######## mem_sdp_be ########
**mem_sdp_be: I/O pins on the die edge**

Drawn at 2 px/um. Pins as bars across the die edge, other pins in grey.
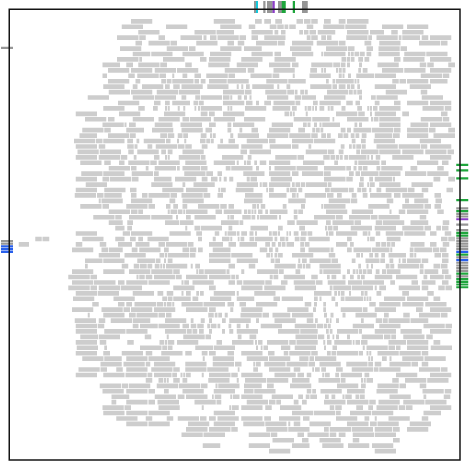

[config.mk]
export PLATFORM = sky130hd
export DESIGN_NAME = mem_sdp_be
export DESIGN_NICKNAME = d
export VERILOG_FILES = /design/src/rtl/mem_sdp_pkg.sv /design/src/rtl/mem_sdp_array.sv /design/src/rtl/mem_sdp_be.sv
export SDC_FILE = /design/constraint.sdc
export NUM_CORES = 1
export LEC_CHECK = 0
export ABC_AREA = 0
export ABC_CLOCK_PERIOD_IN_PS = 3380
export CAP_MARGIN = 5
export CORE_MARGIN = 2
export CORE_UTILIZATION = 45
export DETAILED_ROUTE_END_ITERATION = 16
export PLACE_DENSITY = 0.6
export SETUP_SLACK_MARGIN = 0.02
export SLEW_MARGIN = 40
export SYNTH_ARGS = -nofsm -noshare
export SYNTH_HDL_FRONTEND = slang
export SYNTH_HIERARCHICAL = 1
export SYNTH_SLANG_ARGS = --single-unit
[constraint.sdc]
create_clock -name clk -period 3.38 [get_ports clk]
set_input_delay 0.845 -clock clk [delete_from_list [all_inputs] [get_ports clk]]
set_output_delay 0.845 -clock clk [all_outputs]
set_load 0.03 [all_outputs]
[src/rtl/mem_sdp_pkg.sv]
// rtl/mem_sdp_pkg.sv - shared types and helpers for the mem_sdp_be memory
//
// Holds the controller state encoding and the lane helpers used by
// mem_sdp_be. Helpers work on fixed maximum widths; callers cast the
// results down to their real word width.
package mem_sdp_pkg;

  typedef enum logic {
    ST_CLEAR = 1'b0,
    ST_IDLE  = 1'b1
  } state_t;

  localparam int MAX_BYTES = 32;
  localparam int MAX_WIDTH = 256;

  function automatic int num_bytes(input int data_width, input int byte_width);
    return data_width / byte_width;
  endfunction

  // Expands per-lane enables into a per-bit mask.
  function automatic logic [MAX_WIDTH-1:0] lane_mask(input logic [MAX_BYTES-1:0] be,
                                                     input int byte_width);
    logic [MAX_WIDTH-1:0] mask;
    mask = '0;
    for (int i = 0; i < MAX_WIDTH; i++) begin
      if ((i / byte_width) < MAX_BYTES) begin
        mask[i] = be[i / byte_width];
      end
    end
    return mask;
  endfunction

  // Even parity per lane: the returned bit makes the lane plus parity even.
  function automatic logic [MAX_BYTES-1:0] lane_parity(input logic [MAX_WIDTH-1:0] data,
                                                       input int nbytes,
                                                       input int byte_width);
    logic [MAX_BYTES-1:0] par;
    par = '0;
    for (int i = 0; i < MAX_WIDTH; i++) begin
      if (i < nbytes * byte_width) begin
        par[i / byte_width] = par[i / byte_width] ^ data[i];
      end
    end
    return par;
  endfunction

endpackage

[src/rtl/mem_sdp_array.sv]
// rtl/mem_sdp_array.sv - raw storage with byte-lane write port and combinational read
//
// Ports:
//   clk            write clock (rising edge)
//   we, wbe        write strobe and per-lane enables
//   waddr, wdata   write address and lane-packed write word
//   raddr, rdata   combinational read; out-of-range addresses return zero
// The array has no reset: contents are only changed by writes.
module mem_sdp_array #(
  parameter int LANE_WIDTH = 8,
  parameter int NUM_LANES  = 2,
  parameter int ADDR_WIDTH = 5,
  parameter int MEM_SIZE   = 32
) (
  input  logic                            clk,
  input  logic                            we,
  input  logic [NUM_LANES-1:0]            wbe,
  input  logic [ADDR_WIDTH-1:0]           waddr,
  input  logic [NUM_LANES*LANE_WIDTH-1:0] wdata,
  input  logic [ADDR_WIDTH-1:0]           raddr,
  output logic [NUM_LANES*LANE_WIDTH-1:0] rdata
);

  localparam int WORD_WIDTH = NUM_LANES * LANE_WIDTH;

  logic [WORD_WIDTH-1:0] mem [MEM_SIZE];

  always_ff @(posedge clk) begin
    if (we) begin
      for (int i = 0; i < NUM_LANES; i++) begin
        if (wbe[i]) begin
          mem[waddr][i*LANE_WIDTH +: LANE_WIDTH] <= wdata[i*LANE_WIDTH +: LANE_WIDTH];
        end
      end
    end
  end

  // Extra address bit so MEM_SIZE == 2**ADDR_WIDTH does not wrap to zero.
  assign rdata = ({1'b0, raddr} < (ADDR_WIDTH+1)'(MEM_SIZE)) ? mem[raddr] : '0;

endmodule

[src/rtl/mem_sdp_be.sv]
// rtl/mem_sdp_be.sv - simple-dual-port RAM with byte enables, clear engine and read pipeline
//
// Ports:
//   clk, rst_n                  clock, asynchronous active-low reset
//   clear_req / clear_busy      request a zeroing sweep / sweep in progress
//   write_en, write_be,         byte-enabled write port, accepted when write_ready
//   write_address, data_in,
//   write_ready
//   read_en, read_address,      read port, accepted when read_ready
//   read_ready
//   data_out, data_valid        read result, READ_LATENCY cycles after accept
//   parity_err                  only with MEM_SDP_PARITY_EN: stored lane parity mismatch
//
// Optional feature macro: MEM_SDP_PARITY_EN adds one even-parity bit per lane.
module mem_sdp_be
  import mem_sdp_pkg::*;
#(
  parameter int DATA_WIDTH   = 16,
  parameter int BYTE_WIDTH   = 8,
  parameter int ADDR_WIDTH   = 5,
  parameter int MEM_SIZE     = 32,
  parameter int READ_LATENCY = 1
) (
  input  logic                             clk,
  input  logic                             rst_n,
  input  logic                             clear_req,
  output logic                             clear_busy,
  input  logic                             write_en,
  input  logic [DATA_WIDTH/BYTE_WIDTH-1:0] write_be,
  input  logic [ADDR_WIDTH-1:0]            write_address,
  input  logic [DATA_WIDTH-1:0]            data_in,
  output logic                             write_ready,
  input  logic                             read_en,
  input  logic [ADDR_WIDTH-1:0]            read_address,
  output logic                             read_ready,
  output logic [DATA_WIDTH-1:0]            data_out,
  output logic                             data_valid
`ifdef MEM_SDP_PARITY_EN
  ,
  output logic                             parity_err
`endif
);

  localparam int NB = num_bytes(DATA_WIDTH, BYTE_WIDTH);
`ifdef MEM_SDP_PARITY_EN
  localparam int LW = BYTE_WIDTH + 1;
`else
  localparam int LW = BYTE_WIDTH;
`endif
  localparam int SW = NB * LW;
  localparam logic [ADDR_WIDTH-1:0] LAST_ADDR = ADDR_WIDTH'(MEM_SIZE - 1);

  state_t                state;
  logic [ADDR_WIDTH-1:0] cnt;

  logic                  wr_acc, rd_acc;
  logic                  wr_in_range, rd_in_range, coll;
  logic [DATA_WIDTH-1:0] mask, rd_data, rd_word;
  logic [SW-1:0]         wr_packed, arr_wdata, arr_rdata;
  logic [NB-1:0]         arr_be;
  logic [ADDR_WIDTH-1:0] arr_addr;
  logic                  arr_we;
  logic                  rd_err;

  logic [DATA_WIDTH-1:0] s1_data;
  logic                  s1_valid, s1_err;

  // ---------------------------------------------------------------------
  // Controller: CLEAR sweeps one word per cycle, IDLE serves requests.
  // Ready/busy are registered alongside the state so they track it exactly.
  // ---------------------------------------------------------------------
  always_ff @(posedge clk or negedge rst_n) begin
    if (!rst_n) begin
      state       <= ST_CLEAR;
      cnt         <= '0;
      write_ready <= 1'b0;
      read_ready  <= 1'b0;
      clear_busy  <= 1'b1;
    end else begin
      case (state)
        ST_CLEAR: begin
          if (cnt == LAST_ADDR) begin
            state       <= ST_IDLE;
            cnt         <= '0;
            write_ready <= 1'b1;
            read_ready  <= 1'b1;
            clear_busy  <= 1'b0;
          end else begin
            cnt <= cnt + 1'b1;
          end
        end
        ST_IDLE: begin
          if (clear_req) begin
            state       <= ST_CLEAR;
            cnt         <= '0;
            write_ready <= 1'b0;
            read_ready  <= 1'b0;
            clear_busy  <= 1'b1;
          end
        end
        default: begin
          state <= ST_CLEAR;
          cnt   <= '0;
        end
      endcase
    end
  end

  assign wr_acc      = write_en & write_ready;
  assign rd_acc      = read_en & read_ready;
  assign wr_in_range = {1'b0, write_address} < (ADDR_WIDTH+1)'(MEM_SIZE);
  assign rd_in_range = {1'b0, read_address} < (ADDR_WIDTH+1)'(MEM_SIZE);
  assign coll        = wr_acc & wr_in_range & (write_address == read_address);
  assign mask        = DATA_WIDTH'(lane_mask(MAX_BYTES'(write_be), BYTE_WIDTH));

`ifdef MEM_SDP_PARITY_EN
  logic [NB-1:0] wr_par, rd_par, rd_par_eff;
  assign wr_par = NB'(lane_parity(MAX_WIDTH'(data_in), NB, BYTE_WIDTH));
`endif

  // Lane packing between the data word and the storage word.
  always_comb begin
    wr_packed = '0;
    rd_data   = '0;
`ifdef MEM_SDP_PARITY_EN
    rd_par    = '0;
`endif
    for (int i = 0; i < NB; i++) begin
`ifdef MEM_SDP_PARITY_EN
      wr_packed[i*LW +: LW] = {wr_par[i], data_in[i*BYTE_WIDTH +: BYTE_WIDTH]};
      rd_par[i]             = arr_rdata[i*LW + BYTE_WIDTH];
`else
      wr_packed[i*LW +: LW] = data_in[i*BYTE_WIDTH +: BYTE_WIDTH];
`endif
      rd_data[i*BYTE_WIDTH +: BYTE_WIDTH] = arr_rdata[i*LW +: BYTE_WIDTH];
    end
  end

  // The sweep owns the write port while clearing; user writes only land in IDLE.
  always_comb begin
    arr_we    = 1'b0;
    arr_be    = '0;
    arr_addr  = write_address;
    arr_wdata = '0;
    if (state == ST_CLEAR) begin
      arr_we   = 1'b1;
      arr_be   = '1;
      arr_addr = cnt;
    end else if (wr_acc && wr_in_range) begin
      arr_we    = 1'b1;
      arr_be    = write_be;
      arr_wdata = wr_packed;
    end
  end

  mem_sdp_array #(
    .LANE_WIDTH (LW),
    .NUM_LANES  (NB),
    .ADDR_WIDTH (ADDR_WIDTH),
    .MEM_SIZE   (MEM_SIZE)
  ) u_array (
    .clk   (clk),
    .we    (arr_we),
    .wbe   (arr_be),
    .waddr (arr_addr),
    .wdata (arr_wdata),
    .raddr (read_address),
    .rdata (arr_rdata)
  );

  // Write-first: a same-cycle write to the read address supplies the enabled lanes.
  always_comb begin
    rd_word = '0;
    if (rd_in_range) begin
      rd_word = coll ? ((data_in & mask) | (rd_data & ~mask)) : rd_data;
    end
  end

`ifdef MEM_SDP_PARITY_EN
  assign rd_par_eff = coll ? ((wr_par & write_be) | (rd_par & ~write_be)) : rd_par;
  assign rd_err     = rd_in_range &
                      (|(NB'(lane_parity(MAX_WIDTH'(rd_word), NB, BYTE_WIDTH)) ^ rd_par_eff));
`else
  assign rd_err     = 1'b0;
`endif

  // Stage 1 captures the read at acceptance, so a clear started afterwards
  // cannot disturb reads already in flight.
  always_ff @(posedge clk or negedge rst_n) begin
    if (!rst_n) begin
      s1_data  <= '0;
      s1_valid <= 1'b0;
      s1_err   <= 1'b0;
    end else begin
      s1_valid <= rd_acc;
      if (rd_acc) begin
        s1_data <= rd_word;
        s1_err  <= rd_err;
      end
    end
  end

  generate
    if (READ_LATENCY == 2) begin : g_lat2
      logic [DATA_WIDTH-1:0] s2_data;
      logic                  s2_valid, s2_err;
      always_ff @(posedge clk or negedge rst_n) begin
        if (!rst_n) begin
          s2_data  <= '0;
          s2_valid <= 1'b0;
          s2_err   <= 1'b0;
        end else begin
          s2_valid <= s1_valid;
          if (s1_valid) begin
            s2_data <= s1_data;
            s2_err  <= s1_err;
          end
        end
      end
      assign data_out   = s2_data;
      assign data_valid = s2_valid;
`ifdef MEM_SDP_PARITY_EN
      assign parity_err = s2_valid & s2_err;
`endif
    end else begin : g_lat1
      assign data_out   = s1_data;
      assign data_valid = s1_valid;
`ifdef MEM_SDP_PARITY_EN
      assign parity_err = s1_valid & s1_err;
`endif
    end
  endgenerate

endmodule

######## uart_rx_fifo ########
$ cat config.mk
export PLATFORM = sky130hd
export DESIGN_NAME = uart_rx_fifo
export DESIGN_NICKNAME = d
export VERILOG_FILES = /design/src/rtl/uart_rx_fifo.sv
export SDC_FILE = /design/constraint.sdc
export NUM_CORES = 1
export LEC_CHECK = 0
export CORE_MARGIN = 5
export CORE_UTILIZATION = 45
export DETAILED_ROUTE_END_ITERATION = 12
export GPL_TIMING_DRIVEN = 0
export PLACE_DENSITY = 0.72
export SLEW_MARGIN = 40
export SYNTH_ARGS = -nofsm -noshare
export SYNTH_HDL_FRONTEND = slang
export SYNTH_SLANG_ARGS = --single-unit
export TNS_END_PERCENT = 5
$ cat constraint.sdc
create_clock -name i_clk -period 2.16 [get_ports i_clk]
set_input_delay 0.216 -clock i_clk [delete_from_list [all_inputs] [get_ports i_clk]]
set_output_delay 0.216 -clock i_clk [all_outputs]
set_load 0.005 [all_outputs]
$ cat src/rtl/uart_rx_fifo.sv
// Receive-side byte FIFO for a UART: first-word fall-through read port, sticky overrun flag,
// synchronous flush, and occupancy/level flags decoded from the registered count only.
module uart_rx_fifo #(
  parameter int unsigned DEPTH             = 16,
  parameter int unsigned DEPTH_SIZE        = 4,
  parameter int unsigned ALMOST_FULL_LEVEL = 12
) (
  input  logic                  i_clk,
  input  logic                  i_rst_n,
  input  logic [7:0]            i_wr_data,
  input  logic                  i_wr_stb,
  input  logic                  i_flush,
  input  logic                  i_clr_ovr,
  output logic [7:0]            o_rd_data,
  output logic                  o_rd_valid,
  input  logic                  i_rd_ready,
  output logic [DEPTH_SIZE:0]   o_count,
  output logic                  o_full,
  output logic                  o_almost_full,
  output logic                  o_overrun
);

  localparam logic [DEPTH_SIZE:0] CntFull = (DEPTH_SIZE + 1)'(DEPTH);
  localparam logic [DEPTH_SIZE:0] CntAf   = (DEPTH_SIZE + 1)'(ALMOST_FULL_LEVEL);

  logic [7:0]            r_mem [DEPTH];
  logic [DEPTH_SIZE-1:0] r_wr_ptr;
  logic [DEPTH_SIZE-1:0] r_rd_ptr;
  logic [DEPTH_SIZE:0]   r_count;
  logic                  r_overrun;
  logic                  r_run;

  logic w_empty;
  logic w_full;
  logic w_pop;
  logic w_push;
  logic w_drop;
  logic w_flush;
  logic w_clr;

  // Reset release is registered: the first edge after deassertion only arms r_run, so the
  // earliest accepted push lands on the second edge.
  always_ff @(posedge i_clk or negedge i_rst_n) begin
    if (!i_rst_n) begin
      r_run <= 1'b0;
    end else begin
      r_run <= 1'b1;
    end
  end

  always_comb begin
    w_empty = (r_count == '0);
    w_full  = (r_count == CntFull);
    w_flush = r_run & i_flush;
    w_clr   = r_run & i_clr_ovr;
    // Flush wins over everything in its cycle, so it also masks the handshakes.
    w_pop   = r_run & ~i_flush & ~w_empty & i_rd_ready;
    w_push  = r_run & ~i_flush & i_wr_stb & (~w_full | w_pop);
    w_drop  = r_run & ~i_flush & i_wr_stb & w_full & ~w_pop;
  end

  always_ff @(posedge i_clk or negedge i_rst_n) begin
    if (!i_rst_n) begin
      r_wr_ptr <= '0;
      r_rd_ptr <= '0;
      r_count  <= '0;
    end else if (w_flush) begin
      r_wr_ptr <= '0;
      r_rd_ptr <= '0;
      r_count  <= '0;
    end else begin
      if (w_push) begin
        r_wr_ptr <= r_wr_ptr + 1'b1;
      end
      if (w_pop) begin
        r_rd_ptr <= r_rd_ptr + 1'b1;
      end
      case ({w_push, w_pop})
        2'b10:   r_count <= r_count + 1'b1;
        2'b01:   r_count <= r_count - 1'b1;
        default: r_count <= r_count;
      endcase
    end
  end

  always_ff @(posedge i_clk or negedge i_rst_n) begin
    if (!i_rst_n) begin
      r_overrun <= 1'b0;
    end else if (w_drop) begin
      r_overrun <= 1'b1;
    end else if (w_clr) begin
      r_overrun <= 1'b0;
    end
  end

  // Storage is deliberately not reset; the pointers alone define what is valid.
  always_ff @(posedge i_clk) begin
    if (w_push) begin
      r_mem[r_wr_ptr] <= i_wr_data;
    end
  end

  assign o_rd_data     = r_mem[r_rd_ptr];
  assign o_rd_valid    = ~w_empty;
  assign o_count       = r_count;
  assign o_full        = w_full;
  assign o_almost_full = (r_count >= CntAf);
  assign o_overrun     = r_overrun;

endmodule

######## seq_pattern_gen ########
--- config.mk ---
export PLATFORM = sky130hd
export DESIGN_NAME = seq_pattern_gen
export DESIGN_NICKNAME = d
export VERILOG_FILES = /design/src/rtl/seq_pattern_gen.sv
export SDC_FILE = /design/constraint.sdc
export NUM_CORES = 1
export LEC_CHECK = 0
export ABC_AREA = 1
export CAP_MARGIN = 25
export CORE_MARGIN = 8
export CORE_UTILIZATION = 58
export DETAILED_ROUTE_END_ITERATION = 10
export GPL_TIMING_DRIVEN = 0
export PLACE_DENSITY_LB_ADDON = 0.12
export SLEW_MARGIN = 20
export SYNTH_ARGS = -nofsm -noshare
export SYNTH_HDL_FRONTEND = slang
export SYNTH_SLANG_ARGS = --single-unit
--- constraint.sdc ---
create_clock -name clk -period 2.7 [get_ports clk]
set_clock_uncertainty 0.1 [all_clocks]
set_input_delay 0.405 -clock clk [delete_from_list [all_inputs] [get_ports clk]]
set_output_delay 0.405 -clock clk [all_outputs]
set_load 0.01 [all_outputs]
--- src/rtl/seq_pattern_gen.sv ---
// seq_pattern_gen: serial MSB-first pattern transmitter with repetitions and idle gaps
module seq_pattern_gen #(
   parameter int PAT_WIDTH = 4,
   parameter int GAP_BITS  = 1
) (
   input  logic                 clk,
   input  logic                 rst,
   input  logic                 start,
   input  logic                 abort,
   input  logic [PAT_WIDTH-1:0] pattern,
   input  logic [3:0]           count,
   output logic                 out,
   output logic                 valid,
   output logic                 busy,
   output logic                 done
);
   localparam int BW = $clog2(PAT_WIDTH);
   typedef enum logic [1:0] {IDLE, SHIFT, GAP, DONE} state_t;
   state_t               state;
   logic [PAT_WIDTH-1:0] pat;
   logic [3:0]           reps;
   logic [BW-1:0]        bidx;
   logic [2:0]           gapc;
   always_ff @(posedge clk) begin
      if (rst) begin
         state <= IDLE;
         pat   <= '0;
         reps  <= '0;
         bidx  <= '0;
         gapc  <= '0;
         out   <= 1'b0;
         valid <= 1'b0;
         busy  <= 1'b0;
         done  <= 1'b0;
      end else begin
         case (state)
            IDLE: if (start && !abort) begin
               pat  <= pattern;
               reps <= count;
               if (count == 4'd0) begin
                  state <= DONE;
                  done  <= 1'b1;
               end else begin
                  state <= SHIFT;
                  bidx  <= BW'(PAT_WIDTH-1);
                  out   <= pattern[PAT_WIDTH-1];
                  valid <= 1'b1;
                  busy  <= 1'b1;
               end
            end
            // bidx is the index of the bit currently on out
            SHIFT: if (abort) begin
               state <= IDLE;
               out   <= 1'b0;
               valid <= 1'b0;
               busy  <= 1'b0;
            end else if (bidx != '0) begin
               bidx <= bidx - BW'(1);
               out  <= pat[bidx - BW'(1)];
            end else if (reps == 4'd1) begin
               state <= DONE;
               reps  <= 4'd0;
               out   <= 1'b0;
               valid <= 1'b0;
               busy  <= 1'b0;
               done  <= 1'b1;
            end else if (GAP_BITS == 0) begin
               reps <= reps - 4'd1;
               bidx <= BW'(PAT_WIDTH-1);
               out  <= pat[PAT_WIDTH-1];
            end else begin
               state <= GAP;
               reps  <= reps - 4'd1;
               gapc  <= 3'(GAP_BITS-1);
               out   <= 1'b0;
               valid <= 1'b0;
            end
            GAP: if (abort) begin
               state <= IDLE;
               busy  <= 1'b0;
            end else if (gapc == 3'd0) begin
               state <= SHIFT;
               bidx  <= BW'(PAT_WIDTH-1);
               out   <= pat[PAT_WIDTH-1];
               valid <= 1'b1;
            end else begin
               gapc <= gapc - 3'd1;
            end
            DONE: begin
               state <= IDLE;
               done  <= 1'b0;
            end
            default: state <= IDLE;
         endcase
      end
   end
endmodule
**seq_pattern_gen: sequential cells grouped by signal name**

Drawn at 4 px/um. Other sequential cells in the stronger grey, the rest of the logic in the fainter grey.
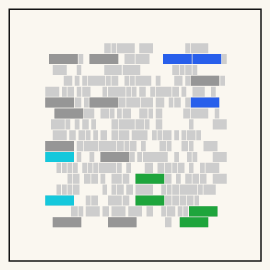
- `gapc`: blue (placed flops 3)
- `reps`: green (placed flops 4)
- `bidx`: cyan (placed flops 2)
- not coloured: 10

==> deck_impl_summary.md, seq_pattern_gen <==
Synthesis and Place & Route Summary

Status
  • Outcome: complete, no violations

Synthesis
  • Largest family of logic cells by area: simple AND/OR/NAND/NOR gates
  • Count leader, synth: nand2_1
  • Ranking of synthesized cells by instance count: 35 x nand2_1, 22 x nor2_1, 20 x inv_1
  • XORs/XNORs by Area: 1.39%
  • EDFF count, synth: 0
  • Syn. warnings: 0
  • Adder share: 10.9%
  • Async set-reset flop share out of synthesis: 0%
  • Syn_area_per_cell: 6.88 sq um
  • Mapped Nets: 206

Die
  • Total Die Area: 3920 sq um
  • Fp util: 59.2%

Final timing
  • RSZ-0062 raised after global routing: no
  • Final Hold Vio Count: 0
  • Cycle use final: 64.3%

Run
  • Tool warnings: 33

Cells and area
  • Non-Clock Buffer Count: 17
  • Clock network area share: 1.79%
  • Fill cells: 194
  • Non-Clock Buffer Area Fraction: 11.3%
  • Num sequential: 19
  • Seq/total area: 25.9%
  • Inverters: 25

Power
  • Pwr dens: 1040 nW/um^2
  • Sequential Power Share: 28.5%
  • Internal: 807 uW
  • Power Combinational: 951 uW

CTS
  • Total CTS buffers: 3

Critical path
  • R2r endpoint: reps[3]
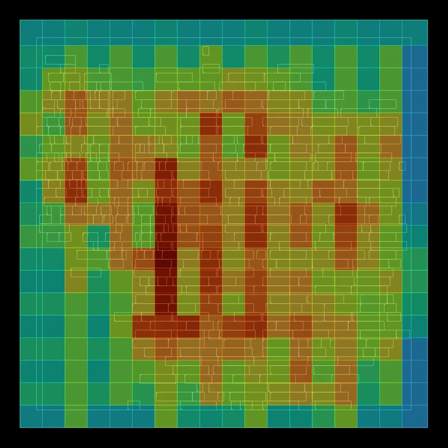
**Above:** uart_rx_fifo (track usage over the die).
Avg WL per Cell: 23.4 um
GRT met2 Usage: 28.8%

==> deck_impl_summary.md, uart_rx_fifo <==
Synthesis and Place & Route Summary

Route
  • Total Routed Length: 13.7 mm

Cells and area
  • MI comb area: 1740 sq um
  • Biggest register: r_mem
  • Post-route insts no fill: 583
  • FF/Latch Area: 4230 sq um
  • Inverters: 13
  • Fill cells: 984
  • Design area: 7630 sq um
  • Comb area share: 22.8%

Synthesis
  • Yosys cell count: 303
  • XORs/XNORs by Area: 1.03%

Status
  • Outcome: finished, violations left
  • Failing checks: setup timing

Global route
  • Met1 GRT Util: 23.3%
  • Overall Global Routing Usage: 17.7%

Run
  • Tool warnings: 33

Critical path
  • Cell repeated most along the worst path: mux4_2

Power
  • Pwr dens: 1080 nW/um^2
  • Sequential Power Share: 38.2%

Final timing
  • Final setup viols: 57
  • Setup ws final: -0.441 ns

CTS
  • Clock tree buffer depth: 2
  • Clock edge transition at the registers on the reported setup and hold paths: 0.06 ns

Min path
  • Hold crit path type: primary input to async pin
**mem_sdp_be: sequential cells grouped by signal name**

Drawn at 1 px/um. Other sequential cells in the stronger grey, the rest of the logic in the fainter grey.
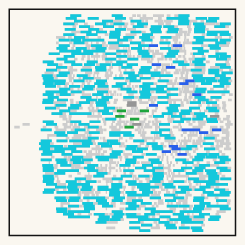
- `u_array/mem`: cyan (placed flops 512; where spread over the die)
- `cnt`: green (placed flops 5; where middle)
- `data_out`: blue (placed flops 16; where right middle)

**mem_sdp_be: layout detail**

Region (100, 55) to (125, 80) um. Cells in grey, sequential cells in the stronger grey; small squares are vias.
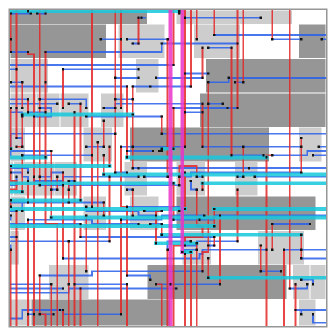
- met4: magenta
- met1: blue
- met3: cyan
- met2: red
- sequential cells in the window: 7
- most frequent: edfxtp_1 (7), a21oi_1 (6), a31oi_1 (5)
- netlist names of flops here include: `u_array/mem` (7)
- cells with their middle in the window: 31

## Picture notes: 'I/O pins on the die edge' of mem_sdp_be
- `write_be`: purple (pins 2; direction input; edge 1 right, 1 top)
- `clear_busy`: cyan (pins 1; direction output; edge top)
- `read_address`: blue (pins 5; direction input; edge 3 left, 2 right)
- `data_out`: green (pins 16; direction output; edge 13 right, 3 top)
- all pins by edge: 32 right, 15 top, 6 left

==> deck_impl_summary.md, mem_sdp_be <==
Synthesis and Place & Route Summary

Status
  • Outcome: complete, no violations

Global route
  • Vias in the first global route: 11900

Critical path
  • R2r endpoint: u_array/mem[18][10]
  • R2R Setup Slk: 0.89 ns
  • Cell breakdown of the critical path: clkdlybuf4s50_1 > and2_2 > buf_12 > a22o_1 > nor3_1 > a31oi_1 > nand3_1 > o21ai_0 > a31oi_1

Power
  • Sw power: 5.05 mW

Cells and area
  • Non-Clock Buffer Area Fraction: 6.99%
  • Comb area share: 20.5%
  • Fill cells: 3768
  • Layout cells sized above 1: 14.9%
  • Inverters: 4
  • Clock buffers: 65

Synthesis
  • Mapped Nets: 1374
  • Adder share: 0.114%

Die
  • Total Die Area: 50500 sq um
  • Num rows: 80

Placed design
  • Post-Place Cells: 2055

CTS
  • Clock tree buffer depth: 3

Route
  • Drc violations: 0

Min path
  • Hold crit path type: flop to flop

Final timing
  • Setup ws final: 0.638 ns
  • FMAX: 365 MHz

######## hdmi_drive ########
**hdmi_drive: sequential cells grouped by signal name**

Drawn at 4 px/um. Other sequential cells in the stronger grey, the rest of the logic in the fainter grey.
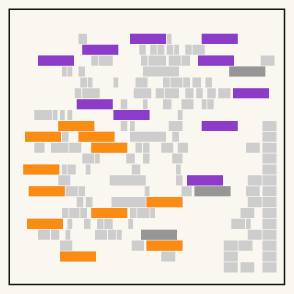

<file path="src/rtl/hdmi_drive.sv">
// hdmi_drive: free-running video timing generator (800x600 class by default) with registered sync, DE and RGB.
// Define HDMI_DRIVE_COLORBAR_EN for the 8-bar test pattern; without it, active video is solid white.
module hdmi_drive #(
  parameter int H_ACTIVE = 800,
  parameter int H_FP     = 56,
  parameter int H_SYNC   = 120,
  parameter int H_BP     = 64,
  parameter int V_ACTIVE = 600,
  parameter int V_FP     = 37,
  parameter int V_SYNC   = 6,
  parameter int V_BP     = 23,
  parameter int SYNC_POL = 1
) (
  input  logic       sclk,
  input  logic       rst_n,
  output logic       hs,
  output logic       vs,
  output logic       video_active,
  output logic [7:0] rdata,
  output logic [7:0] gdata,
  output logic [7:0] bdata
);

  localparam int H_TOTAL = H_ACTIVE + H_FP + H_SYNC + H_BP;
  localparam int V_TOTAL = V_ACTIVE + V_FP + V_SYNC + V_BP;
  localparam int HW      = $clog2(H_TOTAL + 1);
  localparam int VW      = $clog2(V_TOTAL + 1);

  localparam logic [HW-1:0] H_LAST = HW'(H_TOTAL - 1);
  localparam logic [HW-1:0] H_ACT  = HW'(H_ACTIVE);
  localparam logic [HW-1:0] H_SS   = HW'(H_ACTIVE + H_FP);
  localparam logic [HW-1:0] H_SE   = HW'(H_ACTIVE + H_FP + H_SYNC);
  localparam logic [VW-1:0] V_LAST = VW'(V_TOTAL - 1);
  localparam logic [VW-1:0] V_ACT  = VW'(V_ACTIVE);
  localparam logic [VW-1:0] V_SS   = VW'(V_ACTIVE + V_FP);
  localparam logic [VW-1:0] V_SE   = VW'(V_ACTIVE + V_FP + V_SYNC);
  localparam logic          SP     = (SYNC_POL != 0);

  logic [HW-1:0] h_cnt_q, h_cnt_d;
  logic [VW-1:0] v_cnt_q, v_cnt_d;
  logic          h_wrap;
  logic          in_active;
  logic [23:0]   pix_color;

  logic          hs_q, hs_d;
  logic          vs_q, vs_d;
  logic          va_q, va_d;
  logic [23:0]   rgb_q, rgb_d;

  always_comb begin
    h_wrap  = (h_cnt_q == H_LAST);
    h_cnt_d = h_wrap ? '0 : h_cnt_q + 1'b1;
    v_cnt_d = v_cnt_q;
    if (h_wrap) begin
      v_cnt_d = (v_cnt_q == V_LAST) ? '0 : v_cnt_q + 1'b1;
    end
  end

  always_ff @(posedge sclk or negedge rst_n) begin
    if (!rst_n) begin
      h_cnt_q <= '0;
      v_cnt_q <= '0;
    end else begin
      h_cnt_q <= h_cnt_d;
      v_cnt_q <= v_cnt_d;
    end
  end

`ifdef HDMI_DRIVE_COLORBAR_EN
  localparam int BAR_W = (H_ACTIVE / 8 > 0) ? H_ACTIVE / 8 : 1;
  localparam int BW    = $clog2(BAR_W + 1);
  localparam logic [BW-1:0] BAR_RELOAD = BW'(BAR_W - 1);

  // Bar index tracks h_cnt / BAR_W with a down-counter instead of a divider.
  logic [2:0]    bar_idx_q, bar_idx_d;
  logic [BW-1:0] bar_left_q, bar_left_d;

  always_comb begin
    bar_idx_d  = bar_idx_q;
    bar_left_d = bar_left_q;
    if (h_wrap) begin
      bar_idx_d  = '0;
      bar_left_d = BAR_RELOAD;
    end else if (bar_left_q == '0) begin
      bar_left_d = BAR_RELOAD;
      if (bar_idx_q != 3'd7) begin
        bar_idx_d = bar_idx_q + 3'd1;
      end
    end else begin
      bar_left_d = bar_left_q - 1'b1;
    end
  end

  always_ff @(posedge sclk or negedge rst_n) begin
    if (!rst_n) begin
      bar_idx_q  <= '0;
      bar_left_q <= BAR_RELOAD;
    end else begin
      bar_idx_q  <= bar_idx_d;
      bar_left_q <= bar_left_d;
    end
  end

  always_comb begin
    case (bar_idx_q)
      3'd0:    pix_color = 24'hFFFFFF;
      3'd1:    pix_color = 24'hFFFF00;
      3'd2:    pix_color = 24'h00FFFF;
      3'd3:    pix_color = 24'h00FF00;
      3'd4:    pix_color = 24'hFF00FF;
      3'd5:    pix_color = 24'hFF0000;
      3'd6:    pix_color = 24'h0000FF;
      default: pix_color = 24'h000000;
    endcase
  end
`else
  always_comb begin
    pix_color = 24'hFFFFFF;
  end
`endif

  always_comb begin
    in_active = (h_cnt_q < H_ACT) && (v_cnt_q < V_ACT);
    hs_d      = ((h_cnt_q >= H_SS) && (h_cnt_q < H_SE)) ? SP : ~SP;
    vs_d      = ((v_cnt_q >= V_SS) && (v_cnt_q < V_SE)) ? SP : ~SP;
    va_d      = in_active;
    rgb_d     = in_active ? pix_color : 24'h000000;
  end

  // Output stage: everything sees the same counter snapshot, so all outputs stay aligned.
  always_ff @(posedge sclk or negedge rst_n) begin
    if (!rst_n) begin
      hs_q  <= ~SP;
      vs_q  <= ~SP;
      va_q  <= 1'b0;
      rgb_q <= '0;
    end else begin
      hs_q  <= hs_d;
      vs_q  <= vs_d;
      va_q  <= va_d;
      rgb_q <= rgb_d;
    end
  end

  assign hs           = hs_q;
  assign vs           = vs_q;
  assign video_active = va_q;
  assign rdata        = rgb_q[23:16];
  assign gdata        = rgb_q[15:8];
  assign bdata        = rgb_q[7:0];

endmodule

</file>
<file path="config.mk">
export PLATFORM = sky130hd
export DESIGN_NAME = hdmi_drive
export DESIGN_NICKNAME = d
export VERILOG_FILES = /design/src/rtl/hdmi_drive.sv
export SDC_FILE = /design/constraint.sdc
export NUM_CORES = 1
export LEC_CHECK = 0
export CAP_MARGIN = 10
export CELL_PAD_IN_SITES_DETAIL_PLACEMENT = 0
export CELL_PAD_IN_SITES_GLOBAL_PLACEMENT = 2
export CORE_MARGIN = 1.5
export CORE_UTILIZATION = 33
export CTS_BUF_LIST = sky130_fd_sc_hd__clkbuf_16
export CTS_CLUSTER_SIZE = 28
export DETAILED_ROUTE_END_ITERATION = 10
export PLACE_DENSITY_LB_ADDON = 0.1
export RECOVER_POWER = 50
export SLEW_MARGIN = 10
export SYNTH_ARGS = -nofsm -noshare
export SYNTH_HDL_FRONTEND = slang
export SYNTH_SLANG_ARGS = --single-unit
</file>
<file path="constraint.sdc">
create_clock -name sclk -period 4.4 [get_ports sclk]
set_clock_uncertainty 0.2 [all_clocks]
set_input_delay 0.88 -clock sclk [delete_from_list [all_inputs] [get_ports sclk]]
set_output_delay 0.88 -clock sclk [all_outputs]
set_load 0.01 [all_outputs]
</file>
######## ffo32_scanner ########
$ cat src/rtl/ffo_pkg.sv
// Shared types and sizes for the 32-bit find-first-one scanner.
package ffo_pkg;

  localparam int W  = 32;
  localparam int PW = 5;

  typedef enum logic {
    IDLE = 1'b0,
    SCAN = 1'b1
  } scan_state_t;

  // Bit 0 is the MSB; index i refers to element [i] of these vectors.
  typedef logic [0:W-1]  word_t;
  typedef logic [0:PW-1] idx_t;

endpackage

$ cat src/rtl/ffo32_comb.sv
// Purely combinational 32-bit find-first-one tree.
// Finds the lowest-numbered set bit of b ([0:31] numbering, bit 0 = MSB).
// Five levels: 2-bit leaves, then four 2-input merges; left child wins.
module ffo32_comb
  import ffo_pkg::*;
(
  input  word_t b,
  output logic  v,
  output idx_t  p
);

  logic       l1_v [16];
  logic [0:0] l1_p [16];
  logic       l2_v [8];
  logic [1:0] l2_p [8];
  logic       l3_v [4];
  logic [2:0] l3_p [4];
  logic       l4_v [2];
  logic [3:0] l4_p [2];
  logic       l5_v;
  logic [4:0] l5_p;

  for (genvar k = 0; k < 16; k++) begin : g_leaf
    assign l1_v[k] = b[2*k] | b[2*k+1];
    assign l1_p[k] = !b[2*k];
  end

  for (genvar k = 0; k < 8; k++) begin : g_m2
    assign l2_v[k] = l1_v[2*k] | l1_v[2*k+1];
    assign l2_p[k] = l1_v[2*k] ? {1'b0, l1_p[2*k]} : {1'b1, l1_p[2*k+1]};
  end

  for (genvar k = 0; k < 4; k++) begin : g_m3
    assign l3_v[k] = l2_v[2*k] | l2_v[2*k+1];
    assign l3_p[k] = l2_v[2*k] ? {1'b0, l2_p[2*k]} : {1'b1, l2_p[2*k+1]};
  end

  for (genvar k = 0; k < 2; k++) begin : g_m4
    assign l4_v[k] = l3_v[2*k] | l3_v[2*k+1];
    assign l4_p[k] = l3_v[2*k] ? {1'b0, l3_p[2*k]} : {1'b1, l3_p[2*k+1]};
  end

  assign l5_v = l4_v[0] | l4_v[1];
  assign l5_p = l4_v[0] ? {1'b0, l4_p[0]} : {1'b1, l4_p[1]};

  assign v = l5_v;
  assign p = l5_p;

endmodule

$ cat src/rtl/ffo32_scanner.sv
// Accepts a 32-bit word and emits the index of each set bit, one per beat,
// in ascending index order. An all-zero word yields a single "none" beat.
module ffo32_scanner
  import ffo_pkg::*;
(
  input  logic  clock,
  input  logic  reset,
  input  logic  in_valid,
  output logic  in_ready,
  input  word_t in_word,
  output logic  out_valid,
  input  logic  out_ready,
  output idx_t  out_idx,
  output idx_t  out_seq,
  output logic  out_last,
  output logic  out_none
);

  scan_state_t r_state, w_state_nxt;
  word_t       r_work,  w_work_nxt;
  idx_t        r_seq,   w_seq_nxt;
  logic        r_zero,  w_zero_nxt;

  logic  w_ffo_v;
  idx_t  w_ffo_p;
  word_t w_cleared;
  logic  w_beat;
  logic  w_accept;

  ffo32_comb u_ffo (
    .b (r_work),
    .v (w_ffo_v),
    .p (w_ffo_p)
  );

  assign out_valid = (r_state == SCAN) && !reset;
  assign out_idx   = (r_zero || !w_ffo_v) ? '0 : w_ffo_p;
  assign out_seq   = r_seq;
  assign out_none  = r_zero;
  assign out_last  = r_zero || (w_cleared == '0);

  assign w_beat    = out_valid && out_ready;
  assign in_ready  = !reset && ((r_state == IDLE) || (w_beat && out_last));
  assign w_accept  = in_valid && in_ready;

  // Remaining work once the bit being presented this beat is retired.
  always_comb begin
    w_cleared = r_work;
    w_cleared[out_idx] = 1'b0;
  end

  // Next-state: retire a beat, finish a word, and/or load a new one.
  always_comb begin
    w_state_nxt = r_state;
    w_work_nxt  = r_work;
    w_seq_nxt   = r_seq;
    w_zero_nxt  = r_zero;
    if (w_beat) begin
      if (!out_last) begin
        w_work_nxt = w_cleared;
        w_seq_nxt  = r_seq + idx_t'(1);
      end else begin
        w_state_nxt = IDLE;
        w_work_nxt  = '0;
        w_seq_nxt   = '0;
        w_zero_nxt  = 1'b0;
      end
    end
    if (w_accept) begin
      w_state_nxt = SCAN;
      w_work_nxt  = in_word;
      w_seq_nxt   = '0;
      w_zero_nxt  = (in_word == '0);
    end
  end

  // State register; reset abandons any word in progress.
  always_ff @(posedge clock) begin
    if (reset) begin
      r_state <= IDLE;
      r_work  <= '0;
      r_seq   <= '0;
      r_zero  <= 1'b0;
    end else begin
      r_state <= w_state_nxt;
      r_work  <= w_work_nxt;
      r_seq   <= w_seq_nxt;
      r_zero  <= w_zero_nxt;
    end
  end

endmodule
$ cat config.mk
export PLATFORM = sky130hd
export DESIGN_NAME = ffo32_scanner
export DESIGN_NICKNAME = d
export VERILOG_FILES = /design/src/rtl/ffo_pkg.sv /design/src/rtl/ffo32_comb.sv /design/src/rtl/ffo32_scanner.sv
export SDC_FILE = /design/constraint.sdc
export NUM_CORES = 1
export LEC_CHECK = 0
export CAP_MARGIN = 20
export CORE_MARGIN = 4
export CORE_UTILIZATION = 57
export DETAILED_ROUTE_END_ITERATION = 10
export GPL_TIMING_DRIVEN = 1
export MAX_ROUTING_LAYER = met4
export PLACE_DENSITY_LB_ADDON = 0.3
export SLEW_MARGIN = 25
export SYNTH_ARGS = -nofsm -noshare
export SYNTH_HDL_FRONTEND = slang
export SYNTH_SLANG_ARGS = --single-unit
$ cat constraint.sdc
create_clock -name clock -period 7.1 [get_ports clock]
set_clock_uncertainty 0.15 [all_clocks]
set_input_delay 1.42 -clock clock [delete_from_list [all_inputs] [get_ports clock]]
set_output_delay 1.42 -clock clock [all_outputs]
set_load 0.1 [all_outputs]
######## csa_resolve_adder ########
[src/rtl/csa_resolve_adder.sv]
// Resolves a CSA sum/carry pair into one binary word, CHUNK bits per cycle with a held carry.
// One pair in flight: result valid NCHUNK cycles after accept, held in DONE until out_ready.
module csa_resolve_adder #(
  parameter int WIDTH  = 55,
  parameter int CWIDTH = 53,
  parameter int CHUNK  = 8
) (
  input  logic              clk,
  input  logic              rst_n,
  input  logic              in_valid,
  output logic              in_ready,
  input  logic [WIDTH-1:0]  sum_vec,
  input  logic [CWIDTH-1:0] carry_vec,
  output logic              out_valid,
  input  logic              out_ready,
  output logic [WIDTH-1:0]  result,
  output logic              cout
);
  localparam int NCHUNK = (WIDTH + CHUNK - 1) / CHUNK;
  localparam int LASTW  = WIDTH - (NCHUNK - 1) * CHUNK;
  localparam int CNTW   = (NCHUNK > 1) ? $clog2(NCHUNK) : 1;
  localparam logic [CNTW-1:0] LAST_CNT = CNTW'(NCHUNK - 1);

  localparam logic [1:0] S_IDLE = 2'd0;
  localparam logic [1:0] S_RUN  = 2'd1;
  localparam logic [1:0] S_DONE = 2'd2;

  logic [1:0]       state_q, state_d;
  logic [WIDTH-1:0] a_q, a_d;
  logic [WIDTH-1:0] b_q, b_d;
  logic [WIDTH-1:0] result_q, result_d;
  logic             carry_q, carry_d;
  logic             cout_q, cout_d;
  logic [CNTW-1:0]  cnt_q, cnt_d;

  logic [31:0]      base;
  logic [CHUNK-1:0] a_ch, b_ch;
  logic [CHUNK:0]   ch_sum;
  logic             last_chunk;
  logic             ch_cout;
  logic [WIDTH-1:0] ch_mask, ch_bits;

  // The final chunk may be narrower than CHUNK; operand bits above WIDTH shift in as zero,
  // so the carry out of a partial chunk sits at bit LASTW of the chunk sum.
  always_comb begin
    base       = 32'(cnt_q) * 32'(CHUNK);
    a_ch       = CHUNK'(a_q >> base);
    b_ch       = CHUNK'(b_q >> base);
    ch_sum     = {1'b0, a_ch} + {1'b0, b_ch} + {{CHUNK{1'b0}}, carry_q};
    last_chunk = (cnt_q == LAST_CNT);
    ch_cout    = last_chunk ? ch_sum[LASTW] : ch_sum[CHUNK];
    ch_mask    = WIDTH'({CHUNK{1'b1}}) << base;
    ch_bits    = WIDTH'(ch_sum[CHUNK-1:0]) << base;
  end

  always_comb begin
    state_d  = state_q;
    a_d      = a_q;
    b_d      = b_q;
    carry_d  = carry_q;
    cnt_d    = cnt_q;
    result_d = result_q;
    cout_d   = cout_q;
    case (state_q)
      S_IDLE: begin
        if (in_valid) begin
          a_d      = sum_vec;
          b_d      = WIDTH'(carry_vec);
          carry_d  = 1'b0;
          cnt_d    = '0;
          result_d = '0;
          cout_d   = 1'b0;
          state_d  = S_RUN;
        end
      end
      S_RUN: begin
        result_d = (result_q & ~ch_mask) | ch_bits;
        carry_d  = ch_cout;
        if (last_chunk) begin
          cout_d  = ch_cout;
          cnt_d   = '0;
          state_d = S_DONE;
        end else begin
          cnt_d = cnt_q + CNTW'(1);
        end
      end
      S_DONE: begin
        if (out_ready) begin
          state_d = S_IDLE;
        end
      end
      default: state_d = S_IDLE;
    endcase
  end

  always_ff @(posedge clk or negedge rst_n) begin
    if (!rst_n) begin
      state_q  <= S_IDLE;
      a_q      <= '0;
      b_q      <= '0;
      carry_q  <= 1'b0;
      cnt_q    <= '0;
      result_q <= '0;
      cout_q   <= 1'b0;
    end else begin
      state_q  <= state_d;
      a_q      <= a_d;
      b_q      <= b_d;
      carry_q  <= carry_d;
      cnt_q    <= cnt_d;
      result_q <= result_d;
      cout_q   <= cout_d;
    end
  end

  assign in_ready  = (state_q == S_IDLE);
  assign out_valid = (state_q == S_DONE);
  assign result    = result_q;
  assign cout      = cout_q;

endmodule

[config.mk]
export PLATFORM = sky130hd
export DESIGN_NAME = csa_resolve_adder
export DESIGN_NICKNAME = d
export VERILOG_FILES = /design/src/rtl/csa_resolve_adder.sv
export SDC_FILE = /design/constraint.sdc
export NUM_CORES = 1
export LEC_CHECK = 0
export CAP_MARGIN = 20
export CORE_UTILIZATION = 30
export DETAILED_ROUTE_END_ITERATION = 10
export GPL_TIMING_DRIVEN = 1
export PLACE_DENSITY_LB_ADDON = 0.3
export RECOVER_POWER = 25
export SLEW_MARGIN = 15
export SYNTH_ARGS = -nofsm -noshare
export SYNTH_HDL_FRONTEND = slang
export SYNTH_SLANG_ARGS = --single-unit
[constraint.sdc]
create_clock -name clk -period 4.2 [get_ports clk]
set_input_delay 0.84 -clock clk [delete_from_list [all_inputs] [get_ports clk]]
set_output_delay 0.84 -clock clk [all_outputs]
set_load 0.01 [all_outputs]
######## set_assoc_data_cache_flat ########
$ cat config.mk
export PLATFORM = sky130hd
export DESIGN_NAME = set_assoc_data_cache_flat
export DESIGN_NICKNAME = d
export VERILOG_FILES = /design/src/rtl/set_assoc_data_cache_if.sv /design/src/rtl/set_assoc_data_cache.sv /design/src/flat_wrapper.sv
export SDC_FILE = /design/constraint.sdc
export NUM_CORES = 1
export LEC_CHECK = 0
export CELL_PAD_IN_SITES_DETAIL_PLACEMENT = 0
export CELL_PAD_IN_SITES_GLOBAL_PLACEMENT = 1
export CORE_ASPECT_RATIO = 1.5
export CORE_MARGIN = 2
export CORE_UTILIZATION = 50
export DETAILED_ROUTE_END_ITERATION = 6
export PLACE_DENSITY_LB_ADDON = 0.1
export RECOVER_POWER = 100
export SYNTH_ARGS = -nofsm -noshare
export SYNTH_HDL_FRONTEND = slang
export SYNTH_SLANG_ARGS = --single-unit
$ cat constraint.sdc
create_clock -name clk -period 12.7 [get_ports clk]
set_input_delay 1.905 -clock clk [delete_from_list [all_inputs] [get_ports clk]]
set_output_delay 1.905 -clock clk [all_outputs]
set_load 0.02 [all_outputs]
$ cat src/rtl/set_assoc_data_cache_if.sv
// CPU load/store and data-memory signals of the 2-way data cache, bundled as one port.
interface set_assoc_data_cache_if #(
  parameter int DATA_WIDTH = 32,
  parameter int ADDR_WIDTH = 32,
  parameter int CNT_WIDTH  = 32
);
  logic                  cpu_re;
  logic                  cpu_we;
  logic [ADDR_WIDTH-1:0] cpu_addr;
  logic [DATA_WIDTH-1:0] cpu_wdata;
  logic [DATA_WIDTH-1:0] cpu_rdata;
  logic                  cpu_stall;
  logic                  mem_req;
  logic                  mem_we;
  logic [ADDR_WIDTH-1:0] mem_addr;
  logic [DATA_WIDTH-1:0] mem_wdata;
  logic                  mem_ready;
  logic [DATA_WIDTH-1:0] mem_rdata;
  logic [CNT_WIDTH-1:0]  hit_count;
  logic [CNT_WIDTH-1:0]  miss_count;

  // cache side
  modport slave (
    input  cpu_re, cpu_we, cpu_addr, cpu_wdata, mem_ready, mem_rdata,
    output cpu_rdata, cpu_stall, mem_req, mem_we, mem_addr, mem_wdata,
           hit_count, miss_count
  );

  // CPU + memory side
  modport master (
    output cpu_re, cpu_we, cpu_addr, cpu_wdata, mem_ready, mem_rdata,
    input  cpu_rdata, cpu_stall, mem_req, mem_we, mem_addr, mem_wdata,
           hit_count, miss_count
  );
endinterface

$ cat src/rtl/set_assoc_data_cache.sv
// 2-way set-associative, write-through, no-write-allocate data cache, one word per
// line, LRU replacement, miss/write FSM with ready handshake and saturating
// hit/miss counters.
module set_assoc_data_cache #(
  parameter int DATA_WIDTH = 32,
  parameter int ADDR_WIDTH = 32,
  parameter int SET_WIDTH  = 3,
  parameter int CNT_WIDTH  = 32
) (
  input  logic                   clk,
  input  logic                   rst,
  set_assoc_data_cache_if.slave  bus
);
  localparam int TAG_WIDTH = ADDR_WIDTH - SET_WIDTH - 2;
  localparam int SETS      = 2 ** SET_WIDTH;
  localparam int NUM_WAYS  = 2;
  localparam int WA_WIDTH  = ADDR_WIDTH - 2;

  typedef enum logic [1:0] {IDLE, READ_MISS, WRITE_THRU} state_t;

  state_t state_q, state_d;

  logic [SETS-1:0][NUM_WAYS-1:0] valid_q;
  logic [SETS-1:0]               lru_q;     // index of least-recently-used way
  logic [TAG_WIDTH-1:0]          tag_q  [SETS][NUM_WAYS];
  logic [DATA_WIDTH-1:0]         data_q [SETS][NUM_WAYS];

  // request captured at issue; CPU holds its inputs too, but memory sees these
  logic [WA_WIDTH-1:0]   waddr_q;
  logic [DATA_WIDTH-1:0] wdata_q;

  logic [CNT_WIDTH-1:0] hit_cnt_q, miss_cnt_q;

  // lookup uses the live CPU address in IDLE and the captured one while busy
  logic [WA_WIDTH-1:0]   lk_waddr;
  logic [SET_WIDTH-1:0]  lk_set;
  logic [TAG_WIDTH-1:0]  lk_tag;
  logic [NUM_WAYS-1:0]   hit_way;
  logic                  hit;
  logic                  hit_idx;
  logic                  fill_way;

  logic                  issue, fill, touch, wr_line, inc_hit, inc_miss;
  logic                  stall, req, mwe;
  logic [ADDR_WIDTH-1:0] maddr;
  logic [DATA_WIDTH-1:0] mwdata, rdata;

  logic unused_addr_lsb;
  assign unused_addr_lsb = ^bus.cpu_addr[1:0];

  assign lk_waddr = (state_q == IDLE) ? bus.cpu_addr[ADDR_WIDTH-1:2] : waddr_q;
  assign lk_set   = lk_waddr[SET_WIDTH-1:0];
  assign lk_tag   = lk_waddr[WA_WIDTH-1:SET_WIDTH];

  for (genvar w = 0; w < NUM_WAYS; w++) begin : g_way
    assign hit_way[w] = valid_q[lk_set][w] && (tag_q[lk_set][w] == lk_tag);
  end

  // tags are unique per set, so at most one way hits
  assign hit     = |hit_way;
  assign hit_idx = hit_way[1];

  // victim: invalid way 0, then invalid way 1, else the LRU way
  assign fill_way = !valid_q[lk_set][0] ? 1'b0 :
                    !valid_q[lk_set][1] ? 1'b1 : lru_q[lk_set];

  // next-state and handshake outputs
  always_comb begin
    state_d  = state_q;
    stall    = 1'b0;
    req      = 1'b0;
    mwe      = 1'b0;
    maddr    = {waddr_q, 2'b00};
    mwdata   = wdata_q;
    rdata    = '0;
    issue    = 1'b0;
    fill     = 1'b0;
    touch    = 1'b0;
    wr_line  = 1'b0;
    inc_hit  = 1'b0;
    inc_miss = 1'b0;
    case (state_q)
      IDLE: begin
        maddr  = {bus.cpu_addr[ADDR_WIDTH-1:2], 2'b00};
        mwdata = bus.cpu_wdata;
        if (bus.cpu_we) begin
          stall   = 1'b1;
          req     = 1'b1;
          mwe     = 1'b1;
          issue   = 1'b1;
          state_d = WRITE_THRU;
        end else if (bus.cpu_re) begin
          if (hit) begin
            rdata   = data_q[lk_set][hit_idx];
            touch   = 1'b1;
            inc_hit = 1'b1;
          end else begin
            stall   = 1'b1;
            req     = 1'b1;
            issue   = 1'b1;
            state_d = READ_MISS;
          end
        end
      end
      READ_MISS: begin
        req   = 1'b1;
        stall = !bus.mem_ready;
        if (bus.mem_ready) begin
          rdata    = bus.mem_rdata;
          fill     = 1'b1;
          inc_miss = 1'b1;
          state_d  = IDLE;
        end
      end
      WRITE_THRU: begin
        req   = 1'b1;
        mwe   = 1'b1;
        stall = !bus.mem_ready;
        if (bus.mem_ready) begin
          if (hit) begin
            touch   = 1'b1;
            wr_line = 1'b1;
            inc_hit = 1'b1;
          end else begin
            inc_miss = 1'b1;
          end
          state_d = IDLE;
        end
      end
      default: state_d = IDLE;
    endcase
  end

  // state register
  always_ff @(posedge clk) begin
    if (rst) state_q <= IDLE;
    else     state_q <= state_d;
  end

  // capture the memory request so it stays stable until mem_ready
  always_ff @(posedge clk) begin
    if (rst) begin
      waddr_q <= '0;
      wdata_q <= '0;
    end else if (issue) begin
      waddr_q <= bus.cpu_addr[ADDR_WIDTH-1:2];
      wdata_q <= bus.cpu_wdata;
    end
  end

  // valid bits and LRU; the way just used becomes most recent
  always_ff @(posedge clk) begin
    if (rst) begin
      valid_q <= '0;
      lru_q   <= '0;
    end else if (fill) begin
      valid_q[lk_set][fill_way] <= 1'b1;
      lru_q[lk_set]             <= ~fill_way;
    end else if (touch) begin
      lru_q[lk_set] <= ~hit_idx;
    end
  end

  // tag/data arrays; contents are don't-care while the valid bit is clear
  always_ff @(posedge clk) begin
    if (!rst && fill) begin
      tag_q[lk_set][fill_way]  <= lk_tag;
      data_q[lk_set][fill_way] <= bus.mem_rdata;
    end else if (!rst && wr_line) begin
      data_q[lk_set][hit_idx] <= wdata_q;
    end
  end

  // saturating performance counters
  always_ff @(posedge clk) begin
    if (rst) begin
      hit_cnt_q  <= '0;
      miss_cnt_q <= '0;
    end else begin
      if (inc_hit && !(&hit_cnt_q))   hit_cnt_q  <= hit_cnt_q + 1'b1;
      if (inc_miss && !(&miss_cnt_q)) miss_cnt_q <= miss_cnt_q + 1'b1;
    end
  end

  assign bus.cpu_stall  = stall;
  assign bus.cpu_rdata  = rdata;
  assign bus.mem_req    = req;
  assign bus.mem_we     = mwe;
  assign bus.mem_addr   = maddr;
  assign bus.mem_wdata  = mwdata;
  assign bus.hit_count  = hit_cnt_q;
  assign bus.miss_count = miss_cnt_q;
endmodule

$ cat src/flat_wrapper.sv
// flat-port wrapper written by rule: the top's interface ports become plain ports
module set_assoc_data_cache_flat 
#(
  parameter int DATA_WIDTH = 32,
  parameter int ADDR_WIDTH = 32,
  parameter int SET_WIDTH  = 3,
  parameter int CNT_WIDTH  = 32
)
  (clk, rst, bus_cpu_re, bus_cpu_we, bus_cpu_addr, bus_cpu_wdata, bus_mem_ready, bus_mem_rdata, bus_cpu_rdata, bus_cpu_stall, bus_mem_req, bus_mem_we, bus_mem_addr, bus_mem_wdata, bus_hit_count, bus_miss_count);
  set_assoc_data_cache_if #(.DATA_WIDTH(DATA_WIDTH), .ADDR_WIDTH(ADDR_WIDTH), .CNT_WIDTH(CNT_WIDTH)) bus_i ();
  input  logic clk;
  input  logic rst;
  input wire logic [$bits(bus_i.cpu_re)-1:0] bus_cpu_re;
  input wire logic [$bits(bus_i.cpu_we)-1:0] bus_cpu_we;
  input wire logic [$bits(bus_i.cpu_addr)-1:0] bus_cpu_addr;
  input wire logic [$bits(bus_i.cpu_wdata)-1:0] bus_cpu_wdata;
  input wire logic [$bits(bus_i.mem_ready)-1:0] bus_mem_ready;
  input wire logic [$bits(bus_i.mem_rdata)-1:0] bus_mem_rdata;
  output wire logic [$bits(bus_i.cpu_rdata)-1:0] bus_cpu_rdata;
  output wire logic [$bits(bus_i.cpu_stall)-1:0] bus_cpu_stall;
  output wire logic [$bits(bus_i.mem_req)-1:0] bus_mem_req;
  output wire logic [$bits(bus_i.mem_we)-1:0] bus_mem_we;
  output wire logic [$bits(bus_i.mem_addr)-1:0] bus_mem_addr;
  output wire logic [$bits(bus_i.mem_wdata)-1:0] bus_mem_wdata;
  output wire logic [$bits(bus_i.hit_count)-1:0] bus_hit_count;
  output wire logic [$bits(bus_i.miss_count)-1:0] bus_miss_count;
  assign bus_i.cpu_re = bus_cpu_re;
  assign bus_i.cpu_we = bus_cpu_we;
  assign bus_i.cpu_addr = bus_cpu_addr;
  assign bus_i.cpu_wdata = bus_cpu_wdata;
  assign bus_i.mem_ready = bus_mem_ready;
  assign bus_i.mem_rdata = bus_mem_rdata;
  assign bus_cpu_rdata = bus_i.cpu_rdata;
  assign bus_cpu_stall = bus_i.cpu_stall;
  assign bus_mem_req = bus_i.mem_req;
  assign bus_mem_we = bus_i.mem_we;
  assign bus_mem_addr = bus_i.mem_addr;
  assign bus_mem_wdata = bus_i.mem_wdata;
  assign bus_hit_count = bus_i.hit_count;
  assign bus_miss_count = bus_i.miss_count;
  set_assoc_data_cache #(.DATA_WIDTH(DATA_WIDTH), .ADDR_WIDTH(ADDR_WIDTH), .SET_WIDTH(SET_WIDTH), .CNT_WIDTH(CNT_WIDTH)) u_core (.clk(clk), .rst(rst), .bus(bus_i));
endmodule
**set_assoc_data_cache_flat: sequential cells grouped by signal name**

Drawn at 1 px/um. Other sequential cells in the stronger grey, the rest of the logic in the fainter grey.
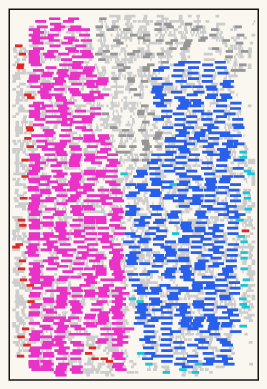
- `u_core.tag_q`: blue (placed flops 432)
- `u_core.wdata_q`: red (placed flops 32)
- `u_core.waddr_q`: cyan (placed flops 30)
- `u_core.data_q`: magenta (placed flops 512)

==> deck_impl_summary.md, set_assoc_data_cache_flat <==
Synthesis and Place & Route Summary

Critical path
  • Crit path depth: 15

Route
  • Antenna Nets Post-Route: 0

CTS
  • Clk Latency, worst-skew pair: 0.69 ns

Synthesis
  • Area reported by Yosys stat: 44400 sq um
  • And+or+nand+nor area frac: 8.32%
  • Cell type with the largest total area: edfxtp_1
  • Area contributors post-synth: edfxtp_1 64%, dfxtp_1 6.8%, mux2i_1 4.0%, o22ai_1 2.8%, nand2_1 2.5%

Status
  • Failing checks: capacitance limit, slew limit
  • Outcome: finished, violations left

Min path
  • Hold Startpoint: u_core.valid_q[4]

Final timing
  • Max-slew violations: 899
  • Total Neg Setup Slack: 0 ns
  • Clock Skews: 0.0212 ns

Cells and area
  • Post-route insts no fill: 4594

Power
  • Seq power: 4.01 mW

Run
  • Max Cap Viol: 30
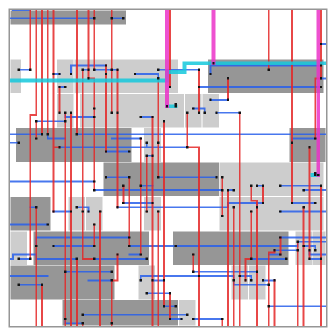
**Above:** csa_resolve_adder (layout detail).
Region (69, 36) to (94, 61) um. Cells in grey, sequential cells in the stronger grey; small squares are vias.
- met4: magenta
- met2: red
- met1: blue
- met3: cyan
- cells with their middle in the window: 25
- netlist names of flops here include: `b_q` (7)
- most frequent: nand2_1 (14), dfrtp_1 (7), mux4_2 (4)
- sequential cells in the window: 7

**csa_resolve_adder: sequential cells grouped by signal name**

Drawn at 1.5 px/um. Other sequential cells in the stronger grey, the rest of the logic in the fainter grey.
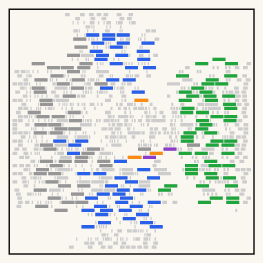
- `result`: green (placed flops 55; where right middle)
- `state_q`: purple (placed flops 2)
- `b_q`: blue (placed flops 53; where a column down the middle)
- `cnt_q`: orange (placed flops 3)
- not coloured: 57

==> deck_impl_summary.md, csa_resolve_adder <==
Synthesis and Place & Route Summary

CTS
  • H-tree levels: 4
  • Post-CTS Resized: 0
  • Clk sinks: 170
  • Post-CTS Setup Inserts: 0
  • Clk Latency, worst-skew pair: 0.43 ns

Run
  • Max Cap Viol: 1

Critical path
  • Cell breakdown of the critical path: nor2b_1 > buf_4 > a21oi_1 > o21ai_0 > fa_1 > inv_1 > fa_1 > nor2b_4 > o31a_2 > mux2i_1 > a2111oi_4 > o21ai_0

Synthesis
  • Area reported by Yosys stat: 7700 sq um
  • Syn. warnings: 0
  • Adder share: 1.82%

Power
  • Seq power: 2.83 mW
  • Comb pwr share: 50.0%
  • Sequential Power Share: 33.0%
  • Internal: 4.94 mW

Route
  • Uppermost routed layer: met4
  • Drc violations: 0

Global route
  • Met1 GRT Util: 24.1%
  • Overall Global Routing Usage: 16.8%

Status
  • Failing checks: capacitance limit, slew limit
  • Outcome: finished, violations left

Final timing
  • Max-slew violations: 91
  • Clock Skews: 0.0124 ns

Cells and area
  • FF/Latch Area: 4260 sq um
  • Final #Nets: 1112

Placed design
  • Input/output buffers: 169

Die
  • Num rows: 58

Min path
  • Hold crit path type: flop to flop
**ffo32_scanner: layout detail**

Region (27, 11) to (52, 36) um. Cells in grey, sequential cells in the stronger grey; small squares are vias.
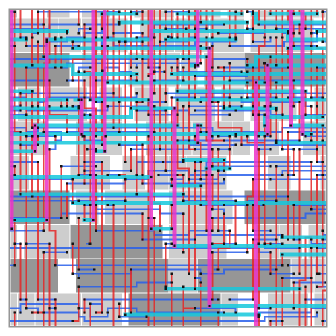
- met1: blue
- met2: red
- met3: cyan
- met4: magenta
- netlist names of flops here include: `r_work` (9)
- sequential cells in the window: 9
- most frequent: o21ai_0 (9), dfxtp_1 (9), nor2_1 (5)
- cells with their middle in the window: 64

**ffo32_scanner: I/O pins on the die edge**

Drawn at 6 px/um. Pins as bars across the die edge, other pins in grey.
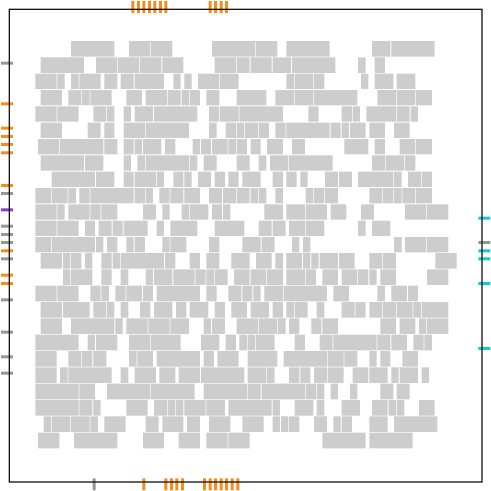
- `in_word`: orange (pins 32; direction input; edge 12 bottom, 11 top, 9 left)
- `out_idx`: cyan (pins 5; direction output; edge right)
- `reset`: purple (pins 1; direction input; edge left)

==> deck_impl_summary.md, ffo32_scanner <==
Synthesis and Place & Route Summary

Status
  • Outcome: complete, no violations

Route
  • DRT Pass-1 Iters: 7
  • Avg WL per Cell: 21.8 um

Synthesis
  • And+or+nand+nor area frac: 32.2%

Cells and area
  • Top cell category: logic gates
  • Comb area share: 55.9%
  • MI comb area: 1910 sq um
  • Non-Clock Buffer Area Fraction: 14.8%
  • Seq/total area: 22.8%

Placed design
  • DP Wirelength: 8.13 mm

CTS
  • Clk Latency, worst-skew pair: 0.29 ns

Final timing
  • Min cycle time layout: 6.30 ns

Die
  • Die H: 78.5 um

Critical path
  • Crit path depth: 14

Power
  • Pleak: 1.14 nW
**hdmi_drive: I/O pins on the die edge**

Drawn at 6 px/um. Pins as bars across the die edge, other pins in grey.
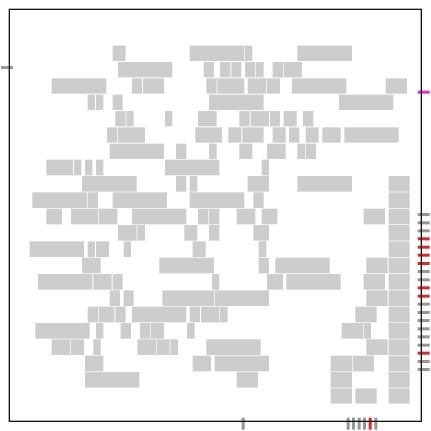
- `rdata`: red (pins 8; direction output; edge 7 right, 1 bottom)
- `vs`: magenta (pins 1; direction output; edge right)
- all pins by edge: 21 right, 7 bottom, 1 left

Notes on 'sequential cells grouped by signal name' of hdmi_drive above:
- `h_cnt_q`: orange (placed flops 11)
- `v_cnt_q`: purple (placed flops 10)
- not coloured: 3

==> deck_impl_summary.md, hdmi_drive <==
Synthesis and Place & Route Summary

Synthesis
  • Share of the synthesized area in the top cell type: 42.5%
  • Async set-reset flop share out of synthesis: 100%
  • Ranking of synthesized cells by instance count: 24 x buf_4, 24 x dfrtp_1, 13 x nand3_1
  • Adder share: 4.43%
  • And+or+nand+nor area frac: 23.4%

Final timing
  • Final Hold Vio Count: 0
  • Setup ws final: 1.70 ns
  • WHS: 0.296 ns

Route
  • DRT Pass-1 Iters: 4
  • Vias per cell: 4.91
  • Uppermost routed layer: met4
  • Routed wl met2: 1.11 mm

Power
  • Clk pwr share: 46.9%
  • Internal: 343 uW

Placed design
  • Worst slack at placement: 1.94 ns

Min path
  • Hold path depth: 1

Status
  • Outcome: complete, no violations

Cells and area
  • Comb area share: 36.3%

Global route
  • Met1 GRT Util: 18.8%
  • Overall Global Routing Usage: 13.1%

CTS
  • H-tree levels: 1

Critical path
  • Worst Path Arrival: 1.62 ns

==> screenshots <==
Gate-type map.
picture 1
Drawn at 1.5 px/um.
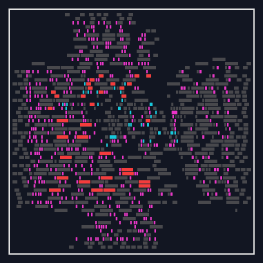
picture 2
Drawn at 4 px/um.
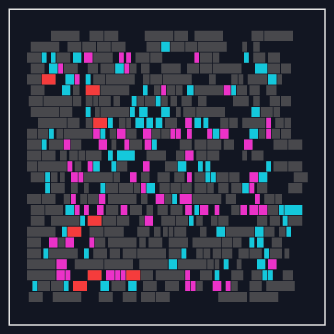
picture 3
Drawn at 4 px/um.
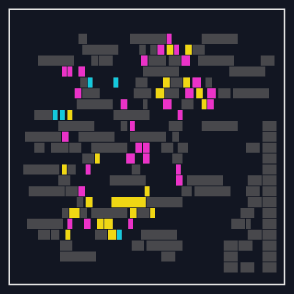
- most cells: picture 1
- largest die: picture 1
| from | picture |
|---|---|
| ffo32_scanner | picture 2 |
| csa_resolve_adder | picture 1 |
| hdmi_drive | picture 3 |



## Gallery

I/O pins on the die edge.
(a)
Drawn at 3 px/um. Pins as bars across the die edge, other pins in grey.
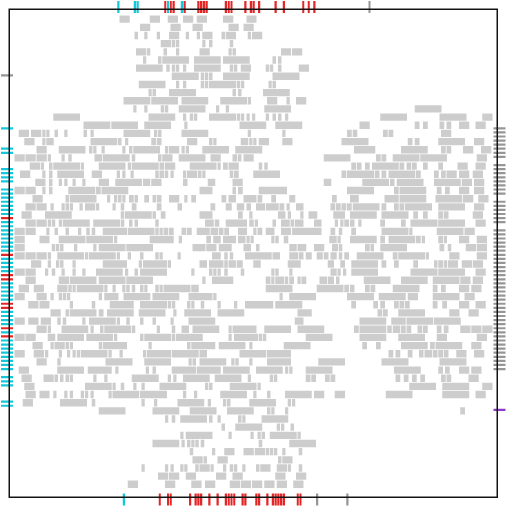
(b)
Drawn at 1 px/um. Pins as bars across the die edge, other pins in grey.
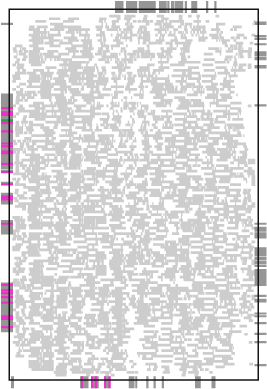
(c)
Drawn at 8 px/um. Pins as bars across the die edge, other pins in grey.
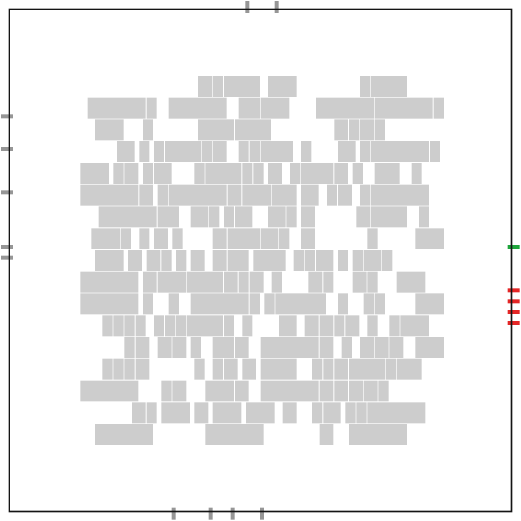
(d)
Drawn at 4 px/um. Pins as bars across the die edge, other pins in grey.
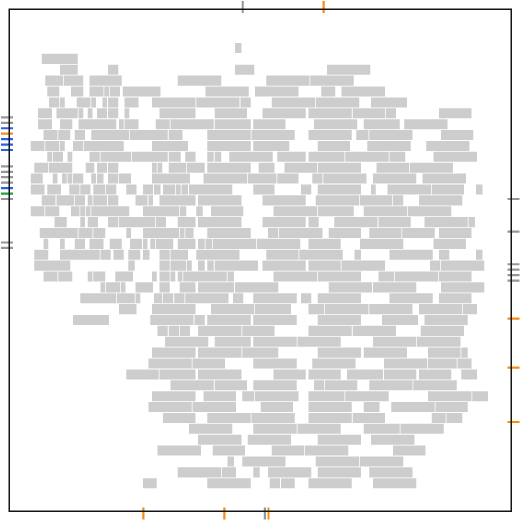
| from | picture |
|---|---|
| csa_resolve_adder | (a) |
| set_assoc_data_cache_flat | (b) |
| uart_rx_fifo | (d) |
| seq_pattern_gen | (c) |
The one with the fewest pins is (c).
The one with the smallest die is (c).

Key to (b):
- `bus_mem_rdata`: magenta (pins 32; direction input; edge 27 left, 5 bottom)
- `bus_cpu_stall`: green (pins 1; direction output; edge left)


==> layout pictures side by side <==
Layout detail.
image #1
Region (50, 25) to (75, 50) um. Cells in grey, sequential cells in the stronger grey; small squares are vias.
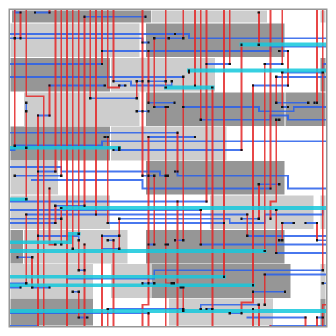
image #2
Region (22, 8) to (47, 33) um. Cells in grey, sequential cells in the stronger grey; small squares are vias.
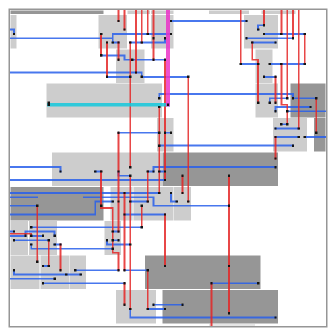
image #3
Region (111, 98) to (136, 123) um. Cells in grey, sequential cells in the stronger grey; small squares are vias.
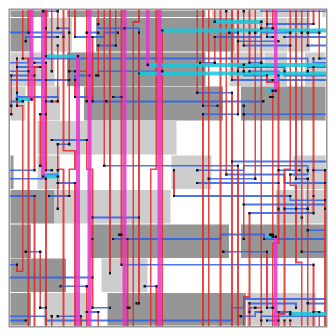
image #4
Region (19, 6) to (44, 31) um. Cells in grey, sequential cells in the stronger grey; small squares are vias.
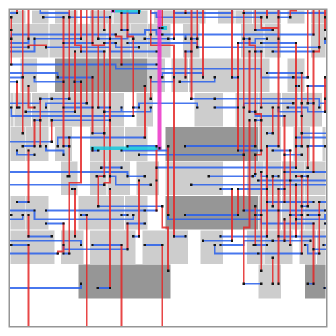
| picture | from |
|---|---|
| image #4 | seq_pattern_gen |
| image #1 | uart_rx_fifo |
| image #3 | set_assoc_data_cache_flat |
| image #2 | hdmi_drive |

Power and IR drop assume default switching activity.
